=== design 1 ===
<file path="config.mk">
export PLATFORM = sky130hd
export DESIGN_NAME = muldiv_ctrl
export DESIGN_NICKNAME = d
export VERILOG_FILES = /design/src/rtl/muldiv_ctrl.sv
export SDC_FILE = /design/constraint.sdc
export NUM_CORES = 1
export LEC_CHECK = 0
export CORE_ASPECT_RATIO = 0.8
export CORE_UTILIZATION = 45
export DETAILED_ROUTE_END_ITERATION = 8
export GPL_TIMING_DRIVEN = 0
export PLACE_DENSITY = 0.69
export SYNTH_ARGS = -nofsm -noshare
export SYNTH_HDL_FRONTEND = slang
export SYNTH_SLANG_ARGS = --single-unit
export TNS_END_PERCENT = 1
</file>
<file path="constraint.sdc">
create_clock -name clk -period 4.6 [get_ports clk]
set_input_delay 0.46 -clock clk [delete_from_list [all_inputs] [get_ports clk]]
set_output_delay 0.46 -clock clk [all_outputs]
set_load 0.02 [all_outputs]
</file>
<file path="src/rtl/muldiv_ctrl.sv">
// Multi-cycle 32x32 multiply / divide unit with HI/LO registers.
// One shift-add or restoring shift-subtract step per cycle, sign correction in a final state.
module muldiv_ctrl (
    input  logic        clk,
    input  logic        rst,
    input  logic        start,
    input  logic [1:0]  fun_c,
    input  logic [31:0] a,
    input  logic [31:0] b,
    input  logic        mthi,
    input  logic        mtlo,
    input  logic [31:0] wdata,
    output logic        busy,
    output logic        done,
    output logic        div0,
    output logic [31:0] hi,
    output logic [31:0] lo
);

    typedef enum logic [1:0] {
        IDLE = 2'd0,
        CALC = 2'd1,
        SIGN = 2'd2
    } state_t;

    state_t      state_r;
    state_t      state_s;
    logic [5:0]  cnt_r;
    logic [63:0] prod_r;
    logic [31:0] opnd_r;
    logic        is_div_r;
    logic        neg_q_r;
    logic        neg_r_r;
    logic        zero_r;
    logic        busy_r;
    logic        done_r;
    logic        div0_r;
    logic [31:0] hi_r;
    logic [31:0] lo_r;

    logic        a_neg_s;
    logic        b_neg_s;
    logic [31:0] a_mag_s;
    logic [31:0] b_mag_s;
    logic [32:0] mul_sum_s;
    logic [63:0] mul_next_s;
    logic [32:0] div_sh_s;
    logic [33:0] div_diff_s;
    logic [63:0] div_next_s;
    logic [63:0] prod_neg_s;
    logic [31:0] res_hi_s;
    logic [31:0] res_lo_s;

    // Two's-complement magnitude of a value when it is treated as signed and negative.
    function automatic logic [31:0] mag32(input logic [31:0] v, input logic neg);
        logic [31:0] r;
        if (neg) begin
            r = 32'd0 - v;
        end else begin
            r = v;
        end
        return r;
    endfunction

    // Conditional 32-bit negation used for the final sign correction.
    function automatic logic [31:0] cneg32(input logic [31:0] v, input logic neg);
        logic [31:0] r;
        if (neg) begin
            r = 32'd0 - v;
        end else begin
            r = v;
        end
        return r;
    endfunction

    // Operand signs/magnitudes and the single-iteration datapath for both operations.
    always_comb begin
        a_neg_s    = fun_c[0] & a[31];
        b_neg_s    = fun_c[0] & b[31];
        a_mag_s    = mag32(a, a_neg_s);
        b_mag_s    = mag32(b, b_neg_s);
        // The carry of the partial-product add shifts down into bit 63.
        mul_sum_s  = {1'b0, prod_r[63:32]} + (prod_r[0] ? {1'b0, opnd_r} : 33'd0);
        mul_next_s = {mul_sum_s, prod_r[31:1]};
        div_sh_s   = {prod_r[63:32], prod_r[31]};
        div_diff_s = {1'b0, div_sh_s} - {2'b00, opnd_r};
        if (div_diff_s[33]) begin
            div_next_s = {div_sh_s[31:0], prod_r[30:0], 1'b0};
        end else begin
            div_next_s = {div_diff_s[31:0], prod_r[30:0], 1'b1};
        end
    end

    // Sign-corrected result presented while in SIGN.
    always_comb begin
        prod_neg_s = 64'd0 - prod_r;
        if (is_div_r) begin
            res_lo_s = cneg32(prod_r[31:0], neg_q_r);
            res_hi_s = cneg32(prod_r[63:32], neg_r_r);
        end else if (neg_q_r) begin
            res_lo_s = prod_neg_s[31:0];
            res_hi_s = prod_neg_s[63:32];
        end else begin
            res_lo_s = prod_r[31:0];
            res_hi_s = prod_r[63:32];
        end
    end

    // State register.
    always_ff @(posedge clk) begin
        if (rst) begin
            state_r <= IDLE;
        end else begin
            state_r <= state_s;
        end
    end

    // Next-state logic.
    always_comb begin
        state_s = state_r;
        case (state_r)
            IDLE: begin
                if (start) begin
                    state_s = CALC;
                end else begin
                    state_s = IDLE;
                end
            end
            CALC: begin
                if (cnt_r == 6'd31) begin
                    state_s = SIGN;
                end else begin
                    state_s = CALC;
                end
            end
            SIGN:    state_s = IDLE;
            default: state_s = IDLE;
        endcase
    end

    // Datapath, HI/LO and status registers.
    always_ff @(posedge clk) begin
        if (rst) begin
            cnt_r    <= 6'd0;
            prod_r   <= 64'd0;
            opnd_r   <= 32'd0;
            is_div_r <= 1'b0;
            neg_q_r  <= 1'b0;
            neg_r_r  <= 1'b0;
            zero_r   <= 1'b0;
            busy_r   <= 1'b0;
            done_r   <= 1'b0;
            div0_r   <= 1'b0;
            hi_r     <= 32'd0;
            lo_r     <= 32'd0;
        end else begin
            done_r <= 1'b0;
            case (state_r)
                IDLE: begin
                    if (start) begin
                        // Start wins over a coincident mthi/mtlo.
                        cnt_r    <= 6'd0;
                        busy_r   <= 1'b1;
                        div0_r   <= 1'b0;
                        is_div_r <= fun_c[1];
                        neg_q_r  <= a_neg_s ^ b_neg_s;
                        neg_r_r  <= a_neg_s;
                        zero_r   <= (b == 32'd0);
                        if (fun_c[1]) begin
                            prod_r <= {32'd0, a_mag_s};
                            opnd_r <= b_mag_s;
                        end else begin
                            prod_r <= {32'd0, b_mag_s};
                            opnd_r <= a_mag_s;
                        end
                    end else begin
                        if (mthi) begin
                            hi_r <= wdata;
                        end else begin
                            hi_r <= hi_r;
                        end
                        if (mtlo) begin
                            lo_r <= wdata;
                        end else begin
                            lo_r <= lo_r;
                        end
                    end
                end
                CALC: begin
                    cnt_r <= cnt_r + 6'd1;
                    if (is_div_r) begin
                        prod_r <= div_next_s;
                    end else begin
                        prod_r <= mul_next_s;
                    end
                end
                SIGN: begin
                    cnt_r  <= 6'd0;
                    busy_r <= 1'b0;
                    done_r <= 1'b1;
                    div0_r <= is_div_r & zero_r;
                    if (!(is_div_r && zero_r)) begin
                        hi_r <= res_hi_s;
                        lo_r <= res_lo_s;
                    end else begin
                        hi_r <= hi_r;
                        lo_r <= lo_r;
                    end
                end
                default: begin
                    cnt_r  <= 6'd0;
                    busy_r <= 1'b0;
                end
            endcase
        end
    end

    assign busy = busy_r;
    assign done = done_r;
    assign div0 = div0_r;
    assign hi   = hi_r;
    assign lo   = lo_r;

endmodule

</file>
=== design 2 ===
## config.mk

```make
export PLATFORM = sky130hd
export DESIGN_NAME = bicubic_bmp_reader
export DESIGN_NICKNAME = d
export VERILOG_FILES = /design/src/rtl/bicubic_bmp_reader_pkg.sv /design/src/rtl/bicubic_bmp_reader_dff.sv /design/src/rtl/bicubic_bmp_reader_rom.sv /design/src/rtl/bicubic_bmp_reader.sv
export SDC_FILE = /design/constraint.sdc
export NUM_CORES = 1
export LEC_CHECK = 0
export CORE_ASPECT_RATIO = 1.2
export CORE_MARGIN = 2
export CORE_UTILIZATION = 49
export DETAILED_ROUTE_END_ITERATION = 8
export PLACE_DENSITY = 0.81
export SYNTH_ARGS = -nofsm -noshare
export SYNTH_HDL_FRONTEND = slang
export SYNTH_SLANG_ARGS = --single-unit
```

## constraint.sdc

```tcl
create_clock -name clk -period 2.21 [get_ports clk]
set_clock_uncertainty 0.1 [all_clocks]
set_input_delay 0.442 -clock clk [delete_from_list [all_inputs] [get_ports clk]]
set_output_delay 0.442 -clock clk [all_outputs]
set_load 0.02 [all_outputs]
```

## src/rtl/bicubic_bmp_reader_pkg.sv

```systemverilog
// Shared constants and the padded-to-source coordinate clamp for the
// bicubic BMP reader.
package bicubic_bmp_reader_pkg;

  localparam int unsigned PIX_W      = 24;
  localparam int unsigned PAD_LEFT   = 1;
  localparam int unsigned PAD_RIGHT  = 2;
  localparam int unsigned PAD_TOP    = 1;
  localparam int unsigned PAD_BOTTOM = 2;
  localparam int unsigned CNT_W      = 10;

  // Map a padded coordinate onto the source range [0, n-1] (edge replication).
  function automatic logic [CNT_W-1:0] pad_clamp(input logic [CNT_W-1:0] c,
                                                 input int unsigned      pad,
                                                 input int unsigned      n);
    int unsigned v;
    v = 32'(c);
    if (v < pad) return '0;
    if (v - pad >= n) return CNT_W'(n - 1);
    return CNT_W'(v - pad);
  endfunction

endpackage

```

## src/rtl/bicubic_bmp_reader_dff.sv

```systemverilog
// Flop primitives.
//   dffl  : load-enable register, no reset.        ports: clk, en, d, q
//   dfflr : load-enable register, async active-low
//           reset to zero.                         ports: clk, rst_n, en, d, q
module dffl #(
  parameter int unsigned W = 1
) (
  input  logic         clk,
  input  logic         en,
  input  logic [W-1:0] d,
  output logic [W-1:0] q
);
  always_ff @(posedge clk) begin
    if (en) q <= d;
  end
endmodule

module dfflr #(
  parameter int unsigned W = 1
) (
  input  logic         clk,
  input  logic         rst_n,
  input  logic         en,
  input  logic [W-1:0] d,
  output logic [W-1:0] q
);
  always_ff @(posedge clk or negedge rst_n) begin
    if (!rst_n)  q <= '0;
    else if (en) q <= d;
  end
endmodule

```

## src/rtl/bicubic_bmp_reader_rom.sv

```systemverilog
// Stored source image with combinational read.
//   addr  : word address (row-major, top row first)
//   rdata : pixel at addr
module bmp_pixel_rom #(
  parameter int unsigned DEPTH     = 66,
  parameter int unsigned DW        = 24,
  parameter int unsigned AW        = 7,
  parameter string       INIT_FILE = "image.hex"
) (
  input  logic [AW-1:0] addr,
  output logic [DW-1:0] rdata
);
  logic [DW-1:0] mem [DEPTH];

  assign rdata = mem[addr];
endmodule

```

## src/rtl/bicubic_bmp_reader.sv

```systemverilog
// Border-padded RGB888 pixel source for the bicubic upscaler window buffer.
// Streams (WIDTH+3)*(HEIGHT+3) pixels in raster order, one per valid/ready
// handshake, replicating 1 column/row left/top and 2 right/bottom.
//   clk, rst_n : clock, async active-low reset
//   ready      : consumer accepts current pixel
//   valid      : data holds a padded-frame pixel
//   data       : current pixel {R,G,B}
// Build option BMP_READER_LOOP_EN: repeat frames forever instead of stopping.
module bicubic_bmp_reader
  import bicubic_bmp_reader_pkg::*;
#(
  parameter int unsigned WIDTH     = 11,
  parameter int unsigned HEIGHT    = 6,
  parameter int unsigned DW        = PIX_W,
  parameter string       INIT_FILE = "image.hex"
) (
  input  logic          clk,
  input  logic          rst_n,
  input  logic          ready,
  output logic          valid,
  output logic [DW-1:0] data
);
  localparam int unsigned DEPTH = WIDTH * HEIGHT;
  localparam int unsigned AW    = (DEPTH > 1) ? $clog2(DEPTH) : 1;
  localparam int unsigned AFW   = 2 * CNT_W;
  localparam logic [CNT_W-1:0] COL_LAST = CNT_W'(WIDTH + PAD_LEFT + PAD_RIGHT - 1);
  localparam logic [CNT_W-1:0] ROW_LAST = CNT_W'(HEIGHT + PAD_TOP + PAD_BOTTOM - 1);

  logic [CNT_W-1:0] col_q, col_d, row_q, row_d, sx, sy;
  logic             cnt_en, data_en, flag_en, hs;
  logic             valid_q, valid_d, done_q, done_d;
  logic [AFW-1:0]   addr_full;
  logic [AW-1:0]    addr;
  logic [DW-1:0]    rom_data, data_q;

  assign hs = valid_q & ready;

  // Next coordinate and load enables; the ROM is addressed by the next coordinate.
  always_comb begin
    col_d   = col_q;
    row_d   = row_q;
    valid_d = valid_q;
    done_d  = done_q;
    cnt_en  = 1'b0;
    data_en = 1'b0;
    flag_en = 1'b0;
    if (!valid_q && !done_q) begin
      // first cycle out of reset: present (0,0)
      valid_d = 1'b1;
      flag_en = 1'b1;
      data_en = 1'b1;
    end else if (hs) begin
      if (col_q != COL_LAST) begin
        col_d   = col_q + CNT_W'(1);
        cnt_en  = 1'b1;
        data_en = 1'b1;
      end else if (row_q != ROW_LAST) begin
        col_d   = '0;
        row_d   = row_q + CNT_W'(1);
        cnt_en  = 1'b1;
        data_en = 1'b1;
      end else begin
`ifdef BMP_READER_LOOP_EN
        col_d   = '0;
        row_d   = '0;
        cnt_en  = 1'b1;
        data_en = 1'b1;
`else
        valid_d = 1'b0;
        done_d  = 1'b1;
        flag_en = 1'b1;
`endif
      end
    end
  end

  assign sx        = pad_clamp(col_d, PAD_LEFT, WIDTH);
  assign sy        = pad_clamp(row_d, PAD_TOP, HEIGHT);
  assign addr_full = AFW'(sy) * AFW'(WIDTH) + AFW'(sx);
  assign addr      = AW'(addr_full);

  bmp_pixel_rom #(
    .DEPTH(DEPTH), .DW(DW), .AW(AW), .INIT_FILE(INIT_FILE)
  ) u_rom (
    .addr(addr), .rdata(rom_data)
  );

  dfflr #(.W(CNT_W)) u_col   (.clk(clk), .rst_n(rst_n), .en(cnt_en),  .d(col_d),   .q(col_q));
  dfflr #(.W(CNT_W)) u_row   (.clk(clk), .rst_n(rst_n), .en(cnt_en),  .d(row_d),   .q(row_q));
  dfflr #(.W(1))     u_valid (.clk(clk), .rst_n(rst_n), .en(flag_en), .d(valid_d), .q(valid_q));
  dfflr #(.W(1))     u_done  (.clk(clk), .rst_n(rst_n), .en(flag_en), .d(done_d),  .q(done_q));
  dffl  #(.W(DW))    u_data  (.clk(clk), .en(data_en), .d(rom_data), .q(data_q));

  // The data flop has no reset; hide its content until a pixel has been loaded.
  assign valid = valid_q;
  assign data  = (valid_q | done_q) ? data_q : '0;

endmodule

```

=== design 3 ===
### src/rtl/serial_tx_if.sv
// Parallel-load handshake plus serial line of the frame transmitter.
interface serial_tx_if #(
  parameter int DATA_W = 8
);
  logic [DATA_W-1:0] Data_in;
  logic              Load;
  logic              Ready;
  logic              Busy;
  logic              Tx;

  modport master (output Data_in, output Load, input Ready, input Busy, input Tx);
  modport slave  (input Data_in, input Load, output Ready, output Busy, output Tx);
endinterface

### src/rtl/serial_tx.sv
// Serial frame transmitter: start / LSB-first data / optional even parity / stop,
// each bit held CLKS_PER_BIT cycles; all outputs registered.
module serial_tx #(
  parameter int DATA_W       = 8,
  parameter int CLKS_PER_BIT = 4,
  parameter int PARITY_EN    = 1
) (
  input logic         Clock,
  input logic         Rst,
  serial_tx_if.slave  bus
);

  localparam int CW = (CLKS_PER_BIT > 1) ? $clog2(CLKS_PER_BIT) : 1;
  localparam int BW = (DATA_W > 1) ? $clog2(DATA_W) : 1;
  localparam logic [CW-1:0] CNT_LAST = CW'(CLKS_PER_BIT - 1);
  localparam logic [BW-1:0] BIT_LAST = BW'(DATA_W - 1);

  typedef enum logic [2:0] {
    IDLE,
    START,
    DATA,
    PARITY,
    STOP
  } state_t;

  state_t            state_q, state_d;
  logic [CW-1:0]     cnt_q, cnt_d;
  logic [BW-1:0]     bit_q, bit_d;
  logic [DATA_W-1:0] shift_q, shift_d;
  logic              par_q, par_d;
  logic              tx_q, tx_d;
  logic              ready_q, ready_d;
  logic              busy_q, busy_d;
  logic              cnt_last;

  always_ff @(posedge Clock or posedge Rst) begin
    if (Rst) begin
      state_q <= IDLE;
      cnt_q   <= '0;
      bit_q   <= '0;
      shift_q <= '0;
      par_q   <= 1'b0;
      tx_q    <= 1'b1;
      ready_q <= 1'b1;
      busy_q  <= 1'b0;
    end else begin
      state_q <= state_d;
      cnt_q   <= cnt_d;
      bit_q   <= bit_d;
      shift_q <= shift_d;
      par_q   <= par_d;
      tx_q    <= tx_d;
      ready_q <= ready_d;
      busy_q  <= busy_d;
    end
  end

  always_comb begin
    state_d  = state_q;
    cnt_d    = cnt_q;
    bit_d    = bit_q;
    shift_d  = shift_q;
    par_d    = par_q;
    tx_d     = tx_q;
    ready_d  = ready_q;
    cnt_last = (cnt_q == CNT_LAST);

    if (state_q == IDLE) begin
      tx_d    = 1'b1;
      ready_d = 1'b1;
      cnt_d   = '0;
      // Accept edge drives the start bit directly, so it already counts as cycle 0.
      if (bus.Load && ready_q) begin
        shift_d = bus.Data_in;
        par_d   = ^bus.Data_in;
        tx_d    = 1'b0;
        ready_d = 1'b0;
        state_d = START;
      end
    end else if (!cnt_last) begin
      cnt_d = cnt_q + 1'b1;
    end else begin
      cnt_d = '0;
      unique case (state_q)
        START: begin
          tx_d    = shift_q[0];
          shift_d = shift_q >> 1;
          bit_d   = '0;
          state_d = DATA;
        end
        DATA: begin
          if (bit_q == BIT_LAST) begin
            if (PARITY_EN != 0) begin
              tx_d    = par_q;
              state_d = PARITY;
            end else begin
              tx_d    = 1'b1;
              state_d = STOP;
            end
          end else begin
            tx_d    = shift_q[0];
            shift_d = shift_q >> 1;
            bit_d   = bit_q + 1'b1;
          end
        end
        PARITY: begin
          tx_d    = 1'b1;
          state_d = STOP;
        end
        STOP: begin
          tx_d    = 1'b1;
          ready_d = 1'b1;
          state_d = IDLE;
        end
        default: state_d = IDLE;
      endcase
    end

    busy_d = ~ready_d;
  end

  assign bus.Tx    = tx_q;
  assign bus.Ready = ready_q;
  assign bus.Busy  = busy_q;

endmodule

### src/flat_wrapper.sv
// flat-port wrapper written by rule: the top's interface ports become plain ports
module serial_tx_flat 
#(
  parameter int DATA_W       = 8,
  parameter int CLKS_PER_BIT = 4,
  parameter int PARITY_EN    = 1
)
  (Clock, Rst, bus_Data_in, bus_Load, bus_Ready, bus_Busy, bus_Tx);
  serial_tx_if #(.DATA_W(DATA_W)) bus_i ();
  input logic Clock;
  input logic Rst;
  input wire logic [$bits(bus_i.Data_in)-1:0] bus_Data_in;
  input wire logic [$bits(bus_i.Load)-1:0] bus_Load;
  output wire logic [$bits(bus_i.Ready)-1:0] bus_Ready;
  output wire logic [$bits(bus_i.Busy)-1:0] bus_Busy;
  output wire logic [$bits(bus_i.Tx)-1:0] bus_Tx;
  assign bus_i.Data_in = bus_Data_in;
  assign bus_i.Load = bus_Load;
  assign bus_Ready = bus_i.Ready;
  assign bus_Busy = bus_i.Busy;
  assign bus_Tx = bus_i.Tx;
  serial_tx #(.DATA_W(DATA_W), .CLKS_PER_BIT(CLKS_PER_BIT), .PARITY_EN(PARITY_EN)) u_core (.Clock(Clock), .Rst(Rst), .bus(bus_i));
endmodule
### config.mk
export PLATFORM = sky130hd
export DESIGN_NAME = serial_tx_flat
export DESIGN_NICKNAME = d
export VERILOG_FILES = /design/src/rtl/serial_tx_if.sv /design/src/rtl/serial_tx.sv /design/src/flat_wrapper.sv
export SDC_FILE = /design/constraint.sdc
export NUM_CORES = 1
export LEC_CHECK = 0
export ABC_AREA = 1
export CAP_MARGIN = 10
export CORE_MARGIN = 3
export CORE_UTILIZATION = 45
export CTS_CLUSTER_DIAMETER = 80
export DETAILED_ROUTE_END_ITERATION = 6
export PLACE_DENSITY = 0.62
export SETUP_SLACK_MARGIN = 0.02
export SLEW_MARGIN = 20
export SYNTH_ARGS = -nofsm -noshare
export SYNTH_HDL_FRONTEND = slang
export SYNTH_SLANG_ARGS = --single-unit
### constraint.sdc
create_clock -name Clock -period 3 [get_ports Clock]
set_clock_uncertainty 0.15 [all_clocks]
set_input_delay 0.6 -clock Clock [delete_from_list [all_inputs] [get_ports Clock]]
set_output_delay 0.6 -clock Clock [all_outputs]
set_load 0.05 [all_outputs]
=== design 4 ===
**src/rtl/sqrt_digit_seq.sv**
```systemverilog
// Iterative integer square root (one root bit per clock) followed by a
// tens / units / blank digit sequencer feeding a 7-segment decoder.
module sqrt_digit_seq #(
   parameter int WIDTH = 8,
   parameter int DWELL = 1000
) (
   input  logic               clk,
   input  logic               reset,
   input  logic               start,
   input  logic [WIDTH-1:0]   operand,
   output logic [3:0]         digit,
   output logic [WIDTH/2-1:0] root,
   output logic               busy,
   output logic               valid
);

   localparam int HW = WIDTH / 2;
   localparam int RW = HW + 2;
   localparam int CW = $clog2(HW + 1);
   localparam int DW = $clog2(DWELL + 1);

   typedef enum logic [2:0] {IDLE, CALC, TENS, UNITS, GAP} state_t;

   state_t          state, state_next;
   logic [WIDTH-1:0] opnd;
   logic [RW-1:0]    rem, rem_shift, rem_new, trial;
   logic [HW-1:0]    partial, partial_new, root_next;
   logic [CW-1:0]    count;
   logic [DW-1:0]    dwell;
   logic             last_iter, dwell_done, load;
   logic [3:0]       digit_next, root4, units;
   logic             busy_next, valid_next;

   assign last_iter  = (state == CALC) && (count == CW'(1));
   assign dwell_done = (dwell == DW'(DWELL - 1));
   assign load       = start && (state != CALC);

   // One restoring square-root step on the next operand bit pair.
   always_comb begin
      rem_shift   = {rem[RW-3:0], opnd[WIDTH-1 -: 2]};
      trial       = {partial, 2'b01};
      rem_new     = rem_shift;
      partial_new = partial << 1;
      if (rem_shift >= trial) begin
         rem_new     = rem_shift - trial;
         partial_new = (partial << 1) | HW'(1);
      end
      root_next = last_iter ? partial_new : root;
   end

   always_ff @(posedge clk) begin
      if (reset) state <= IDLE;
      else       state <= state_next;
   end

   always_comb begin
      state_next = state;
      case (state)
         IDLE:  if (start) state_next = CALC;
         CALC:  if (last_iter) state_next = TENS;
         TENS:  if (start) state_next = CALC; else if (dwell_done) state_next = UNITS;
         UNITS: if (start) state_next = CALC; else if (dwell_done) state_next = GAP;
         GAP:   if (start) state_next = CALC; else if (dwell_done) state_next = TENS;
         default: state_next = IDLE;
      endcase
   end

   // Outputs are precomputed from the upcoming state so that they can be registered.
   always_comb begin
      root4      = 4'(root_next);
      units      = (root4 >= 4'd10) ? (root4 - 4'd10) : root4;
      digit_next = 4'hF;
      case (state_next)
         TENS:    digit_next = (root4 >= 4'd10) ? 4'd1 : 4'hF;
         UNITS:   digit_next = units;
         default: digit_next = 4'hF;
      endcase
      busy_next  = (state_next == CALC);
      valid_next = (state_next == TENS) || (state_next == UNITS) || (state_next == GAP);
   end

   always_ff @(posedge clk) begin
      if (reset) begin
         opnd    <= '0;
         rem     <= '0;
         partial <= '0;
         count   <= '0;
         dwell   <= '0;
         root    <= '0;
         digit   <= 4'hF;
         busy    <= 1'b0;
         valid   <= 1'b0;
      end else begin
         if (load) begin
            opnd    <= operand;
            rem     <= '0;
            partial <= '0;
            count   <= CW'(HW);
         end else if (state == CALC) begin
            opnd    <= opnd << 2;
            rem     <= rem_new;
            partial <= partial_new;
            count   <= count - CW'(1);
         end
         // The dwell counter restarts whenever a display slot is entered.
         if (valid_next && (state_next == state)) dwell <= dwell + DW'(1);
         else                                      dwell <= '0;
         root  <= root_next;
         digit <= digit_next;
         busy  <= busy_next;
         valid <= valid_next;
      end
   end

endmodule

```
**config.mk**
```make
export PLATFORM = sky130hd
export DESIGN_NAME = sqrt_digit_seq
export DESIGN_NICKNAME = d
export VERILOG_FILES = /design/src/rtl/sqrt_digit_seq.sv
export SDC_FILE = /design/constraint.sdc
export NUM_CORES = 1
export LEC_CHECK = 0
export CAP_MARGIN = 0
export CORE_MARGIN = 3
export CORE_UTILIZATION = 60
export CTS_CLUSTER_SIZE = 20
export DETAILED_ROUTE_END_ITERATION = 8
export PLACE_DENSITY = 0.83
export SETUP_SLACK_MARGIN = 0.3
export SYNTH_ARGS = -nofsm -noshare
export SYNTH_HDL_FRONTEND = slang
export SYNTH_SLANG_ARGS = --single-unit
```
**constraint.sdc**
```tcl
create_clock -name clk -period 3.1 [get_ports clk]
set_input_delay 0.62 -clock clk [delete_from_list [all_inputs] [get_ports clk]]
set_output_delay 0.62 -clock clk [all_outputs]
set_load 0.005 [all_outputs]
```
Design 4, cell sizes after repair:
Drawn at 8 px/µm.
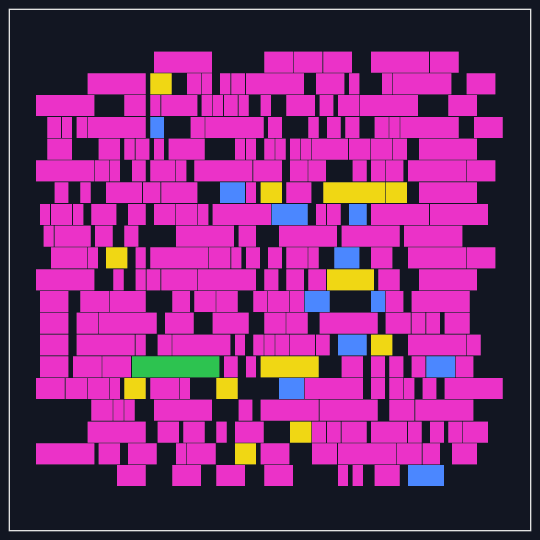
color	size	cells	share
blue	x2	11	4.3%
magenta	x1 and smaller	229	91%
yellow	x3 and x4	12	4.7%
green	x6 and larger	1	0.40%

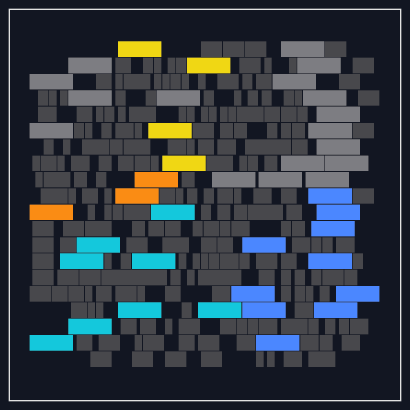
Design 4: sequential cells grouped by signal name
Drawn at 6 px/µm. Other sequential cells in the stronger gray, the rest of the logic in the fainter gray.
color	name in the netlist	flops
orange	`count`	3
yellow	`partial`	4
cyan	`opnd`	8
blue	`dwell`	10

==> flow_metrics.tcl, design 4 <==
# implementation run metrics
set metrics [dict create \
    status "finished, final reports clean" \
    synth-async-reset-ratio_pct 0 \
    final_cells 297 \
    ir_drop_v 0.000430 \
    wl_met3_um 179 \
    path_depth 7 \
    rows 20 \
    met2_usage_pct 38.1 \
    yosysChipArea_um2 2090 \
    ys_sh_simple_pct 21.4 \
    largest-register "dwell" \
    rrSetupSlack_ns 0.76 \
    holdPathEnd "partial[3]$_SDFFE_PP0P_" \
    hold_path.class "flip-flop to flip-flop" \
    r2r_start "dwell[0]$_SDFF_PP0_" \
    grt_util_met3_pct 4.51 \
    grt_use_met1_pct 25.3 \
    busiest_layer "met2" \
    ys_cells 231 \
    ff_type "dfxtp_1" \
    ys_top_logic_family "simple AND/OR/NAND/NOR gates" \
    drc_errors 0 \
    max_cap_violations 0 \
    logic_area_um2 1140 \
    p_leak_nw 0.902 \
    ant_nets 0 \
]
design 4: area by class of cell:
cell class	count	area share (%)
multi-input combinational	168	47.8
sequential	42	35.3
timing repair buffer	24	9.65
tap	44	2.31
inverter	11	1.73
clock inverter	3	1.68
clock buffer	5	1.57
design 4: power by group through the flow:
stage	clock (mW)	sequential (mW)	combinational, mW
2_1_floorplan	0	0.584	0.131
3_3_place_gp	0	0.588	0.168
3_5_place_dp	0	0.589	0.174
4_1_cts	0.347	0.577	0.175
5_1_grt	0.363	0.580	0.195
6_report	0.344	0.577	0.174
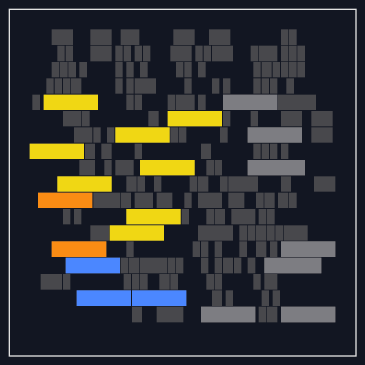
Design 3: sequential cells grouped by signal name
Drawn at 6 px/µm. Other sequential cells in the stronger gray, the rest of the logic in the fainter gray.
color	name in the netlist	flops
yellow	`u_core.shift_q`	8
orange	`u_core.cnt_q`	2
blue	`u_core.bit_q`	3

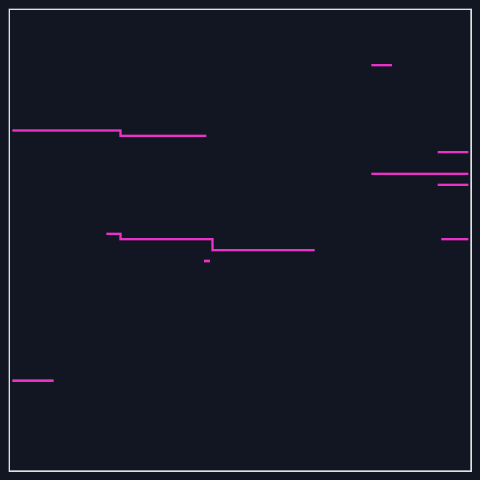
Design 3: met3 routing
Drawn at 8 px/µm.
wire length on this layer	81.8 µm
main direction	horizontal
share of all routed wire	3.7%

==> flow_metrics.tcl, design 3 <==
# implementation run metrics
set metrics [dict create \
    dp_hpwl_um 1750 \
    layout.nonclk_buf_share_pct 9.40 \
    top_area_cell_class "combinational gates" \
    grt_max_degree 21 \
    ys_sh_aoi_pct 10.4 \
    antenna_found_initial 0 \
    ys_seq_elements 20 \
    final_cell_area_um2 1380 \
    ctsResizeCount 0 \
    top_cells_by_count "nand2_1, inv_1, dfrtp_1" \
    cp_slowest_cell "clkdlybuf4s50_1" \
    worstPathArrival_ns 1.69 \
    clkTransAtPathRegs_ns 0.12 \
    ys_seq_share_pct 42.1 \
    routed-wl-met2_um 1070 \
    postLayoutCoreUtil_pct 55.4 \
    path_depth 1 \
    status "finished, final reports clean" \
    required_ns 2.25 \
    maxSlewHeadroom_pct 51.1 \
    nWellTaps 30 \
    grt_pass1_vias 991 \
    gp_congestion 0.725 \
    power_density_nw_per_um2 919 \
    yosysWarnings 0 \
    logic_gate_count 118 \
]
==> design 3: cells in the final DEF, fill, tap and decap left out <==
cell type        count
nand2_1             72
nor3_1               2
clkdlybuf4s50_1     13
nor2_1               8
clkbuf_8             1
inv_1               22
ha_1                 3
a21oi_4              1
dfstp_2              2
nand3_4              1
o21ai_0              9
clkbuf_4             3
a21oi_1              2
o21ai_2              6
dfrtp_1             18
nand3_1              8
inv_2                2
nand2_2              1
nor2_4               1
nand2_4              2
xnor2_1              2
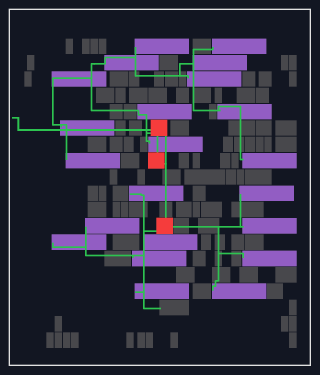
Design 2: clock distribution
Drawn at 6 px/µm.
[red] clock-net drivers | count: 3
[purple] flip-flops | count: 22
[green] clock wires | length: 241 µm
routed clock nets	4

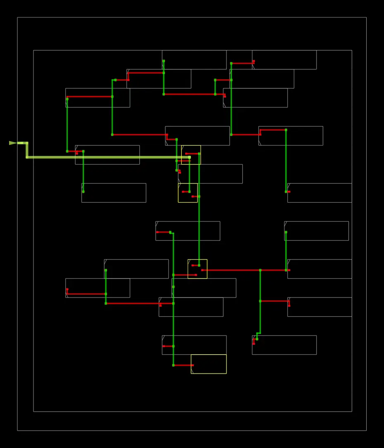
Design 2: clock routing
clk pwr: 0.218 mW
clock sinks: 22
total CTS buffers: 3

==> flow_metrics.tcl, design 2 <==
# implementation run metrics
set metrics [dict create \
    p_total_mw 1.07 \
    flop-count 22 \
    fin_crit_ns 2.01 \
    cts_setup_buffers 0 \
    crit_end "u_row.q[6]$_DFFE_PN0P_" \
    gp_congestion 0.779 \
    r2r_start "u_col.q[1]$_DFFE_PN0P_" \
    top_layer "met3" \
    dp_hpwl_um 1320 \
    ys_cells 119 \
    rrSetupSlack_ns 0.20 \
    mostFrequentLayoutCells "conb_1, dfrtp_1, xnor2_1" \
    p_leak_nw 0.584 \
    required_ns 2.31 \
    vias 750 \
    die_x_um 49.9 \
    hold_viol_final 0 \
    startpoint "u_col.q[1]$_DFFE_PN0P_" \
    pre_cts_ws_ns 0.140 \
    status "finished, final reports clean" \
    top_cell "buf_4" \
    critical_path_buf_inv_count 1 \
    clkLatencyLatePin_ns 0.30 \
    postLayoutCoreUtil_pct 53.6 \
]
-- design 2: registers in the layout (all words and copies together) (netlist names) --
| register | count |
|---|---|
| u_col.q | 10 |
| u_row.q | 10 |
| u_done.q | 1 |
| u_valid.q | 1 |
-- design 2: report_power, final --
part | leakage (nW) | internal, mW | switching (mW)
Sequential | 0.286 | 0.485 | 0.0814
Combinational | 0.277 | 0.110 | 0.176
Clock | 0.0210 | 0.100 | 0.117
Total | 0.584 | 0.696 | 0.375
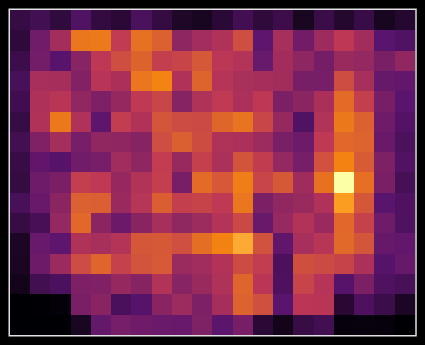
Design 1: signal metal coverage by tile
Drawn at 2 px/µm. 20 x 16 tiles, from black (low) to pale yellow (high), scaled to the fullest tile. Values are wire area over tile area, all layers added.
mean over tiles	0.32
emptiest ninth of the die	south-west
tiles over half the peak	29%
densest ninth of the die	center
nearly empty tiles	2.8%

==> flow_metrics.tcl, design 1 <==
# implementation run metrics
set metrics [dict create \
    numCtsBuffers 17 \
    layout_top_cell "nor2_1" \
    num-nonclk-inverters 62 \
    setup_viol 0 \
    wirelength_um 61800 \
    grt_max_degree 18 \
    nWellTaps 420 \
    grt_use_total_pct 36.4 \
    n_clock_buffer 20 \
    max_freq_mhz 231 \
    pwr-share-clk_pct 30.5 \
    mux_area_share_pct 4.36 \
    seq-power_mw 1.72 \
    drc_errors 0 \
    status "finished, final reports clean" \
    r2r_start "prod_r[47]$_SDFFE_PP0P_" \
    startpoint "prod_r[47]$_SDFFE_PP0P_" \
    antenna_found_initial 1 \
    edf_count 0 \
    top_cell "nor2_1" \
    holdPathEnd "hi[11]$_SDFFE_PP0P_" \
    seq_share_pct 20.3 \
    final_cell_area_um2 17300 \
    clkLatencyLatePin_ns 0.44 \
]
==> design 1: layer usage <==
layer	wire length [µm]	GRT usage (%)	up-vias
li1	-	-	7627
met3	6290	5.80	101
met2	25500	53.9	963
met4	1890	12.4	0
met5	0	0	-
met1	28100	53.1	7810
==> design 1: registers in the layout, indices dropped and copies added (netlist names), 2 cells and up <==
| signal | count |
|---|---|
| hi | 32 |
| opnd_r | 32 |
| state_r | 2 |
| prod_r | 64 |
| cnt_r | 6 |
| lo | 32 |

=== design 5 ===
Design 5, met3 routing:
Drawn at 10 px/µm.
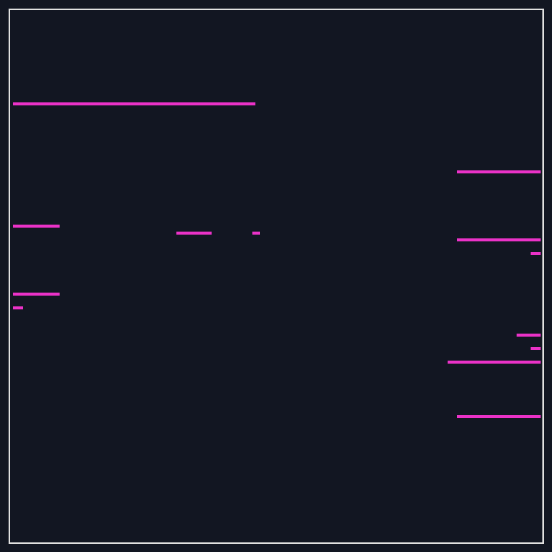

===== src/rtl/piso_pkg.sv =====
// Shared definitions for the parallel-in/serial-out stream serializer:
// FSM state encoding and the beat/counter sizing helpers used by the top.
package piso_pkg;

  // Serializer state: no word loaded, or a word being shifted out.
  typedef enum logic [0:0] {
    IDLE  = 1'b0,
    SHIFT = 1'b1
  } piso_state_e;

  // Number of LANES-wide beats needed to emit one DATA_WIDTH word.
  function automatic int beats(input int data_width, input int lanes);
    return (lanes > 0) ? (data_width / lanes) : 1;
  endfunction

  // Beat counter width; a single-beat word still gets a 1-bit counter.
  function automatic int cnt_width(input int n_beats);
    return (n_beats <= 1) ? 1 : $clog2(n_beats);
  endfunction

endpackage


===== src/rtl/piso_hold_reg.sv =====
// One-entry valid/data holding register. A word is written with load and
// released with take; the serializer uses it to prefetch the next word while
// the current one is still shifting.
module piso_hold_reg #(
  parameter int DATA_WIDTH = 16
) (
  input  logic                  clk,
  input  logic                  reset,
  input  logic                  load,
  input  logic [DATA_WIDTH-1:0] load_data,
  input  logic                  take,
  output logic                  valid,
  output logic [DATA_WIDTH-1:0] data
);

  // Occupancy flag: load sets it, take clears it (load wins if both).
  always_ff @(posedge clk or posedge reset) begin
    if (reset) begin
      valid <= 1'b0;
    end else if (load) begin
      valid <= 1'b1;
    end else if (take) begin
      valid <= 1'b0;
    end
  end

  // Payload capture.
  // NOTE: the payload has no reset; valid alone qualifies it, so clearing
  // the data bits on reset would only cost reset fan-out.
  always_ff @(posedge clk) begin
    if (load) begin
      data <= load_data;
    end
  end

endmodule


===== src/rtl/piso_stream_serializer.sv =====
// Parallel-in/serial-out stream serializer. Accepts DATA_WIDTH-bit words on a
// valid/ready handshake and emits LANES-bit beats, LSB-first or MSB-first,
// with downstream backpressure and first/last beat markers.
//
// Optional feature: define PISO_PREFETCH_EN to add a one-word holding
// register, allowing gapless back-to-back words. Without it, one idle cycle
// separates consecutive words.
module piso_stream_serializer
  import piso_pkg::*;
#(
  parameter int DATA_WIDTH = 16,
  parameter int LANES      = 1,
  parameter int MSB_FIRST  = 0
) (
  input  logic                  clk,
  input  logic                  reset,
  input  logic [DATA_WIDTH-1:0] din,
  input  logic                  din_valid,
  output logic                  din_ready,
  output logic [LANES-1:0]      dout,
  output logic                  dout_valid,
  input  logic                  dout_ready,
  output logic                  dout_first,
  output logic                  dout_last,
  output logic                  busy
);

  localparam int              BEATS     = beats(DATA_WIDTH, LANES);
  localparam int              CW        = cnt_width(BEATS);
  localparam logic [CW-1:0]   LAST_BEAT = CW'(BEATS - 1);

  // Elaboration-time parameter legality checks.
  if (LANES < 1 || LANES > DATA_WIDTH) begin : g_bad_lanes
    $error("piso_stream_serializer: LANES (%0d) must be in 1..DATA_WIDTH (%0d)",
           LANES, DATA_WIDTH);
  end
  if (LANES >= 1) begin : g_div_check
    if (DATA_WIDTH % LANES != 0) begin : g_bad_div
      $error("piso_stream_serializer: DATA_WIDTH (%0d) not a multiple of LANES (%0d)",
             DATA_WIDTH, LANES);
    end
  end
  if (MSB_FIRST != 0 && MSB_FIRST != 1) begin : g_bad_order
    $error("piso_stream_serializer: MSB_FIRST must be 0 or 1");
  end

  piso_state_e           state;
  logic [DATA_WIDTH-1:0] shift_reg;
  logic [DATA_WIDTH-1:0] shift_reg_adv;
  logic [CW-1:0]         cnt;

  logic                  in_shift;
  logic                  accept;
  logic                  retire;
  logic                  last_beat;
  logic                  load_word;
  logic [DATA_WIDTH-1:0] load_data;

  assign in_shift  = (state == SHIFT);
  assign accept    = din_valid & din_ready;
  assign retire    = in_shift & dout_ready;
  assign last_beat = (cnt == LAST_BEAT);

  // Output lane selection and the matching zero-fill shift direction.
  if (MSB_FIRST != 0) begin : g_msb_first
    assign dout          = shift_reg[DATA_WIDTH-1 -: LANES];
    assign shift_reg_adv = shift_reg << LANES;
  end else begin : g_lsb_first
    assign dout          = shift_reg[LANES-1:0];
    assign shift_reg_adv = shift_reg >> LANES;
  end

  assign dout_valid = in_shift;
  assign dout_first = in_shift & (cnt == '0);
  assign dout_last  = in_shift & last_beat;

`ifdef PISO_PREFETCH_EN
  logic                  hold_valid;
  logic [DATA_WIDTH-1:0] hold_data;
  logic                  hold_load;
  logic                  hold_take;

  // Ready whenever the holding slot is free; held low during reset.
  assign din_ready = ~hold_valid & ~reset;
  assign busy      = in_shift | hold_valid;

  // An accept while shifting is parked, unless the last beat retires at the
  // same edge with nothing held, in which case it goes straight to the shifter.
  assign hold_load = accept & in_shift & ~(retire & last_beat);
  assign hold_take = retire & last_beat & hold_valid;

  piso_hold_reg #(
    .DATA_WIDTH (DATA_WIDTH)
  ) u_hold (
    .clk       (clk),
    .reset     (reset),
    .load      (hold_load),
    .load_data (din),
    .take      (hold_take),
    .valid     (hold_valid),
    .data      (hold_data)
  );
`else
  // Only an idle serializer takes a new word; held low during reset.
  assign din_ready = ~in_shift & ~reset;
  assign busy      = in_shift;
`endif

  // Decide whether the shift register loads a fresh word this edge.
  always_comb begin
    // NOTE: every output of this block gets a default first, so no path
    // leaves it unassigned and no latch is inferred.
    load_word = 1'b0;
    load_data = din;
    if (!in_shift) begin
      load_word = accept;
    end
`ifdef PISO_PREFETCH_EN
    if (in_shift && retire && last_beat && (hold_valid || accept)) begin
      load_word = 1'b1;
      load_data = hold_valid ? hold_data : din;
    end
`endif
  end

  // Serializer FSM, shift register and beat counter.
  // NOTE: sequential state uses non-blocking assignments so every register
  // samples pre-edge values regardless of statement order.
  always_ff @(posedge clk or posedge reset) begin
    if (reset) begin
      state     <= IDLE;
      shift_reg <= '0;
      cnt       <= '0;
    end else if (load_word) begin
      state     <= SHIFT;
      shift_reg <= load_data;
      cnt       <= '0;
    end else if (retire) begin
      if (last_beat) begin
        state <= IDLE;
      end else begin
        shift_reg <= shift_reg_adv;
        cnt       <= cnt + CW'(1);
      end
    end
  end

endmodule


===== config.mk =====
export PLATFORM = sky130hd
export DESIGN_NAME = piso_stream_serializer
export DESIGN_NICKNAME = d
export VERILOG_FILES = /design/src/rtl/piso_pkg.sv /design/src/rtl/piso_hold_reg.sv /design/src/rtl/piso_stream_serializer.sv
export SDC_FILE = /design/constraint.sdc
export NUM_CORES = 1
export LEC_CHECK = 0
export ABC_CLOCK_PERIOD_IN_PS = 2900
export CORE_MARGIN = 2
export CORE_UTILIZATION = 45
export DETAILED_ROUTE_END_ITERATION = 10
export PLACE_DENSITY = 0.78
export SLEW_MARGIN = 20
export SYNTH_ARGS = -nofsm -noshare
export SYNTH_HDL_FRONTEND = slang
export SYNTH_HIERARCHICAL = 1
export SYNTH_SLANG_ARGS = --single-unit

===== constraint.sdc =====
create_clock -name clk -period 2.9 [get_ports clk]
set_clock_uncertainty 0.1 [all_clocks]
set_input_delay 0.435 -clock clk [delete_from_list [all_inputs] [get_ports clk]]
set_output_delay 0.435 -clock clk [all_outputs]
set_load 0.005 [all_outputs]

=== design 6 ===
[config.mk]
export PLATFORM = sky130hd
export DESIGN_NAME = i2c_target
export DESIGN_NICKNAME = d
export VERILOG_FILES = /design/src/rtl/i2c_target.sv
export SDC_FILE = /design/constraint.sdc
export NUM_CORES = 1
export LEC_CHECK = 0
export CORE_UTILIZATION = 49
export CTS_BUF_LIST = sky130_fd_sc_hd__clkbuf_16
export DETAILED_ROUTE_END_ITERATION = 8
export PLACE_DENSITY = 0.76
export SETUP_SLACK_MARGIN = 0.02
export SLEW_MARGIN = 20
export SYNTH_ARGS = -nofsm -noshare
export SYNTH_HDL_FRONTEND = slang
export SYNTH_SLANG_ARGS = --single-unit
[constraint.sdc]
create_clock -name clk -period 1.4 [get_ports clk]
set_input_delay 0.35 -clock clk [delete_from_list [all_inputs] [get_ports clk]]
set_output_delay 0.35 -clock clk [all_outputs]
set_load 0.01 [all_outputs]
[src/rtl/i2c_target.sv]
// rtl/i2c_target.sv - write-only I2C target with 7-bit address match
module i2c_target #(
  parameter logic [6:0] ADDR        = 7'h20,
  parameter int         SYNC_STAGES = 2
) (
  input  logic       clk,
  input  logic       rst_n,
  input  logic       scl,
  input  logic       sda,
  output logic       sda_pull,
  output logic [7:0] rx_data,
  output logic       rx_valid,
  output logic       rx_first,
  output logic       busy,
  output logic       frame_done
);
  typedef enum logic [2:0] {
    S_IDLE, S_ADDR, S_ADDR_ACK, S_DATA, S_DATA_ACK, S_IGNORE
  } state_t;

  logic [SYNC_STAGES-1:0] scl_sync_q, scl_sync_d, sda_sync_q, sda_sync_d;
  logic scl_dly_q, scl_dly_d, sda_dly_q, sda_dly_d;
  logic scl_s, sda_s, scl_rise, scl_fall, sda_rise, sda_fall, start_det, stop_det;

  state_t     state_q, state_d;
  logic [2:0] cnt_q, cnt_d;
  logic [7:0] shift_q, shift_d, byte_in;
  logic       armed_q, armed_d;
  logic       got_q, got_d;
  logic       ack_phase_q, ack_phase_d;
  logic       sda_pull_q, sda_pull_d;
  logic [7:0] rx_data_q, rx_data_d;
  logic       rx_valid_q, rx_valid_d;
  logic       rx_first_q, rx_first_d;
  logic       frame_done_q, frame_done_d;

  // Synchronizer shift and edge/bus-condition detection
  always_comb begin
    scl_sync_d = {scl_sync_q[SYNC_STAGES-2:0], scl};
    sda_sync_d = {sda_sync_q[SYNC_STAGES-2:0], sda};
    scl_s      = scl_sync_q[SYNC_STAGES-1];
    sda_s      = sda_sync_q[SYNC_STAGES-1];
    scl_dly_d  = scl_s;
    sda_dly_d  = sda_s;
    scl_rise   = scl_s & ~scl_dly_q;
    scl_fall   = ~scl_s & scl_dly_q;
    sda_rise   = sda_s & ~sda_dly_q;
    sda_fall   = ~sda_s & sda_dly_q;
    start_det  = sda_fall & scl_s & scl_dly_q;
    stop_det   = sda_rise & scl_s & scl_dly_q;
  end

  // Synchronizers are left unreset so that a reset can never fabricate a bus edge
  always_ff @(posedge clk) begin
    scl_sync_q <= scl_sync_d;
    sda_sync_q <= sda_sync_d;
    scl_dly_q  <= scl_dly_d;
    sda_dly_q  <= sda_dly_d;
  end

  // Protocol FSM next state; START/STOP override any bit activity in the same cycle
  always_comb begin
    state_d      = state_q;
    cnt_d        = cnt_q;
    shift_d      = shift_q;
    armed_d      = armed_q;
    got_d        = got_q;
    ack_phase_d  = ack_phase_q;
    sda_pull_d   = sda_pull_q;
    rx_data_d    = rx_data_q;
    rx_valid_d   = 1'b0;
    rx_first_d   = 1'b0;
    frame_done_d = 1'b0;
    byte_in      = {shift_q[6:0], sda_s};
    if (start_det) begin
      state_d     = S_ADDR;
      cnt_d       = 3'd0;
      sda_pull_d  = 1'b0;
      ack_phase_d = 1'b0;
    end else if (stop_det) begin
      state_d      = S_IDLE;
      sda_pull_d   = 1'b0;
      ack_phase_d  = 1'b0;
      frame_done_d = (state_q == S_DATA) || (state_q == S_DATA_ACK) ||
                     ((state_q == S_ADDR) && got_q);
      got_d        = 1'b0;
      armed_d      = 1'b0;
    end else begin
      case (state_q)
        S_ADDR, S_DATA: begin
          if (scl_rise) begin
            shift_d = byte_in;
            cnt_d   = cnt_q + 3'd1;
            if (cnt_q == 3'd7) begin
              cnt_d       = 3'd0;
              ack_phase_d = 1'b0;
              if (state_q == S_ADDR) begin
                if ((byte_in[7:1] == ADDR) && !byte_in[0]) begin
                  state_d = S_ADDR_ACK;
                  armed_d = 1'b1;
                end else begin
                  state_d = S_IGNORE;
                end
              end else begin
                rx_data_d  = byte_in;
                rx_valid_d = 1'b1;
                rx_first_d = armed_q;
                armed_d    = 1'b0;
                got_d      = 1'b1;
                state_d    = S_DATA_ACK;
              end
            end
          end
        end
        // First SCL fall after the byte grabs SDA, the next one (end of 9th clock) lets go
        S_ADDR_ACK, S_DATA_ACK: begin
          if (scl_fall) begin
            if (!ack_phase_q) begin
              sda_pull_d  = 1'b1;
              ack_phase_d = 1'b1;
            end else begin
              sda_pull_d  = 1'b0;
              ack_phase_d = 1'b0;
              cnt_d       = 3'd0;
              state_d     = S_DATA;
            end
          end
        end
        default: ;
      endcase
    end
  end

  // Protocol state and registered outputs
  always_ff @(posedge clk) begin
    if (!rst_n) begin
      state_q      <= S_IDLE;
      cnt_q        <= 3'd0;
      shift_q      <= 8'h00;
      armed_q      <= 1'b0;
      got_q        <= 1'b0;
      ack_phase_q  <= 1'b0;
      sda_pull_q   <= 1'b0;
      rx_data_q    <= 8'h00;
      rx_valid_q   <= 1'b0;
      rx_first_q   <= 1'b0;
      frame_done_q <= 1'b0;
    end else begin
      state_q      <= state_d;
      cnt_q        <= cnt_d;
      shift_q      <= shift_d;
      armed_q      <= armed_d;
      got_q        <= got_d;
      ack_phase_q  <= ack_phase_d;
      sda_pull_q   <= sda_pull_d;
      rx_data_q    <= rx_data_d;
      rx_valid_q   <= rx_valid_d;
      rx_first_q   <= rx_first_d;
      frame_done_q <= frame_done_d;
    end
  end

  assign sda_pull   = sda_pull_q;
  assign rx_data    = rx_data_q;
  assign rx_valid   = rx_valid_q;
  assign rx_first   = rx_first_q;
  assign busy       = (state_q != S_IDLE);
  assign frame_done = frame_done_q;
endmodule


## Gallery

Sequential cells grouped by signal name.
(a)
Drawn at 6 px/µm. Other sequential cells in the stronger gray, the rest of the logic in the fainter gray.
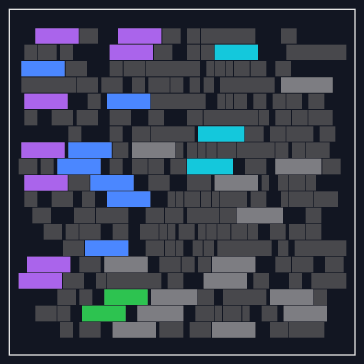
(b)
Drawn at 8 px/µm. Other sequential cells in the stronger gray, the rest of the logic in the fainter gray.
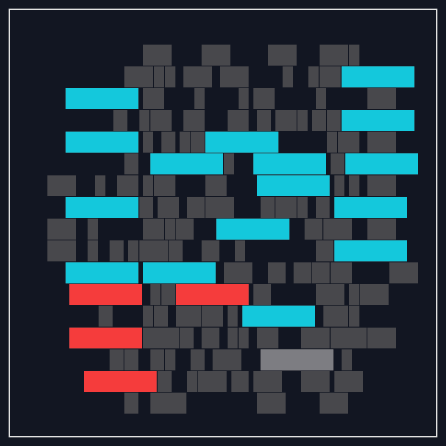
For design 5, see (b).
For design 6, see (a).
The one with the most cells is (a).
The one with the largest die is (a).

Key to (a):
color	name in the netlist	flops
blue	`shift_q`	7
cyan	`cnt_q`	3
purple	`rx_data`	8
green	`sda_sync_q`	2

Design 5, cell sizes after repair:
Drawn at 10 px/µm.
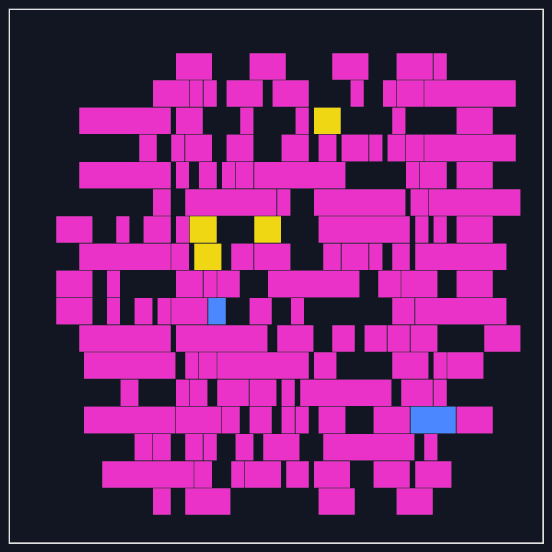
color	size	cells	share
blue	x2	2	1.4%
yellow	x3 and x4	4	2.8%
magenta	x1 and smaller	135	96%

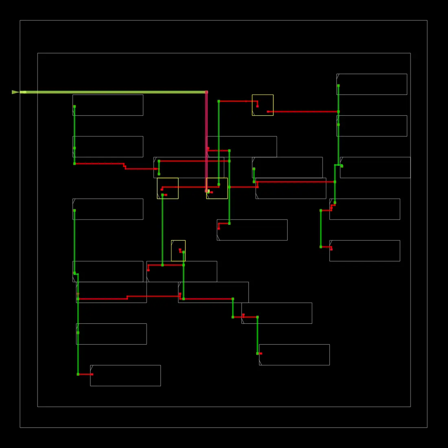
Design 5: clock routing
clock sinks: 21
# clk buffers: 3
clock latency on the worst-skew pair: 0.30 ns
Flops: 21
clk pwr: 0.140 mW

## Picture notes: 'met3 routing' of design 5
main direction	horizontal
longest straight run	23.9 µm
wire length on this layer	73.4 µm

==> flow_metrics.tcl, design 5 <==
# implementation run metrics
set metrics [dict create \
    busiest_layer "met2" \
    critPathLaunchType "flip-flop" \
    logic_gate_count 87 \
    numCtsBuffers 3 \
    fp_nets 142 \
    fp.dieH_um 53.2 \
    status "finished, final reports clean" \
    grt_pass1_wl_um 3840 \
    syn_inst 120 \
    nWellTaps 28 \
    setup_viol 0 \
    worstPathArrival_ns 1.79 \
    hold_path.class "flip-flop to flip-flop" \
    drt-wirelength-per-cell_um 13.6 \
    grt_max_degree 22 \
    ant_nets 0 \
    top_area_cell_class "registers" \
    worst_pin_slew_ns 0.797 \
    synth-async-reset-ratio_pct 100 \
]
-- design 5: power groups by stage --
stage,clock network (mW),logic (mW),registers [mW]
2_1_floorplan,0,0.249,0.466
3_3_place_gp,0,0.329,0.483
3_5_place_dp,0,0.343,0.487
4_1_cts,0.143,0.344,0.481
5_1_grt,0.158,0.391,0.498
6_report,0.140,0.340,0.482
-- design 5: critical path, delay by kind of cell (launching register included) --
kind,cells,cell delay [ns]
adder cells (fa/ha/maj),1,0.23
AND/OR/NAND/NOR,2,0.41
flip-flops,1,0.42
buffers and inverters,1,0.43
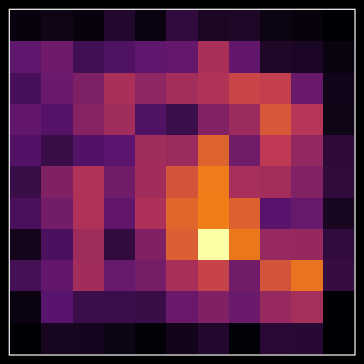
Design 6: signal metal coverage by tile
Drawn at 6 px/µm. 11 x 11 tiles, from black (low) to pale yellow (high), scaled to the fullest tile. Values are wire area over tile area, all layers added.
tiles over half the peak	13%
emptiest ninth of the die	south-west
nearly empty tiles	5.0%
fullest tile	0.59
densest ninth of the die	center

==> flow_metrics.tcl, design 6 <==
# implementation run metrics
set metrics [dict create \
    pwr-share-clk_pct 48.7 \
    buffers 46 \
    setup_ws_ns -0.0657 \
    ff_type "dfxtp_1" \
    max_freq_mhz 682 \
    violations "design-rule violations, negative setup slack" \
    powerComb_mw 0.129 \
    critPathTopFamily "AND-OR/OR-AND gates" \
    setup_viol 7 \
    hold_path.class "flip-flop to flip-flop" \
    h-tree-depth 2 \
    worstReg2RegEnd "state_q[0]$_SDFFE_PN0P_" \
    gp_congestion 0.879 \
    status "finished with violations" \
    wirelength_um 3520 \
    ys_cells 151 \
    layout.nonclk_buf_share_pct 19.2 \
    via_per_inst 5.54 \
    ys_seq_elements 34 \
    p_seq_share_pct 45.4 \
    drc_errors 1 \
    placedCellCount 209 \
]
-- design 6: synthesized netlist by cell type, drive strengths merged, types with 3 or more instances --
library cell   n  area share, %
inv            4            1.0
buf            7            3.4
dfxtp         34             45
mux2i         15             10
nor3           5            2.0
nor2           5            1.2
or2            3            1.2
o21ai          7            2.3
nand4          3            1.2
a21oi          5            1.9
nor2b         17            7.1
and3b          3            1.7
nand2          9            2.2
-- design 6: metal layers --
| layer | track usage, % | vias up |
|---|---|---|
| met5 | 0 | - |
| met4 | 8.71 | 0 |
| met3 | 7.48 | 6 |
| met2 | 41.5 | 32 |
| met1 | 27.9 | 602 |
| li1 | - | 618 |

=== design 7 ===
$ cat src/rtl/instr_fetch_unit.sv
// Sequential instruction prefetcher: credit-limited word requests, in-order response FIFO, flush discard.
// Optional IFU_PERF_EN adds pop and starvation counters.
module instr_fetch_unit #(
  parameter int unsigned ADDR_WIDTH = 12,
  parameter int unsigned DEPTH      = 4,
  parameter logic [31:0] BOOT_ADDR  = 32'h0
) (
  input  logic                  clk_i,
  input  logic                  rst_ni,
  input  logic                  flush_i,
  input  logic [31:0]           flush_pc_i,
  output logic                  instr_valid_o,
  input  logic                  instr_ready_i,
  output logic [31:0]           instr_rdata_o,
  output logic [31:0]           instr_pc_o,
  output logic                  mem_req_o,
  output logic [ADDR_WIDTH-1:0] mem_addr_o,
  output logic                  mem_we_o,
  output logic [3:0]            mem_wmask_o,
  output logic [31:0]           mem_wdata_o,
`ifdef IFU_PERF_EN
  output logic [31:0]           perf_fetch_cnt_o,
  output logic [31:0]           perf_stall_cnt_o,
`endif
  input  logic [31:0]           mem_rdata_i,
  input  logic                  mem_rvalid_i
);
  localparam int unsigned PW = $clog2(DEPTH);
  localparam int unsigned CW = PW + 1;
  localparam int unsigned SW = CW + 1;

  typedef struct packed {
    logic [31:0] rdata;
    logic [31:0] pc;
  } fetch_entry_t;

  fetch_entry_t          fifo_q [DEPTH];
  logic [PW-1:0]         wr_ptr_q, rd_ptr_q;
  logic [CW-1:0]         cnt_q, out_q, disc_q, out_nxt;
  logic [SW-1:0]         credit_sum;
  logic [31:0]           rsp_pc_q;
  logic                  req_q, req_d, push, pop;
  logic [ADDR_WIDTH-1:0] addr_q;
  logic                  unused_pc_bits;

  function automatic logic [31:0] pc_inc(input logic [31:0] pc);
    logic [31:0] r;
    r = pc;
    r[ADDR_WIDTH+1:2] = pc[ADDR_WIDTH+1:2] + ADDR_WIDTH'(1);
    return r;
  endfunction

  assign unused_pc_bits = ^flush_pc_i[1:0];

  assign mem_req_o     = req_q;
  assign mem_addr_o    = addr_q;
  assign mem_we_o      = 1'b0;
  assign mem_wmask_o   = 4'b0000;
  assign mem_wdata_o   = 32'h0;
  assign instr_valid_o = (cnt_q != '0);
  assign instr_rdata_o = fifo_q[rd_ptr_q].rdata;
  assign instr_pc_o    = fifo_q[rd_ptr_q].pc;

  always_comb begin
    push       = mem_rvalid_i && (disc_q == '0) && !flush_i;
    pop        = instr_valid_o && instr_ready_i && !flush_i;
    out_nxt    = out_q + CW'(req_q) - CW'(mem_rvalid_i);
    credit_sum = SW'(cnt_q) + SW'(out_q) + SW'(req_q) - SW'(pop);
    // A flush restarts fetching immediately; only the counter range can hold it back.
    if (flush_i) req_d = (out_nxt < CW'(2 * DEPTH - 1));
    else         req_d = (credit_sum < SW'(DEPTH));
  end

  always_ff @(posedge clk_i or negedge rst_ni) begin
    if (!rst_ni) begin
      req_q    <= 1'b0;
      addr_q   <= BOOT_ADDR[ADDR_WIDTH+1:2];
      out_q    <= '0;
      disc_q   <= '0;
      rsp_pc_q <= {BOOT_ADDR[31:2], 2'b00};
    end else begin
      req_q <= req_d;
      out_q <= out_nxt;
      if (flush_i)    addr_q <= flush_pc_i[ADDR_WIDTH+1:2];
      else if (req_q) addr_q <= addr_q + ADDR_WIDTH'(1);
      // Everything still unanswered after a flush cycle belongs to the old stream.
      if (flush_i)                         disc_q <= out_nxt;
      else if (mem_rvalid_i && disc_q != '0) disc_q <= disc_q - CW'(1);
      // rsp_pc_q tracks the PC of the next response that will be kept.
      if (flush_i)   rsp_pc_q <= {flush_pc_i[31:2], 2'b00};
      else if (push) rsp_pc_q <= pc_inc(rsp_pc_q);
    end
  end

  always_ff @(posedge clk_i or negedge rst_ni) begin
    if (!rst_ni) begin
      wr_ptr_q <= '0;
      rd_ptr_q <= '0;
      cnt_q    <= '0;
    end else if (flush_i) begin
      wr_ptr_q <= '0;
      rd_ptr_q <= '0;
      cnt_q    <= '0;
    end else begin
      if (push) wr_ptr_q <= wr_ptr_q + PW'(1);
      if (pop)  rd_ptr_q <= rd_ptr_q + PW'(1);
      cnt_q <= cnt_q + CW'(push) - CW'(pop);
    end
  end

  always_ff @(posedge clk_i) begin
    if (push) fifo_q[wr_ptr_q] <= '{rdata: mem_rdata_i, pc: rsp_pc_q};
  end

`ifdef IFU_PERF_EN
  always_ff @(posedge clk_i or negedge rst_ni) begin
    if (!rst_ni) begin
      perf_fetch_cnt_o <= '0;
      perf_stall_cnt_o <= '0;
    end else begin
      if (pop)                            perf_fetch_cnt_o <= perf_fetch_cnt_o + 32'd1;
      if (instr_ready_i && !instr_valid_o) perf_stall_cnt_o <= perf_stall_cnt_o + 32'd1;
    end
  end
`endif

  a_no_rsp_underflow: assert property (@(posedge clk_i) disable iff (!rst_ni)
    !(mem_rvalid_i && out_q == '0));
  a_disc_le_out: assert property (@(posedge clk_i) disable iff (!rst_ni)
    disc_q <= out_q);
  a_fifo_no_overflow: assert property (@(posedge clk_i) disable iff (!rst_ni)
    !(push && !pop && cnt_q == CW'(DEPTH)));
endmodule

$ cat config.mk
export PLATFORM = sky130hd
export DESIGN_NAME = instr_fetch_unit
export DESIGN_NICKNAME = d
export VERILOG_FILES = /design/src/rtl/instr_fetch_unit.sv
export SDC_FILE = /design/constraint.sdc
export NUM_CORES = 1
export LEC_CHECK = 0
export CAP_MARGIN = 10
export CORE_MARGIN = 1.5
export CORE_UTILIZATION = 40
export DETAILED_ROUTE_END_ITERATION = 10
export HOLD_SLACK_MARGIN = 0.15
export PLACE_DENSITY = 0.7
export SYNTH_ARGS = -nofsm -noshare
export SYNTH_HDL_FRONTEND = slang
export SYNTH_SLANG_ARGS = --single-unit
$ cat constraint.sdc
create_clock -name clk_i -period 3.05 [get_ports clk_i]
set_input_delay 0.61 -clock clk_i [delete_from_list [all_inputs] [get_ports clk_i]]
set_output_delay 0.61 -clock clk_i [all_outputs]
set_load 0.02 [all_outputs]
=== design 8 ===
===== config.mk =====
export PLATFORM = sky130hd
export DESIGN_NAME = mem_access_unit
export DESIGN_NICKNAME = d
export VERILOG_FILES = /design/src/rtl/mem_pkg.sv /design/src/rtl/load_format.sv /design/src/rtl/mem_access_unit.sv
export SDC_FILE = /design/constraint.sdc
export NUM_CORES = 1
export LEC_CHECK = 0
export ABC_AREA = 0
export CAP_MARGIN = 20
export CORE_AREA = 5 5 179 138
export DETAILED_ROUTE_END_ITERATION = 12
export DIE_AREA = 0 0 184 143
export MAX_ROUTING_LAYER = met4
export PLACE_DENSITY = 0.76
export SETUP_SLACK_MARGIN = 0.5
export SLEW_MARGIN = 20
export SYNTH_ARGS = -nofsm -noshare
export SYNTH_HDL_FRONTEND = slang
export SYNTH_HIERARCHICAL = 1
export SYNTH_SLANG_ARGS = --single-unit

===== constraint.sdc =====
create_clock -name clk -period 8.9 [get_ports clk]
set_input_delay 1.78 -clock clk [delete_from_list [all_inputs] [get_ports clk]]
set_output_delay 1.78 -clock clk [all_outputs]
set_load 0.05 [all_outputs]

===== src/rtl/mem_pkg.sv =====
// Shared encodings and helpers for the load/store access unit: funct3 sizes,
// ram write-enable codes and the controller state enum.
package mem_pkg;

  localparam logic [2:0] F3_B  = 3'b000;
  localparam logic [2:0] F3_H  = 3'b001;
  localparam logic [2:0] F3_W  = 3'b010;
  localparam logic [2:0] F3_BU = 3'b100;
  localparam logic [2:0] F3_HU = 3'b101;

  localparam logic [2:0] WE_NONE = 3'b000;
  localparam logic [2:0] WE_WORD = 3'b001;
  localparam logic [2:0] WE_HALF = 3'b010;
  localparam logic [2:0] WE_BYTE = 3'b100;

  typedef enum logic [1:0] {
    IDLE,
    ACCESS,
    SPLIT,
    RESP
  } state_t;

  // Access size in bytes; illegal encodings fall to 4 so range checks stay conservative.
  function automatic logic [2:0] access_size(input logic [2:0] f3);
    case (f3)
      F3_B, F3_BU: return 3'd1;
      F3_H, F3_HU: return 3'd2;
      default:     return 3'd4;
    endcase
  endfunction

  function automatic logic funct3_legal(input logic [2:0] f3, input logic write);
    case (f3)
      F3_B, F3_H, F3_W: return 1'b1;
      F3_BU, F3_HU:     return !write;
      default:          return 1'b0;
    endcase
  endfunction

  function automatic logic is_aligned(input logic [2:0] f3, input logic [1:0] lsb);
    case (f3)
      F3_W:        return lsb == 2'b00;
      F3_H, F3_HU: return !lsb[0];
      default:     return 1'b1;
    endcase
  endfunction

  function automatic logic [2:0] store_we(input logic [2:0] f3);
    case (f3)
      F3_W:    return WE_WORD;
      F3_H:    return WE_HALF;
      default: return WE_BYTE;
    endcase
  endfunction

  function automatic logic [31:0] store_mask(input logic [2:0] f3, input logic [31:0] wdata);
    case (f3)
      F3_W:    return wdata;
      F3_H:    return {16'h0, wdata[15:0]};
      default: return {24'h0, wdata[7:0]};
    endcase
  endfunction

  // Byte k of an n-byte store value, counted from its most significant byte.
  function automatic logic [7:0] split_byte(input logic [31:0] wdata, input logic [2:0] n,
                                            input logic [1:0] k);
    logic [2:0]  pos;
    logic [31:0] shifted;
    pos     = n - {1'b0, k} - 3'd1;
    shifted = wdata >> {pos, 3'b000};
    return shifted[7:0];
  endfunction

endpackage


===== src/rtl/load_format.sv =====
// Sign/zero extension of big-endian load data; the value sits left-justified in raw.
module load_format
  import mem_pkg::*;
(
  input  logic [2:0]  funct3,
  input  logic [31:0] raw,
  output logic [31:0] result
);

  always_comb begin
    // NOTE: default assignment first so no path through the case leaves result unassigned (no latch).
    result = raw;
    case (funct3)
      F3_B:    result = {{24{raw[31]}}, raw[31:24]};
      F3_BU:   result = {24'h0, raw[31:24]};
      F3_H:    result = {{16{raw[31]}}, raw[31:16]};
      F3_HU:   result = {16'h0, raw[31:16]};
      default: result = raw;
    endcase
  end

endmodule


===== src/rtl/mem_access_unit.sv =====
// Load/store initiator for the byte-addressed data ram: aligned accesses in one
// ram cycle, misaligned ones as a sequence of single-byte accesses.
module mem_access_unit
  import mem_pkg::*;
#(
  parameter int MEM_SIZE = 2048
) (
  input  logic        clk,
  input  logic        reset,
  input  logic        req_valid,
  output logic        req_ready,
  input  logic        req_write,
  input  logic [2:0]  req_funct3,
  input  logic [31:0] req_addr,
  input  logic [31:0] req_wdata,
  output logic        resp_valid,
  output logic [31:0] resp_rdata,
  output logic        resp_fault,
  output logic [2:0]  mem_write_enable,
  output logic [31:0] mem_addr,
  output logic [31:0] mem_wdata,
  input  logic [31:0] mem_rdata
);

  state_t      state;
  logic        r_write;
  logic [2:0]  r_f3;
  logic [31:0] r_addr;
  logic [31:0] r_wdata;
  logic [1:0]  k;
  logic [23:0] asm_q;

  logic [2:0]  req_n;
  logic [32:0] req_last;
  logic        req_fault;
  logic [2:0]  n;
  logic        last_k;
  logic [31:0] asm_next;
  logic [31:0] fmt_raw;
  logic [31:0] fmt_data;

  assign req_ready = (state == IDLE) && !reset;

  // Last byte computed in 33 bits so addresses near 2^32 cannot wrap into range.
  assign req_n     = access_size(req_funct3);
  assign req_last  = {1'b0, req_addr} + {30'h0, req_n} - 33'd1;
  assign req_fault = !funct3_legal(req_funct3, req_write) || (req_last > 33'(MEM_SIZE - 1));

  assign n        = access_size(r_f3);
  assign last_k   = ({1'b0, k} == (n - 3'd1));
  assign asm_next = {asm_q, mem_rdata[31:24]};

  // Split loads re-left-justify the assembled bytes so one formatter serves both paths.
  always_comb begin
    fmt_raw = mem_rdata;
    if (state == SPLIT) begin
      case (n)
        3'd4:    fmt_raw = asm_next;
        3'd2:    fmt_raw = {asm_next[15:0], 16'h0};
        default: fmt_raw = {asm_next[7:0], 24'h0};
      endcase
    end
  end

  load_format u_load_format (
    .funct3 (r_f3),
    .raw    (fmt_raw),
    .result (fmt_data)
  );

  // NOTE: every register here uses <= so all state updates see pre-edge values.
  always_ff @(posedge clk) begin
    if (reset) begin
      state            <= IDLE;
      r_write          <= 1'b0;
      r_f3             <= F3_B;
      r_addr           <= '0;
      r_wdata          <= '0;
      k                <= '0;
      asm_q            <= '0;
      resp_valid       <= 1'b0;
      resp_rdata       <= '0;
      resp_fault       <= 1'b0;
      mem_write_enable <= WE_NONE;
      mem_addr         <= '0;
      mem_wdata        <= '0;
    end else begin
      resp_valid <= 1'b0;
      case (state)
        IDLE: begin
          if (req_valid) begin
            r_write <= req_write;
            r_f3    <= req_funct3;
            r_addr  <= req_addr;
            r_wdata <= req_wdata;
            k       <= '0;
            asm_q   <= '0;
            if (req_fault) begin
              state      <= RESP;
              resp_valid <= 1'b1;
              resp_rdata <= '0;
              resp_fault <= 1'b1;
            end else if (is_aligned(req_funct3, req_addr[1:0])) begin
              state            <= ACCESS;
              mem_addr         <= req_addr;
              mem_write_enable <= req_write ? store_we(req_funct3) : WE_NONE;
              mem_wdata        <= req_write ? store_mask(req_funct3, req_wdata) : '0;
            end else begin
              state            <= SPLIT;
              mem_addr         <= req_addr;
              mem_write_enable <= req_write ? WE_BYTE : WE_NONE;
              mem_wdata        <= req_write ? {24'h0, split_byte(req_wdata, req_n, 2'd0)} : '0;
            end
          end
        end
        ACCESS: begin
          state            <= RESP;
          resp_valid       <= 1'b1;
          resp_fault       <= 1'b0;
          resp_rdata       <= r_write ? '0 : fmt_data;
          mem_write_enable <= WE_NONE;
          mem_addr         <= '0;
          mem_wdata        <= '0;
        end
        SPLIT: begin
          asm_q <= asm_next[23:0];
          if (last_k) begin
            state            <= RESP;
            resp_valid       <= 1'b1;
            resp_fault       <= 1'b0;
            resp_rdata       <= r_write ? '0 : fmt_data;
            mem_write_enable <= WE_NONE;
            mem_addr         <= '0;
            mem_wdata        <= '0;
          end else begin
            k         <= k + 2'd1;
            mem_addr  <= mem_addr + 32'd1;
            mem_wdata <= r_write ? {24'h0, split_byte(r_wdata, n, k + 2'd1)} : '0;
          end
        end
        RESP: begin
          state <= IDLE;
        end
        default: state <= IDLE;
      endcase
    end
  end

endmodule

=== design 9 ===
==> src/rtl/led_sequence_monitor.sv <==
// led_sequence_monitor: receive-side checker for the divided 2-bit LED counter.
// Watches leds[1:0], measures the gap between state changes, and verifies each
// change is a +1 (mod 4) step spaced DIVIDE (+/- TOL) clocks apart. Reports
// lock, last measured period, a good-step count and sticky error flags.
//
// Optional feature macro: LED_SEQUENCE_MONITOR_PERIOD_CHECK_EN
//   defined   - period tolerance check and stall detection are active
//   undefined - only the sequence is checked; err_period stays 0
module led_sequence_monitor #(
   parameter logic [31:0] DIVIDE     = 32'd10000,
   parameter logic [31:0] TOL        = 32'd0,
   parameter logic [7:0]  LOCK_COUNT = 8'd4
) (
   input  logic        clk,
   input  logic        rst,
   input  logic [3:0]  leds,
   input  logic        clr_err,
   output logic        locked,
   output logic [31:0] period,
   output logic [15:0] steps,
   output logic        err_seq,
   output logic        err_period
);

   typedef enum logic [1:0] {
      S_IDLE   = 2'd0,
      S_TRACK  = 2'd1,
      S_LOCKED = 2'd2
   } state_t;

   state_t      state_q, state_d;
   logic [1:0]  prev_q, prev_d;
   logic [31:0] cnt_q, cnt_d;
   logic [7:0]  good_cnt_q, good_cnt_d;
   logic [31:0] period_q, period_d;
   logic [15:0] steps_q, steps_d;
   logic        err_seq_q, err_seq_d;
   logic        err_period_q, err_period_d;
   logic        locked_q, locked_d;

   logic [1:0]  cur;
   logic        evt;
   logic        seq_ok;
   logic        per_ok;
   logic        stall;
   logic        good;
   logic [1:0]  unused_leds_hi;

   assign cur            = leds[1:0];
   assign unused_leds_hi = leds[3:2];
   assign evt            = (cur != prev_q);
   assign seq_ok         = (cur == 2'(prev_q + 2'd1));
   assign good           = seq_ok && per_ok;

`ifdef LED_SEQUENCE_MONITOR_PERIOD_CHECK_EN
   // Gap compared in a widened domain: lower bound is tested as gap+TOL >= DIVIDE
   // so a TOL larger than DIVIDE can never wrap the bound around.
   logic [33:0] gap_w;
   assign gap_w  = {2'b00, cnt_q} + 34'd1;
   assign per_ok = ((gap_w + {2'b00, TOL}) >= {2'b00, DIVIDE}) &&
                   (gap_w <= ({2'b00, DIVIDE} + {2'b00, TOL}));
   // Source considered stalled once the gap can no longer end in tolerance.
   assign stall  = (cnt_q == (DIVIDE + TOL));
`else
   logic [31:0] unused_lim;
   assign unused_lim = DIVIDE ^ TOL;
   assign per_ok     = 1'b1;
   assign stall      = 1'b0;
`endif

   // Next-state computation for the tracker FSM and all observed outputs.
   always_comb begin
      state_d      = state_q;
      prev_d       = cur;
      cnt_d        = (&cnt_q) ? cnt_q : cnt_q + 32'd1;
      good_cnt_d   = good_cnt_q;
      period_d     = period_q;
      steps_d      = steps_q;
      err_seq_d    = err_seq_q && !clr_err;
      err_period_d = err_period_q && !clr_err;

      if (evt) begin
         cnt_d    = 32'd0;
         period_d = cnt_q + 32'd1;
      end

      case (state_q)
         S_IDLE: begin
            // First change after reset only establishes a reference.
            if (evt) begin
               state_d    = S_TRACK;
               good_cnt_d = 8'd0;
            end
         end
         S_TRACK: begin
            if (evt) begin
               if (good) begin
                  good_cnt_d = good_cnt_q + 8'd1;
                  steps_d    = steps_q + 16'd1;
                  if ((good_cnt_q + 8'd1) == LOCK_COUNT) state_d = S_LOCKED;
               end else begin
                  if (!seq_ok) err_seq_d = 1'b1;
                  if (!per_ok) err_period_d = 1'b1;
                  good_cnt_d = 8'd0;
               end
            end
         end
         S_LOCKED: begin
            if (evt) begin
               if (good) begin
                  steps_d = steps_q + 16'd1;
               end else begin
                  if (!seq_ok) err_seq_d = 1'b1;
                  if (!per_ok) err_period_d = 1'b1;
                  state_d    = S_TRACK;
                  good_cnt_d = 8'd0;
               end
            end else if (stall) begin
               err_period_d = 1'b1;
               state_d      = S_TRACK;
               good_cnt_d   = 8'd0;
            end
         end
         default: begin
            state_d    = S_IDLE;
            good_cnt_d = 8'd0;
         end
      endcase

      locked_d = (state_d == S_LOCKED);
   end

   // State and output registers; reset takes effect immediately.
   always_ff @(posedge clk or posedge rst) begin
      if (rst) begin
         state_q      <= S_IDLE;
         prev_q       <= 2'd0;
         cnt_q        <= 32'd0;
         good_cnt_q   <= 8'd0;
         period_q     <= 32'd0;
         steps_q      <= 16'd0;
         err_seq_q    <= 1'b0;
         err_period_q <= 1'b0;
         locked_q     <= 1'b0;
      end else begin
         state_q      <= state_d;
         prev_q       <= prev_d;
         cnt_q        <= cnt_d;
         good_cnt_q   <= good_cnt_d;
         period_q     <= period_d;
         steps_q      <= steps_d;
         err_seq_q    <= err_seq_d;
         err_period_q <= err_period_d;
         locked_q     <= locked_d;
      end
   end

   assign locked     = locked_q;
   assign period     = period_q;
   assign steps      = steps_q;
   assign err_seq    = err_seq_q;
   assign err_period = err_period_q;

endmodule

==> config.mk <==
export PLATFORM = sky130hd
export DESIGN_NAME = led_sequence_monitor
export DESIGN_NICKNAME = d
export VERILOG_FILES = /design/src/rtl/led_sequence_monitor.sv
export SDC_FILE = /design/constraint.sdc
export NUM_CORES = 1
export LEC_CHECK = 0
export ABC_AREA = 0
export CAP_MARGIN = 20
export CORE_AREA = 3 3 92 94
export CTS_BUF_LIST = sky130_fd_sc_hd__clkbuf_2
export DETAILED_ROUTE_END_ITERATION = 16
export DIE_AREA = 0 0 95 97
export GPL_ROUTABILITY_DRIVEN = 0
export PLACE_DENSITY_LB_ADDON = 0.05
export SYNTH_ARGS = -nofsm -noshare
export SYNTH_HDL_FRONTEND = slang
export SYNTH_SLANG_ARGS = --single-unit
==> constraint.sdc <==
create_clock -name clk -period 5.55 [get_ports clk]
set_input_delay 1.11 -clock clk [delete_from_list [all_inputs] [get_ports clk]]
set_output_delay 1.11 -clock clk [all_outputs]
set_load 0.1 [all_outputs]
Design 9, clock routing:
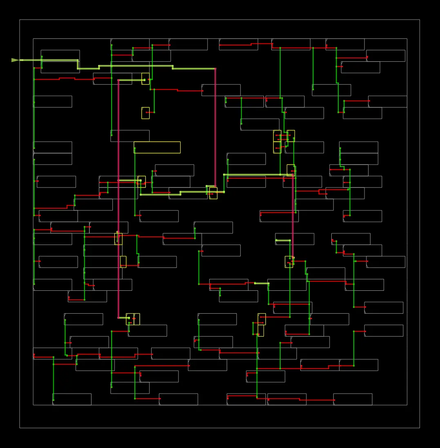
clock sinks: 95
clk_skew: 0.0385 ns
total CTS buffers: 9

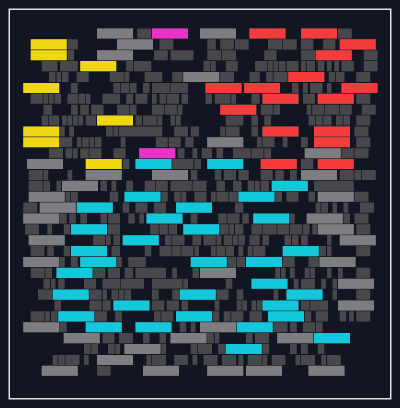
Design 9: sequential cells grouped by signal name
Drawn at 4 px/µm. Other sequential cells in the stronger gray, the rest of the logic in the fainter gray.
color	name in the netlist	flops
magenta	`prev_q`	2
red	`steps`	16
yellow	`good_cnt_q`	8
cyan	`cnt_q`	32
not colored	37

==> flow_metrics.tcl, design 9 <==
# implementation run metrics
set metrics [dict create \
    status "finished, final reports clean" \
    h-tree-depth 3 \
    swShare_pct 43.2 \
    initCoreUtil_pct 58.9 \
    drv_slew 0 \
    synth-xor-area-share_pct 9.60 \
    met2_usage_pct 33.0 \
    setup_tns_ns 0 \
    antenna_cells 0 \
    postLayoutCoreUtil_pct 68.3 \
    ir_drop_v 0.000199 \
    cts_setup_buffers 0 \
    n_clock_buffer 10 \
    drc_errors 0 \
    tritoncts "done" \
]
## design 9: cell usage after synthesis (2+ instances only)
master,instances
xor2_1,24
nand2_1,30
nor3b_1,2
a22oi_1,2
nor3_1,7
mux2i_1,3
and4_1,6
mux2_2,2
a21oi_1,29
ha_1,7
nor4_1,5
clkbuf_1,11
inv_1,14
nand4_1,14
o21ai_0,38
xnor2_1,24
and2b_2,2
and3_1,7
or2_2,3
buf_2,4
dfrtp_1,95
nand4_2,3
a22o_1,4
nand3_1,28
buf_6,2
nor2_1,52
o211a_1,2
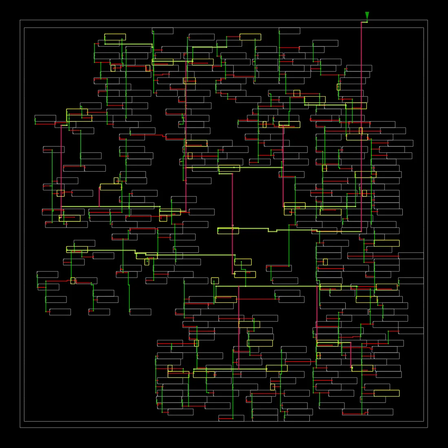
Design 7: clock routing
clk pwr: 3.80 mW
clock sinks: 304
clk_skew: 0.0239 ns
clock latency on the worst-skew pair: 0.57 ns
Flops: 304

==> flow_metrics.tcl, design 7 <==
# implementation run metrics
set metrics [dict create \
    edf_count 248 \
    ys_sh_aoi_pct 0.555 \
    drc_errors 0 \
    grt_use_total_pct 14.6 \
    powerComb_mw 3.03 \
    grt_max_degree 36 \
    port-buffer-count 142 \
    mostFrequentLayoutCells "edfxtp_1, clkdlybuf4s50_1, mux4_2" \
    grt_pass1_vias 6231 \
    fa_ha_area_share_pct 1.97 \
    maxSlewHeadroom_pct 60.5 \
    ios 184 \
    vias 5909 \
    min_period_over_period_pct 97.2 \
    synth_area_um2 12200 \
    gp_congestion 0.706 \
    crit_end "instr_pc_o[11]" \
    final_cell_area_um2 15300 \
    status "finished, final reports clean" \
    critPathKind "flip-flop to output port" \
]
==> design 7: per-layer routing <==
layer  global-route usage, %  part of all wire (%)  up-vias
met2                    24.9                    50      158
met4                    3.71                   1.7        0
met5                       0                     0        -
li1                        -                     -     2698
met1                    19.5                    42     3027
met3                    2.19                   6.3       26
==> design 7: area by class of cell <==
cell class	instances	area (µm²)	area share, %
clock buffer	34	797	5.20
sequential	304	8860	57.8
tap	390	488	3.18
multi-input combinational	273	3000	19.5
inverter	20	75.1	0.490
antenna	1	2.50	0.0163
timing repair buffer	169	1860	12.2
clock inverter	24	250	1.63
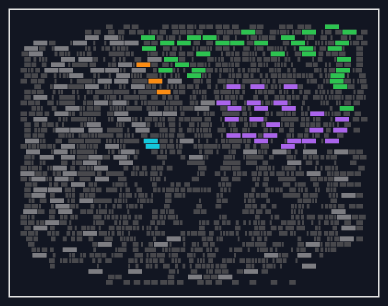
Design 8: sequential cells grouped by signal name
Drawn at 2 px/µm. Other sequential cells in the stronger gray, the rest of the logic in the fainter gray.
color	name in the netlist	flops
green	`resp_rdata`	32
purple	`asm_q`	24
orange	`mem_write_enable`	3
cyan	`state`	2

==> flow_metrics.tcl, design 8 <==
# implementation run metrics
set metrics [dict create \
    num-nonclk-inverters 75 \
    synth-xor-area-share_pct 1.72 \
    syn_avg_cell_area_um2 7.70 \
    critical_path_buf_inv_count 6 \
    crit_fanout 33 \
    seq_share_pct 23.9 \
    yosysChipArea_um2 11200 \
    required_ns 9.22 \
    finClkSkew_ns 0.0242 \
    status "finished, final reports clean" \
    top_cell "nand2_1" \
    place_area_um2 13200 \
    logic_gate_count 1100 \
    drc_errors 0 \
    cts_setup_buffers 0 \
    flop-count 165 \
    clock_sinks 165 \
    initCoreUtil_pct 49.3 \
]
design 8: worst paths after layout:
kind	from	end	slack [ns]	cells after the start
max	req_funct3[0]	resp_fault$_SDFFE_PP0P_	1.95	20
min	r_wdata[23]$_SDFFE_PP0P_	r_wdata[23]$_SDFFE_PP0P_	0.46	2
max reg2reg	state[0]$_SDFFE_PP0P_	resp_fault$_SDFFE_PP0P_	5.17	8
min reg2reg	r_wdata[23]$_SDFFE_PP0P_	r_wdata[23]$_SDFFE_PP0P_	0.46	2

==> notes/layouts.md <==
Pictures saved along the way, in no particular order.

Met3 routing.
picture 1
Drawn at 4 px/µm.
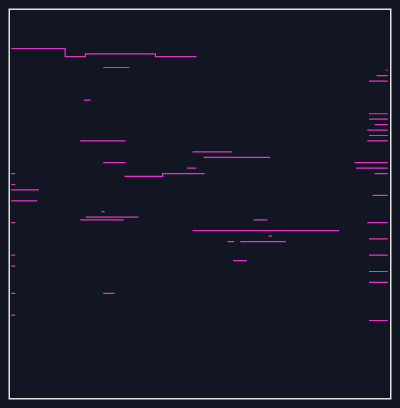
picture 2
Drawn at 3 px/µm.
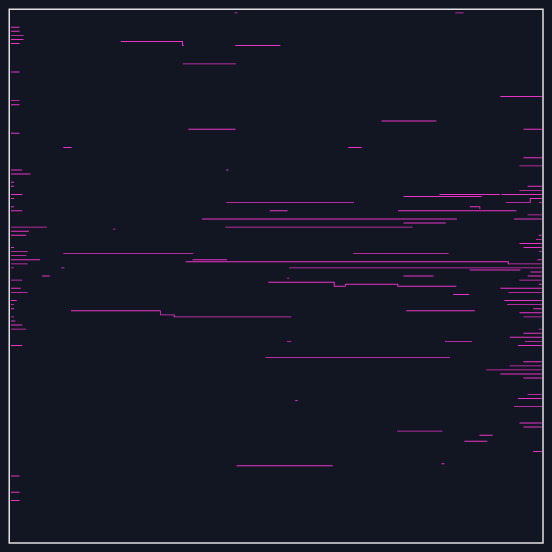
picture 3
Drawn at 2 px/µm.
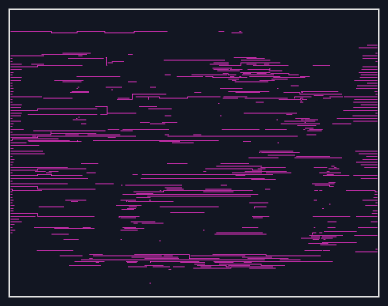
design 8 -> picture 3
design 7 -> picture 2
design 9 -> picture 1
The one with the largest die is picture 2.
The one with the smallest die is picture 1.

Key to picture 1:
longest straight run	36.3 µm
wire length on this layer	303 µm


=== design 10 ===
Design 10, clock routing:
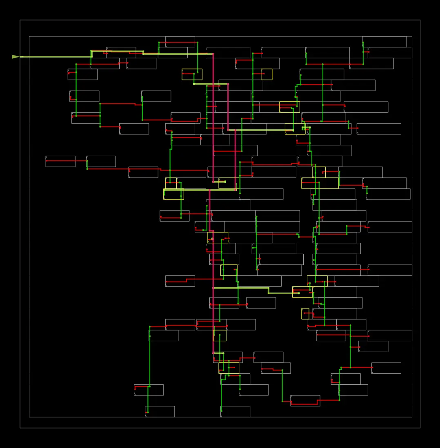

--- src/rtl/morse_pkg.sv ---
// Shared Morse definitions: ASCII constants, word-gap FSM encoding and the
// symbol-to-ASCII lookup used by the character controller.
package morse_pkg;

  localparam logic [7:0] CH_SPACE = 8'h20;
  localparam logic [7:0] CH_ERR   = 8'h3F;

  typedef logic [1:0] gap_state_t;
  localparam gap_state_t GAP_IDLE  = 2'd0;
  localparam gap_state_t GAP_ARMED = 2'd1;
  localparam gap_state_t GAP_PEND  = 2'd2;

  // Returns {hit, ascii}; bit[len-1] of bits is the first element, 1 = dash.
  function automatic logic [8:0] morse_lookup(input logic [3:0] len, input logic [7:0] bits);
    logic [7:0] mask;
    logic [7:0] m;
    logic [7:0] a;
    mask = (8'd1 << len) - 8'd1;
    m    = bits & mask;
    a    = CH_ERR;
    if (len != 4'd0 && len <= 4'd5) begin
      case ({len[2:0], m[4:0]})
        {3'd1, 5'b00000}: a = "E";
        {3'd1, 5'b00001}: a = "T";
        {3'd2, 5'b00000}: a = "I";
        {3'd2, 5'b00001}: a = "A";
        {3'd2, 5'b00010}: a = "N";
        {3'd2, 5'b00011}: a = "M";
        {3'd3, 5'b00000}: a = "S";
        {3'd3, 5'b00001}: a = "U";
        {3'd3, 5'b00010}: a = "R";
        {3'd3, 5'b00011}: a = "W";
        {3'd3, 5'b00100}: a = "D";
        {3'd3, 5'b00101}: a = "K";
        {3'd3, 5'b00110}: a = "G";
        {3'd3, 5'b00111}: a = "O";
        {3'd4, 5'b00000}: a = "H";
        {3'd4, 5'b00001}: a = "V";
        {3'd4, 5'b00010}: a = "F";
        {3'd4, 5'b00100}: a = "L";
        {3'd4, 5'b00110}: a = "P";
        {3'd4, 5'b00111}: a = "J";
        {3'd4, 5'b01000}: a = "B";
        {3'd4, 5'b01001}: a = "X";
        {3'd4, 5'b01010}: a = "C";
        {3'd4, 5'b01011}: a = "Y";
        {3'd4, 5'b01100}: a = "Z";
        {3'd4, 5'b01101}: a = "Q";
        {3'd5, 5'b11111}: a = "0";
        {3'd5, 5'b01111}: a = "1";
        {3'd5, 5'b00111}: a = "2";
        {3'd5, 5'b00011}: a = "3";
        {3'd5, 5'b00001}: a = "4";
        {3'd5, 5'b00000}: a = "5";
        {3'd5, 5'b10000}: a = "6";
        {3'd5, 5'b11000}: a = "7";
        {3'd5, 5'b11100}: a = "8";
        {3'd5, 5'b11110}: a = "9";
        default:          a = CH_ERR;
      endcase
    end
    return {a != CH_ERR, a};
  endfunction

endpackage

--- src/rtl/morse_char_fifo.sv ---
// Character FIFO with an extra pointer bit for full/empty; a push into a full
// FIFO is accepted only when a pop frees the slot in the same cycle.
module morse_char_fifo #(
  parameter int DEPTH = 8,
  parameter int W     = 8
) (
  input  logic         clk,
  input  logic         rst,
  input  logic         push,
  input  logic [W-1:0] din,
  input  logic         pop,
  output logic         full,
  output logic         empty,
  output logic [W-1:0] head,
  output logic         drop
);
  localparam int AW = $clog2(DEPTH);

  logic [W-1:0] mem [DEPTH];
  logic [AW:0]  wp, rp;
  logic         do_push, do_pop;

  assign empty   = (wp == rp);
  assign full    = (wp[AW] != rp[AW]) && (wp[AW-1:0] == rp[AW-1:0]);
  assign do_pop  = pop & ~empty;
  assign do_push = push & (~full | do_pop);
  assign drop    = push & full & ~do_pop;
  assign head    = empty ? '0 : mem[rp[AW-1:0]];

  always_ff @(posedge clk) begin
    if (rst) begin
      wp <= '0;
      rp <= '0;
    end else begin
      if (do_push) begin
        mem[wp[AW-1:0]] <= din;
        wp <= wp + (AW+1)'(1);
      end
      if (do_pop) rp <= rp + (AW+1)'(1);
    end
  end

endmodule

--- src/rtl/morse_char_ctrl.sv ---
// Turns decoder symbols into ASCII, inserts word spaces after a long key-low
// gap and queues characters for a valid/ready consumer.
module morse_char_ctrl
  import morse_pkg::*;
#(
  parameter int FRQ      = 10,
  parameter int NWORD_MS = 1400,
  parameter int DEPTH    = 8
) (
  input  logic       clk,
  input  logic       rst,
  input  logic       enable,
  input  logic       key_in,
  input  logic       sym_valid,
  input  logic [3:0] sym_len,
  input  logic [7:0] sym_bits,
  output logic       dec_rst,
  output logic       char_valid,
  output logic [7:0] char_data,
  input  logic       char_ready,
  output logic       overflow,
  output logic [7:0] err_cnt
);
  localparam int THR = NWORD_MS * FRQ;
  localparam int CW  = $clog2(THR + 1);

  logic          accept, lk_vld, space_push, push, full, empty, drop;
  logic [7:0]    lk_code, push_data;
  logic [8:0]    lk_res;
  logic [CW-1:0] cnt;
  gap_state_t    state;

  assign accept     = sym_valid & enable & ~dec_rst;
  assign lk_res     = morse_lookup(sym_len, sym_bits);
  // A symbol leaving the lookup stage always wins; the space waits a cycle.
  assign space_push = enable & (state == GAP_PEND) & ~lk_vld;
  assign push       = lk_vld | space_push;
  assign push_data  = lk_vld ? lk_code : CH_SPACE;
  assign char_valid = ~empty;

  morse_char_fifo #(.DEPTH(DEPTH), .W(8)) u_fifo (
    .clk   (clk),
    .rst   (rst),
    .push  (push),
    .din   (push_data),
    .pop   (char_ready),
    .full  (full),
    .empty (empty),
    .head  (char_data),
    .drop  (drop)
  );

  always_ff @(posedge clk) begin
    if (rst) begin
      dec_rst  <= 1'b1;
      lk_vld   <= 1'b0;
      lk_code  <= '0;
      err_cnt  <= '0;
      overflow <= 1'b0;
      state    <= GAP_IDLE;
      cnt      <= '0;
    end else begin
      dec_rst <= ~enable;
      lk_vld  <= accept;
      if (accept) lk_code <= lk_res[7:0];
      if (accept && !lk_res[8] && err_cnt != 8'hFF) err_cnt <= err_cnt + 8'd1;
      if (drop) overflow <= 1'b1;

      if (!enable) begin
        state <= GAP_IDLE;
        cnt   <= '0;
      end else begin
        case (state)
          GAP_IDLE: begin
            cnt <= '0;
            if (lk_vld) state <= GAP_ARMED;
          end
          GAP_ARMED: begin
            if (lk_vld || key_in) cnt <= '0;
            else if (cnt == CW'(THR - 1)) begin
              state <= GAP_PEND;
              cnt   <= '0;
            end else cnt <= cnt + CW'(1);
          end
          GAP_PEND: begin
            cnt <= '0;
            if (!lk_vld) state <= GAP_IDLE;
          end
          default: begin
            state <= GAP_IDLE;
            cnt   <= '0;
          end
        endcase
      end
    end
  end

endmodule

--- config.mk ---
export PLATFORM = sky130hd
export DESIGN_NAME = morse_char_ctrl
export DESIGN_NICKNAME = d
export VERILOG_FILES = /design/src/rtl/morse_pkg.sv /design/src/rtl/morse_char_fifo.sv /design/src/rtl/morse_char_ctrl.sv
export SDC_FILE = /design/constraint.sdc
export NUM_CORES = 1
export LEC_CHECK = 0
export ABC_AREA = 1
export CORE_AREA = 2 2 98 100
export CTS_CLUSTER_SIZE = 28
export DETAILED_ROUTE_END_ITERATION = 7
export DIE_AREA = 0 0 100 102
export GPL_TIMING_DRIVEN = 0
export PLACE_DENSITY = 0.78
export SLEW_MARGIN = 20
export SYNTH_ARGS = -nofsm -noshare
export SYNTH_HDL_FRONTEND = slang
export SYNTH_SLANG_ARGS = --single-unit
--- constraint.sdc ---
create_clock -name clk -period 4.55 [get_ports clk]
set_clock_uncertainty 0.15 [all_clocks]
set_input_delay 1.365 -clock clk [delete_from_list [all_inputs] [get_ports clk]]
set_output_delay 1.365 -clock clk [all_outputs]
set_load 0.02 [all_outputs]
=== design 11 ===
`config.mk`:
```
export PLATFORM = sky130hd
export DESIGN_NAME = alu_operand_stage
export DESIGN_NICKNAME = d
export VERILOG_FILES = /design/src/rtl/alu_operand_stage.sv
export SDC_FILE = /design/constraint.sdc
export NUM_CORES = 1
export LEC_CHECK = 0
export CORE_AREA = 2 2 107 109
export CTS_CLUSTER_SIZE = 25
export DETAILED_ROUTE_END_ITERATION = 16
export DIE_AREA = 0 0 109 111
export PLACE_DENSITY = 0.88
export SLEW_MARGIN = 15
export SYNTH_ARGS = -nofsm -noshare
export SYNTH_HDL_FRONTEND = slang
export SYNTH_SLANG_ARGS = --single-unit
```
`constraint.sdc`:
```
create_clock -name clk -period 2.31 [get_ports clk]
set_clock_uncertainty 0.1 [all_clocks]
set_input_delay 0.462 -clock clk [delete_from_list [all_inputs] [get_ports clk]]
set_output_delay 0.462 -clock clk [all_outputs]
set_load 0.01 [all_outputs]
```
`src/rtl/alu_operand_stage.sv`:
```
// alu_operand_stage: ID/EX pipeline register that sits in front of the ALU.
// It forwards from the EX/MEM and MEM/WB buses, picks the register or the
// immediate for operand 2, and decodes ALUOp/funct into the 4-bit ALU code.
// Optional feature macro: ALU_OPERAND_FWD_EN. When it is defined, forwarding
// and hold refresh are enabled. When it is undefined, the operands are the
// raw register-file data, but the forwarding ports stay on the interface.
module alu_operand_stage #(
  parameter int WIDTH = 32
) (
  input  logic             clk,
  input  logic             rst_n,
  input  logic             in_valid,
  output logic             in_ready,
  input  logic [1:0]       in_aluop,
  input  logic [5:0]       in_funct,
  input  logic [4:0]       in_rs_addr,
  input  logic [4:0]       in_rt_addr,
  input  logic [WIDTH-1:0] in_rs_data,
  input  logic [WIDTH-1:0] in_rt_data,
  input  logic [WIDTH-1:0] in_imm,
  input  logic             in_alusrc,
  input  logic [4:0]       in_rd_addr,
  input  logic             flush,
  input  logic             ex_stall,
  input  logic             exmem_we,
  input  logic [4:0]       exmem_addr,
  input  logic [WIDTH-1:0] exmem_data,
  input  logic             memwb_we,
  input  logic [4:0]       memwb_addr,
  input  logic [WIDTH-1:0] memwb_data,
  output logic             out_valid,
  output logic [WIDTH-1:0] Read_data_1,
  output logic [WIDTH-1:0] Read_data_2,
  output logic [3:0]       ALUControl,
  output logic [4:0]       out_rd_addr,
  output logic             out_illegal
);

  logic             outValid_q, outValid_d;
  logic [WIDTH-1:0] readData1_q, readData1_d;
  logic [WIDTH-1:0] readData2_q, readData2_d;
  logic [3:0]       aluControl_q, aluControl_d;
  logic [4:0]       rdAddr_q, rdAddr_d;
  logic             illegal_q, illegal_d;

  logic             load;
  logic [WIDTH-1:0] rsValue;
  logic [WIDTH-1:0] rtValue;
  logic [3:0]       decCtl;
  logic             decIllegal;

`ifdef ALU_OPERAND_FWD_EN
  // Source addresses and alusrc are kept so that a stalled instruction can
  // keep picking up results that are written back while it waits.
  logic [4:0] rsAddr_q, rsAddr_d;
  logic [4:0] rtAddr_q, rtAddr_d;
  logic       aluSrc_q, aluSrc_d;

  // EX/MEM is the younger result, so it wins over MEM/WB. Register 0 is
  // hard-wired, so it never forwards.
  function automatic logic [WIDTH-1:0] forwardValue(
    input logic [4:0]       addr,
    input logic [WIDTH-1:0] raw,
    input logic             exWe,
    input logic [4:0]       exAddr,
    input logic [WIDTH-1:0] exData,
    input logic             wbWe,
    input logic [4:0]       wbAddr,
    input logic [WIDTH-1:0] wbData
  );
    logic [WIDTH-1:0] result;
    result = raw;
    if (addr != 5'd0) begin
      if (exWe && (exAddr == addr)) begin
        result = exData;
      end else if (wbWe && (wbAddr == addr)) begin
        result = wbData;
      end
    end
    return result;
  endfunction

  assign rsValue = forwardValue(in_rs_addr, in_rs_data, exmem_we, exmem_addr,
                                exmem_data, memwb_we, memwb_addr, memwb_data);
  assign rtValue = forwardValue(in_rt_addr, in_rt_data, exmem_we, exmem_addr,
                                exmem_data, memwb_we, memwb_addr, memwb_data);
`else
  // Without forwarding, the bypass buses and source addresses go unused.
  logic unusedFwd;
  assign unusedFwd = ^{exmem_we, exmem_addr, exmem_data,
                       memwb_we, memwb_addr, memwb_data,
                       in_rs_addr, in_rt_addr};

  assign rsValue = in_rs_data;
  assign rtValue = in_rt_data;
`endif

  // A full stage only frees up when the consumer is not stalled.
  assign in_ready = !outValid_q || !ex_stall;
  assign load     = in_valid && in_ready;

  // Main-decoder ALUOp plus funct produce the ALU code. Unsupported
  // combinations fall back to add and raise the illegal flag.
  always_comb begin
    decCtl     = 4'b0010;
    decIllegal = 1'b0;
    case (in_aluop)
      2'b00: decCtl = 4'b0010;
      2'b01: decCtl = 4'b0110;
      2'b10: begin
        case (in_funct)
          6'b100000: decCtl = 4'b0010;
          6'b100010: decCtl = 4'b0110;
          6'b100100: decCtl = 4'b0000;
          6'b100101: decCtl = 4'b0001;
          6'b101010: decCtl = 4'b0111;
          default:   decIllegal = 1'b1;
        endcase
      end
      default: decIllegal = 1'b1;
    endcase
  end

  // Next state. Flush beats load, load beats bubble, and a blocked stage
  // holds its contents (refreshing operands when forwarding is enabled).
  always_comb begin
    outValid_d   = outValid_q;
    readData1_d  = readData1_q;
    readData2_d  = readData2_q;
    aluControl_d = aluControl_q;
    rdAddr_d     = rdAddr_q;
    illegal_d    = illegal_q;
`ifdef ALU_OPERAND_FWD_EN
    rsAddr_d     = rsAddr_q;
    rtAddr_d     = rtAddr_q;
    aluSrc_d     = aluSrc_q;
`endif
    if (flush) begin
      outValid_d = 1'b0;
    end else if (load) begin
      outValid_d   = 1'b1;
      readData1_d  = rsValue;
      readData2_d  = in_alusrc ? in_imm : rtValue;
      aluControl_d = decCtl;
      illegal_d    = decIllegal;
      rdAddr_d     = in_rd_addr;
`ifdef ALU_OPERAND_FWD_EN
      rsAddr_d     = in_rs_addr;
      rtAddr_d     = in_rt_addr;
      aluSrc_d     = in_alusrc;
`endif
    end else if (in_ready) begin
      outValid_d = 1'b0;
`ifdef ALU_OPERAND_FWD_EN
    end else begin
      // Not ready here means the stage is full and stalled.
      readData1_d = forwardValue(rsAddr_q, readData1_q, exmem_we, exmem_addr,
                                 exmem_data, memwb_we, memwb_addr, memwb_data);
      if (!aluSrc_q) begin
        readData2_d = forwardValue(rtAddr_q, readData2_q, exmem_we, exmem_addr,
                                   exmem_data, memwb_we, memwb_addr, memwb_data);
      end
`endif
    end
  end

  // Pipeline register. Asynchronous reset drops any held instruction at once.
  always_ff @(posedge clk or negedge rst_n) begin
    if (!rst_n) begin
      outValid_q   <= 1'b0;
      readData1_q  <= '0;
      readData2_q  <= '0;
      aluControl_q <= 4'b0000;
      rdAddr_q     <= 5'd0;
      illegal_q    <= 1'b0;
`ifdef ALU_OPERAND_FWD_EN
      rsAddr_q     <= 5'd0;
      rtAddr_q     <= 5'd0;
      aluSrc_q     <= 1'b0;
`endif
    end else begin
      outValid_q   <= outValid_d;
      readData1_q  <= readData1_d;
      readData2_q  <= readData2_d;
      aluControl_q <= aluControl_d;
      rdAddr_q     <= rdAddr_d;
      illegal_q    <= illegal_d;
`ifdef ALU_OPERAND_FWD_EN
      rsAddr_q     <= rsAddr_d;
      rtAddr_q     <= rtAddr_d;
      aluSrc_q     <= aluSrc_d;
`endif
    end
  end

  assign out_valid   = outValid_q;
  assign Read_data_1 = readData1_q;
  assign Read_data_2 = readData2_q;
  assign ALUControl  = aluControl_q;
  assign out_rd_addr = rdAddr_q;
  assign out_illegal = illegal_q;

endmodule

```
=== design 12 ===
### config.mk
export PLATFORM = sky130hd
export DESIGN_NAME = uart_rx_fifo
export DESIGN_NICKNAME = d
export VERILOG_FILES = /design/src/rtl/uart_pkg.sv /design/src/rtl/sync_fifo.sv /design/src/rtl/uart_rx_fifo.sv
export SDC_FILE = /design/constraint.sdc
export NUM_CORES = 1
export LEC_CHECK = 0
export ABC_AREA = 1
export CAP_MARGIN = 40
export CORE_ASPECT_RATIO = 0.7
export CORE_MARGIN = 3
export CORE_UTILIZATION = 30
export DETAILED_ROUTE_END_ITERATION = 6
export PLACE_DENSITY = 0.49
export SYNTH_ARGS = -nofsm -noshare
export SYNTH_HDL_FRONTEND = slang
export SYNTH_SLANG_ARGS = --single-unit
export TNS_END_PERCENT = 10
### constraint.sdc
create_clock -name clock -period 5.6 [get_ports clock]
set_input_delay 0.84 -clock clock [delete_from_list [all_inputs] [get_ports clock]]
set_output_delay 0.84 -clock clock [all_outputs]
set_load 0.1 [all_outputs]
### src/rtl/uart_pkg.sv
// Shared UART types and helpers for the receive path and the transmitter.
// Defining UART_RX_PARITY_EN adds the PARITY state for even-parity frames.
package uart_pkg;

   localparam int UART_DATA_BITS = 8;

   typedef enum logic [2:0] {
      IDLE,
      START,
      DATA,
`ifdef UART_RX_PARITY_EN
      PARITY,
`endif
      STOP,
      BREAK
   } uart_rx_state_t;

   function automatic int clks_per_bit(input int clkHz, input int baud);
      return clkHz / baud;
   endfunction

endpackage

### src/rtl/sync_fifo.sv
// Single-clock FIFO with a show-ahead head output that reads 0 while empty.
module sync_fifo #(
   parameter int WIDTH = 8,
   parameter int DEPTH = 8
) (
   input  logic                     clock,
   input  logic                     reset_n,
   input  logic                     i_push,
   input  logic [WIDTH-1:0]         i_data,
   input  logic                     i_pop,
   output logic [WIDTH-1:0]         o_q,
   output logic                     o_full,
   output logic                     o_empty,
   output logic [$clog2(DEPTH):0]   o_count
);

   localparam int AW = $clog2(DEPTH);

   logic [WIDTH-1:0] r_mem [DEPTH];
   logic [AW-1:0]    r_wrPtr;
   logic [AW-1:0]    r_rdPtr;
   logic [AW:0]      r_count;
   logic             w_doPop;
   logic             w_doPush;

   assign o_empty  = (r_count == '0);
   assign o_full   = (r_count == (AW+1)'(DEPTH));
   assign o_count  = r_count;
   assign w_doPop  = i_pop && !o_empty;
   // A pop in the same cycle frees the slot a push into a full FIFO needs.
   assign w_doPush = i_push && (!o_full || w_doPop);

   always_ff @(posedge clock or negedge reset_n) begin
      if (!reset_n) begin
         r_wrPtr <= '0;
         r_rdPtr <= '0;
         r_count <= '0;
      end else begin
         if (w_doPush) r_wrPtr <= r_wrPtr + 1'b1;
         if (w_doPop)  r_rdPtr <= r_rdPtr + 1'b1;
         r_count <= r_count + (AW+1)'(w_doPush) - (AW+1)'(w_doPop);
      end
   end

   always_ff @(posedge clock) begin
      if (w_doPush) r_mem[r_wrPtr] <= i_data;
   end

   assign o_q = o_empty ? '0 : r_mem[r_rdPtr];

endmodule

### src/rtl/uart_rx_fifo.sv
// UART receiver (8N1, or 8E1 with UART_RX_PARITY_EN) feeding a show-ahead FIFO
// with sticky overrun and framing-error flags.
module uart_rx_fifo
   import uart_pkg::*;
#(
   parameter int CLK_HZ     = 50_000_000,
   parameter int BAUD       = 115200,
   parameter int FIFO_DEPTH = 8
) (
   input  logic                          clock,
   input  logic                          reset_n,
   input  logic                          uart_rx,
   input  logic                          rd_en,
   input  logic                          err_clear,
   output logic [UART_DATA_BITS-1:0]     rx_data,
   output logic                          rx_valid,
   output logic [$clog2(FIFO_DEPTH):0]   rx_count,
   output logic                          overrun,
   output logic                          frame_err
);

   localparam int CPB = clks_per_bit(CLK_HZ, BAUD);
   localparam int CW  = $clog2(CPB);
   localparam logic [CW-1:0] CNT_LAST = CW'(CPB - 1);
   localparam logic [CW-1:0] CNT_HALF = CW'(CPB / 2 - 1);

   uart_rx_state_t              r_state;
   logic                        r_sync1;
   logic                        r_rxs;
   logic [CW-1:0]               r_cnt;
   logic [2:0]                  r_idx;
   logic [UART_DATA_BITS-1:0]   r_shift;
   logic                        w_bitEnd;
   logic                        w_parBad;
   logic                        w_push;
   logic                        w_frameBad;
   logic                        w_drop;
   logic                        w_full;
   logic                        w_empty;

   always_ff @(posedge clock or negedge reset_n) begin
      if (!reset_n) begin
         r_sync1 <= 1'b1;
         r_rxs   <= 1'b1;
      end else begin
         r_sync1 <= uart_rx;
         r_rxs   <= r_sync1;
      end
   end

   assign w_bitEnd = (r_cnt == CNT_LAST);

`ifdef UART_RX_PARITY_EN
   logic r_parErr;
   assign w_parBad = r_parErr;
`else
   assign w_parBad = 1'b0;
`endif

   // The stop-bit sample decides the frame: push it, or flag and discard it.
   assign w_push     = (r_state == STOP) && w_bitEnd && r_rxs && !w_parBad;
   assign w_frameBad = (r_state == STOP) && w_bitEnd && (!r_rxs || w_parBad);
   assign w_drop     = w_push && w_full && !rd_en;

   always_ff @(posedge clock or negedge reset_n) begin
      if (!reset_n) begin
         r_state  <= IDLE;
         r_cnt    <= '0;
         r_idx    <= '0;
         r_shift  <= '0;
`ifdef UART_RX_PARITY_EN
         r_parErr <= 1'b0;
`endif
      end else begin
         unique case (r_state)
            IDLE: begin
               r_cnt <= '0;
               if (!r_rxs) r_state <= START;
            end
            START: begin
               if (r_cnt == CNT_HALF) begin
                  r_cnt   <= '0;
                  r_idx   <= '0;
                  r_state <= r_rxs ? IDLE : DATA;
               end else begin
                  r_cnt <= r_cnt + 1'b1;
               end
            end
            DATA: begin
               if (w_bitEnd) begin
                  r_cnt   <= '0;
                  r_shift <= {r_rxs, r_shift[UART_DATA_BITS-1:1]};
                  if (r_idx == 3'(UART_DATA_BITS - 1)) begin
`ifdef UART_RX_PARITY_EN
                     r_state <= PARITY;
`else
                     r_state <= STOP;
`endif
                  end else begin
                     r_idx <= r_idx + 1'b1;
                  end
               end else begin
                  r_cnt <= r_cnt + 1'b1;
               end
            end
`ifdef UART_RX_PARITY_EN
            PARITY: begin
               if (w_bitEnd) begin
                  r_cnt    <= '0;
                  r_parErr <= (r_rxs != ^r_shift);
                  r_state  <= STOP;
               end else begin
                  r_cnt <= r_cnt + 1'b1;
               end
            end
`endif
            STOP: begin
               if (w_bitEnd) begin
                  r_cnt   <= '0;
                  r_state <= r_rxs ? IDLE : BREAK;
               end else begin
                  r_cnt <= r_cnt + 1'b1;
               end
            end
            BREAK: begin
               if (r_rxs) r_state <= IDLE;
            end
            default: r_state <= IDLE;
         endcase
      end
   end

   // Setting wins over clearing so an error in the clear cycle is not lost.
   always_ff @(posedge clock or negedge reset_n) begin
      if (!reset_n) begin
         overrun   <= 1'b0;
         frame_err <= 1'b0;
      end else begin
         if (err_clear)  overrun   <= 1'b0;
         if (w_drop)     overrun   <= 1'b1;
         if (err_clear)  frame_err <= 1'b0;
         if (w_frameBad) frame_err <= 1'b1;
      end
   end

   sync_fifo #(
      .WIDTH (UART_DATA_BITS),
      .DEPTH (FIFO_DEPTH)
   ) u_fifo (
      .clock   (clock),
      .reset_n (reset_n),
      .i_push  (w_push),
      .i_data  (r_shift),
      .i_pop   (rd_en),
      .o_q     (rx_data),
      .o_full  (w_full),
      .o_empty (w_empty),
      .o_count (rx_count)
   );

   assign rx_valid = !w_empty;

endmodule

==> notes/layouts.md <==
Pictures saved along the way, in no particular order.

Signal metal coverage by tile.
image #1
Drawn at 3 px/µm. 22 x 22 tiles, from black (low) to pale yellow (high), scaled to the fullest tile. Values are wire area over tile area, all layers added.
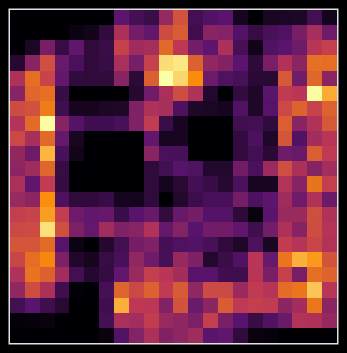
image #2
Drawn at 2 px/µm. 31 x 22 tiles, from black (low) to pale yellow (high), scaled to the fullest tile. Values are wire area over tile area, all layers added.
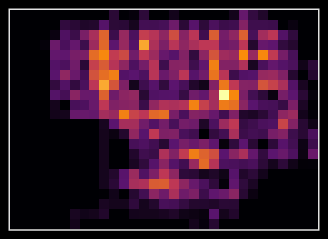
image #3
Drawn at 4 px/µm. 20 x 20 tiles, from black (low) to pale yellow (high), scaled to the fullest tile. Values are wire area over tile area, all layers added.
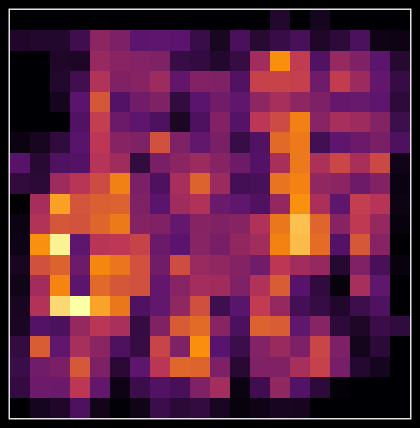
- image #3 = design 10
- image #2 = design 12
- image #1 = design 11
Of these, smallest die: image #3
Of these, largest die: image #2

Key to image #1:
tiles over half the peak	21%
emptiest ninth of the die	center
mean over tiles	0.13
fullest tile	0.43
nearly empty tiles	14%

Design 10, cell sizes after repair:
Drawn at 4 px/µm.
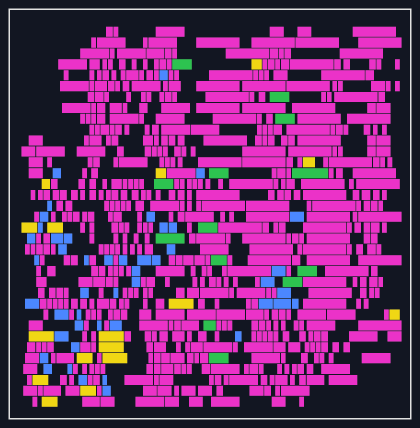
color	size	cells	share	most used
yellow	x3 and x4	16	2.3%	nor2_4
green	x6 and larger	13	1.9%	clkbuf_8
blue	x2	46	6.7%	nand2_2
magenta	x1 and smaller	616	89%	nor2_1

## Picture notes: 'clock routing' of design 10
Flops: 101
clk pwr: 0.556 mW
total CTS buffers: 9

==> flow_metrics.tcl, design 10 <==
# implementation run metrics
set metrics [dict create \
    core_area_um2 9110 \
    warnings 29 \
    area_growth_pct 13.3 \
    clockRootBuffer "clkbuf_8" \
    worst_pin_slew_ns 1.00 \
    tritoncts "done" \
    port-buffer-count 31 \
    n_clock_buffer 11 \
    powerComb_mw 0.316 \
    path_cells "clkdlybuf4s50_1 -> nor2_4 -> nand2_2 -> ha_1 -> nor2_4 -> inv_2 -> nor2_4 -> nand3_1 -> inv_1 -> nand2_1 -> nand3_1 -> nor2_1 -> nand2_1 -> nor2_1 -> nand2_1 -> nand2_1 -> nor2_8 -> nand3_4 -> nand2_1 -> a21oi_1" \
    seq-power_mw 0.972 \
    required_ns 4.63 \
    setup_ws_ns 0.272 \
    nNetsFinal 709 \
    status "finished, final reports clean" \
    drt-wirelength-per-cell_um 14.7 \
    largest_area_cell "edfxtp_1" \
    synth-async-reset-ratio_pct 0 \
    path_common_cell "nand2_1" \
    p_seq_share_pct 52.7 \
    drtPass1Iterations 5 \
    p_total_mw 1.84 \
    holdPathEnd "cnt[0]$_SDFF_PP0_" \
    drive_gt1_share_pct 10.9 \
    pre_cts_ws_ns -0.406 \
]
[design 10: cells by family after synthesis]
group / synth area share, %
AND/OR/NAND/NOR: 28.9
AND-OR/OR-AND: 11.1
flip-flops: 49.2
buffers and inverters: 7.09
XOR/XNOR: 2.34
adder cells (fa/ha/maj): 1.19
other: 0.0715
[design 10: flip-flops by register name, summed over array words and instances (netlist names), named ones only]
signal and flops:
lk_code 7, dec_rst 1, overflow 1, lk_vld 1
u_fifo.wp 4, cnt 14, u_fifo.rp 4, state 2
u_fifo.mem 56, err_cnt 8
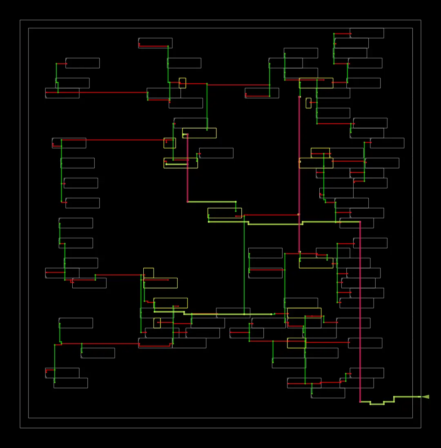
Design 11: clock routing
total CTS buffers: 9
Flops: 74
# clk buffers: 12
clock sinks: 74
clock latency on the worst-skew pair: 0.32 ns

==> flow_metrics.tcl, design 11 <==
# implementation run metrics
set metrics [dict create \
    status "finished with violations" \
    violations "negative hold slack" \
    flop_area_um2 1850 \
    die_x_um 109 \
    whs_ns -0.00673 \
    logic_area_um2 1320 \
    clockRootBuffer "clkbuf_16" \
    ys_seq_share_pct 55.7 \
    p_leak_nw 2.36 \
    p_seq_share_pct 40.1 \
    rows 39 \
    grt_pass1_vias 2917 \
    port-buffer-count 189 \
    syn_inst 259 \
    path_common_cell "clkdlybuf4s50_1" \
    dp_hpwl_um 7220 \
    hold_viol_final 4 \
    placedCellCount 582 \
    setup_ws_ns 0.0726 \
    max_freq_mhz 447 \
]
==> design 11: routing by layer <==
layer | vias to the layer above | track usage, % | share of wire (%)
met5 | - | 0 | 0
met4 | 0 | 5.56 | 1.2
met3 | 9 | 6.94 | 11
met2 | 151 | 26.6 | 48
met1 | 1312 | 17.1 | 39
li1 | 1320 | - | -
==> design 11: final cells by class <==
class | instances | area share (%)
Inverter | 4 | 0.265
Multi-Input combinational cell | 162 | 23.3
Sequential cell | 74 | 32.7
Tap cell | 143 | 3.16
Timing Repair Buffer | 199 | 35.5
Clock buffer | 12 | 4.54
Clock inverter | 4 | 0.465
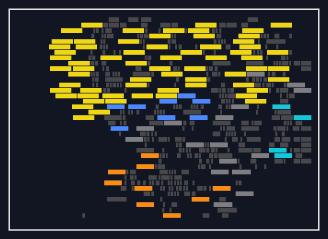
Design 12: sequential cells grouped by signal name
Drawn at 2 px/µm. Other sequential cells in the stronger gray, the rest of the logic in the fainter gray.
color	name in the netlist	flops
yellow	`u_fifo.r_mem`	64
blue	`r_shift`	8
orange	`r_cnt`	9
cyan	`u_fifo.o_count`	4
not colored	16

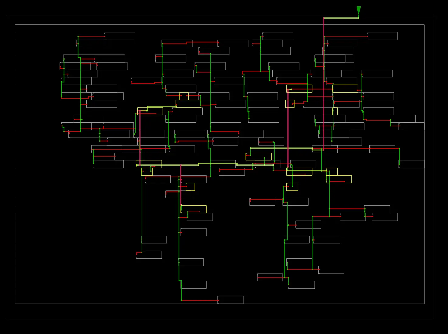
Design 12: clock routing
Flops: 101
clk pwr: 0.614 mW
# clk buffers: 9
clock latency on the worst-skew pair: 0.34 ns
total CTS buffers: 9

==> flow_metrics.tcl, design 12 <==
# implementation run metrics
set metrics [dict create \
    status "finished, final reports clean" \
    initCoreUtil_pct 30.9 \
    grt-ovfl-total 0 \
    crit_fanout 26 \
    ff_type "edfxtp_1" \
    final_cells 663 \
    ios 20 \
    setup_viol 0 \
    startpoint "u_fifo.r_rdPtr[1]$_DFFE_PN0P_" \
    area_growth_pct 21.1 \
    wirelength_um 9520 \
    placedCellCount 647 \
    pre_cts_ws_ns 2.43 \
    ys_top_logic_family "simple AND/OR/NAND/NOR gates" \
    yosysWarnings 0 \
]
-- design 12: per-layer routing --
metal  routed length, µm  track usage, %  vias up  share of wire [%]
met5                   0               0        -                  0
met2                4010            17.9       62                 42
met3                 386            2.48        8                4.1
met4                 109            3.47        0                1.1
met1                5020            17.9     1457                 53
li1                    -               -     1517                  -
-- design 12: cell type report --
cell class	count	area, µm²	share of cell area (%)
flip-flops and latches	101	2850	51.2
multi-input cells	279	1550	27.9
clock buffers	9	225	4.05
repair buffers	39	504	9.06
clock inverters	7	65.1	1.17
well taps	195	244	4.38
inverters	33	124	2.23


## Gallery

Met3 routing.
Plate I
Drawn at 2 px/µm.
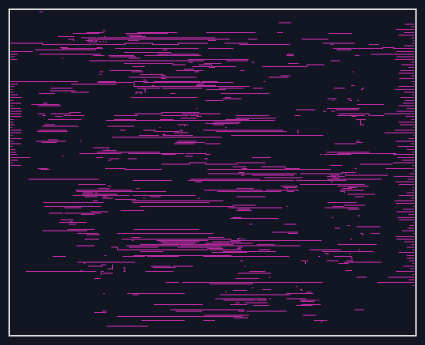
Plate II
Drawn at 8 px/µm.
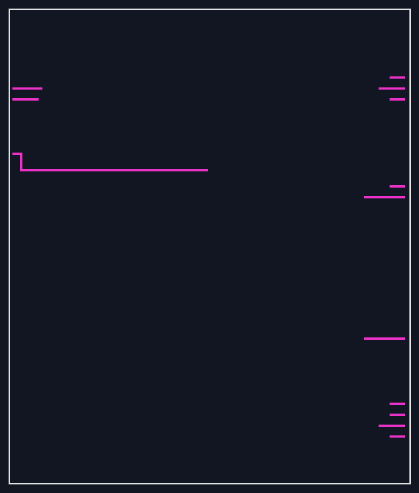
Plate III
Drawn at 4 px/µm.
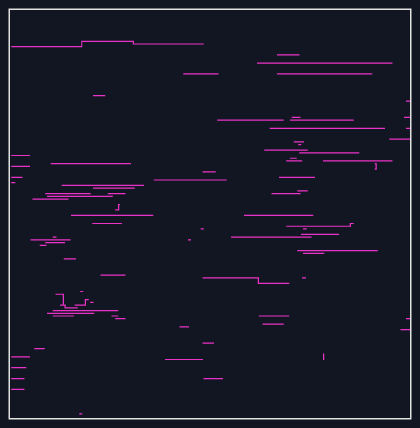
Plate IV
Drawn at 8 px/µm.
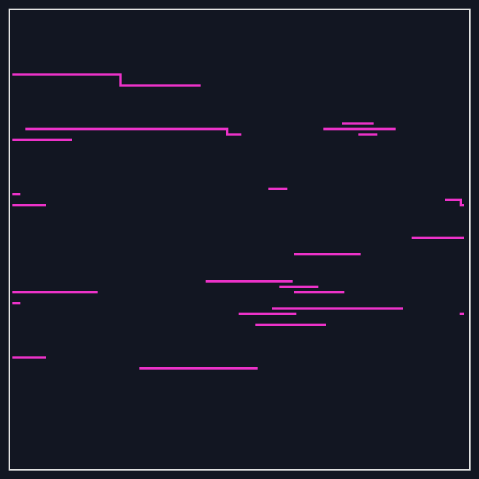
Plate V
Drawn at 4 px/µm.
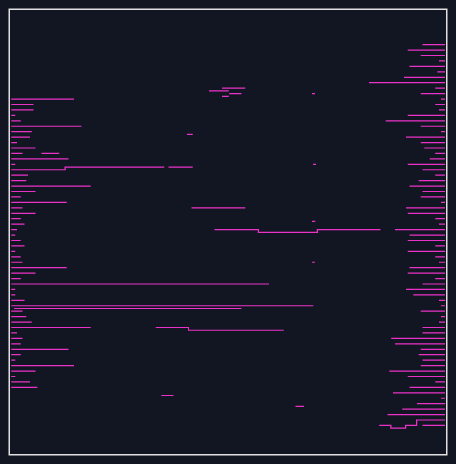
Plate VI
Drawn at 8 px/µm.
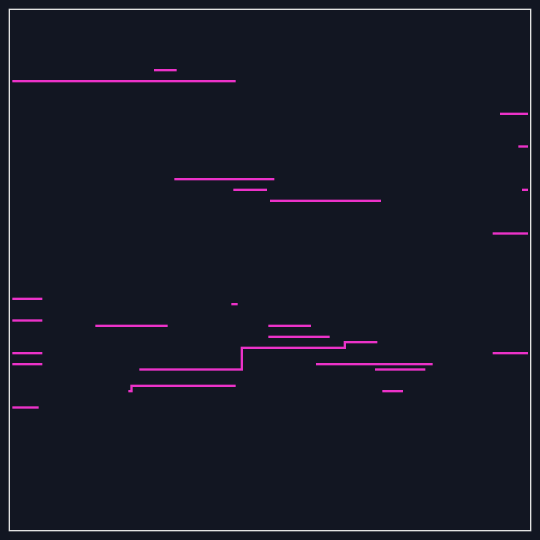
| picture | from |
|---|---|
| Plate I | design 1 |
| Plate VI | design 4 |
| Plate II | design 2 |
| Plate III | design 10 |
| Plate V | design 11 |
| Plate IV | design 6 |

Key to Plate IV:
wire length on this layer	180 µm
main direction	horizontal
longest straight run	25.1 µm
share of all routed wire	5.1%
nets with wire on the layer	19


## Gallery

Signal metal coverage by tile.
shot_01.png
Drawn at 6 px/µm. 13 x 13 tiles, from black (low) to pale yellow (high), scaled to the fullest tile. Values are wire area over tile area, all layers added.
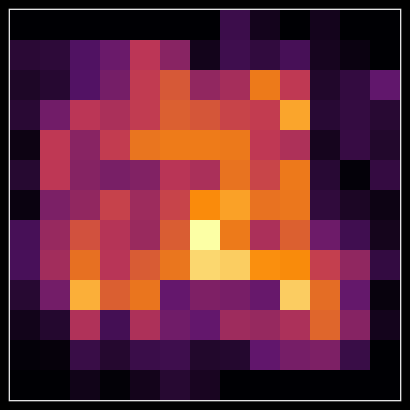
shot_02.png
Drawn at 6 px/µm. 10 x 12 tiles, from black (low) to pale yellow (high), scaled to the fullest tile. Values are wire area over tile area, all layers added.
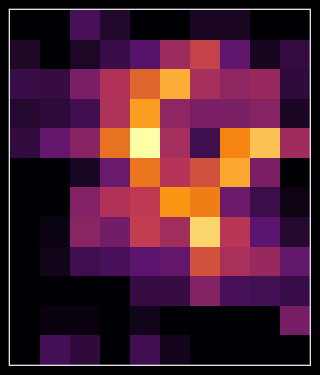
shot_03.png
Drawn at 4 px/µm. 19 x 19 tiles, from black (low) to pale yellow (high), scaled to the fullest tile. Values are wire area over tile area, all layers added.
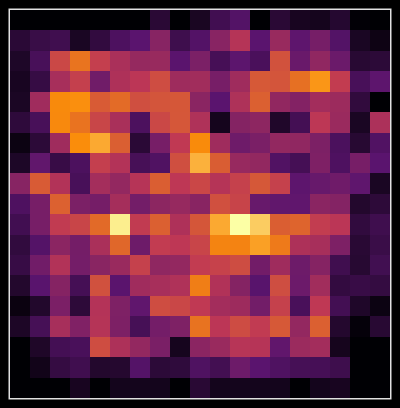
shot_04.png
Drawn at 2 px/µm. 35 x 35 tiles, from black (low) to pale yellow (high), scaled to the fullest tile. Values are wire area over tile area, all layers added.
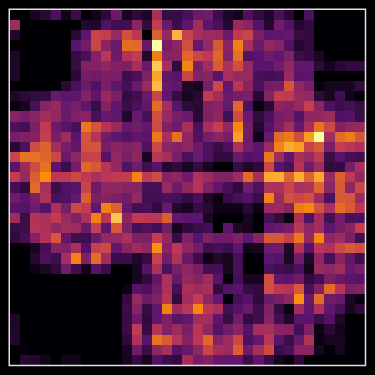
shot_05.png
Drawn at 2 px/µm. 37 x 29 tiles, from black (low) to pale yellow (high), scaled to the fullest tile. Values are wire area over tile area, all layers added.
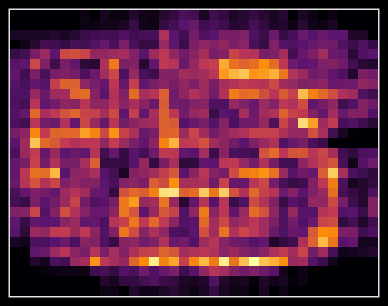
shot_06.png
Drawn at 8 px/µm. 11 x 11 tiles, from black (low) to pale yellow (high), scaled to the fullest tile. Values are wire area over tile area, all layers added.
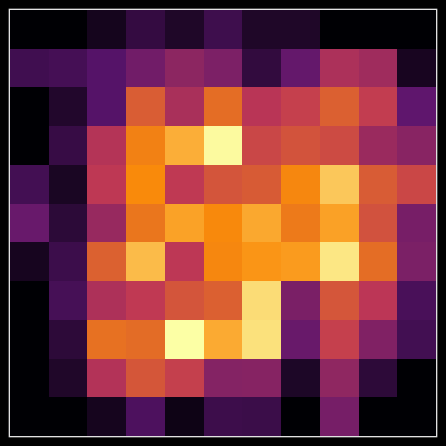
design 7 -> shot_04.png
design 8 -> shot_05.png
design 4 -> shot_01.png
design 5 -> shot_06.png
design 9 -> shot_03.png
design 2 -> shot_02.png
Of these, largest die: shot_04.png

Key to shot_06.png:
tiles over half the peak	39%
fullest tile	0.32
nearly empty tiles	13%
emptiest ninth of the die	north-west

Power and IR drop assume default switching activity.
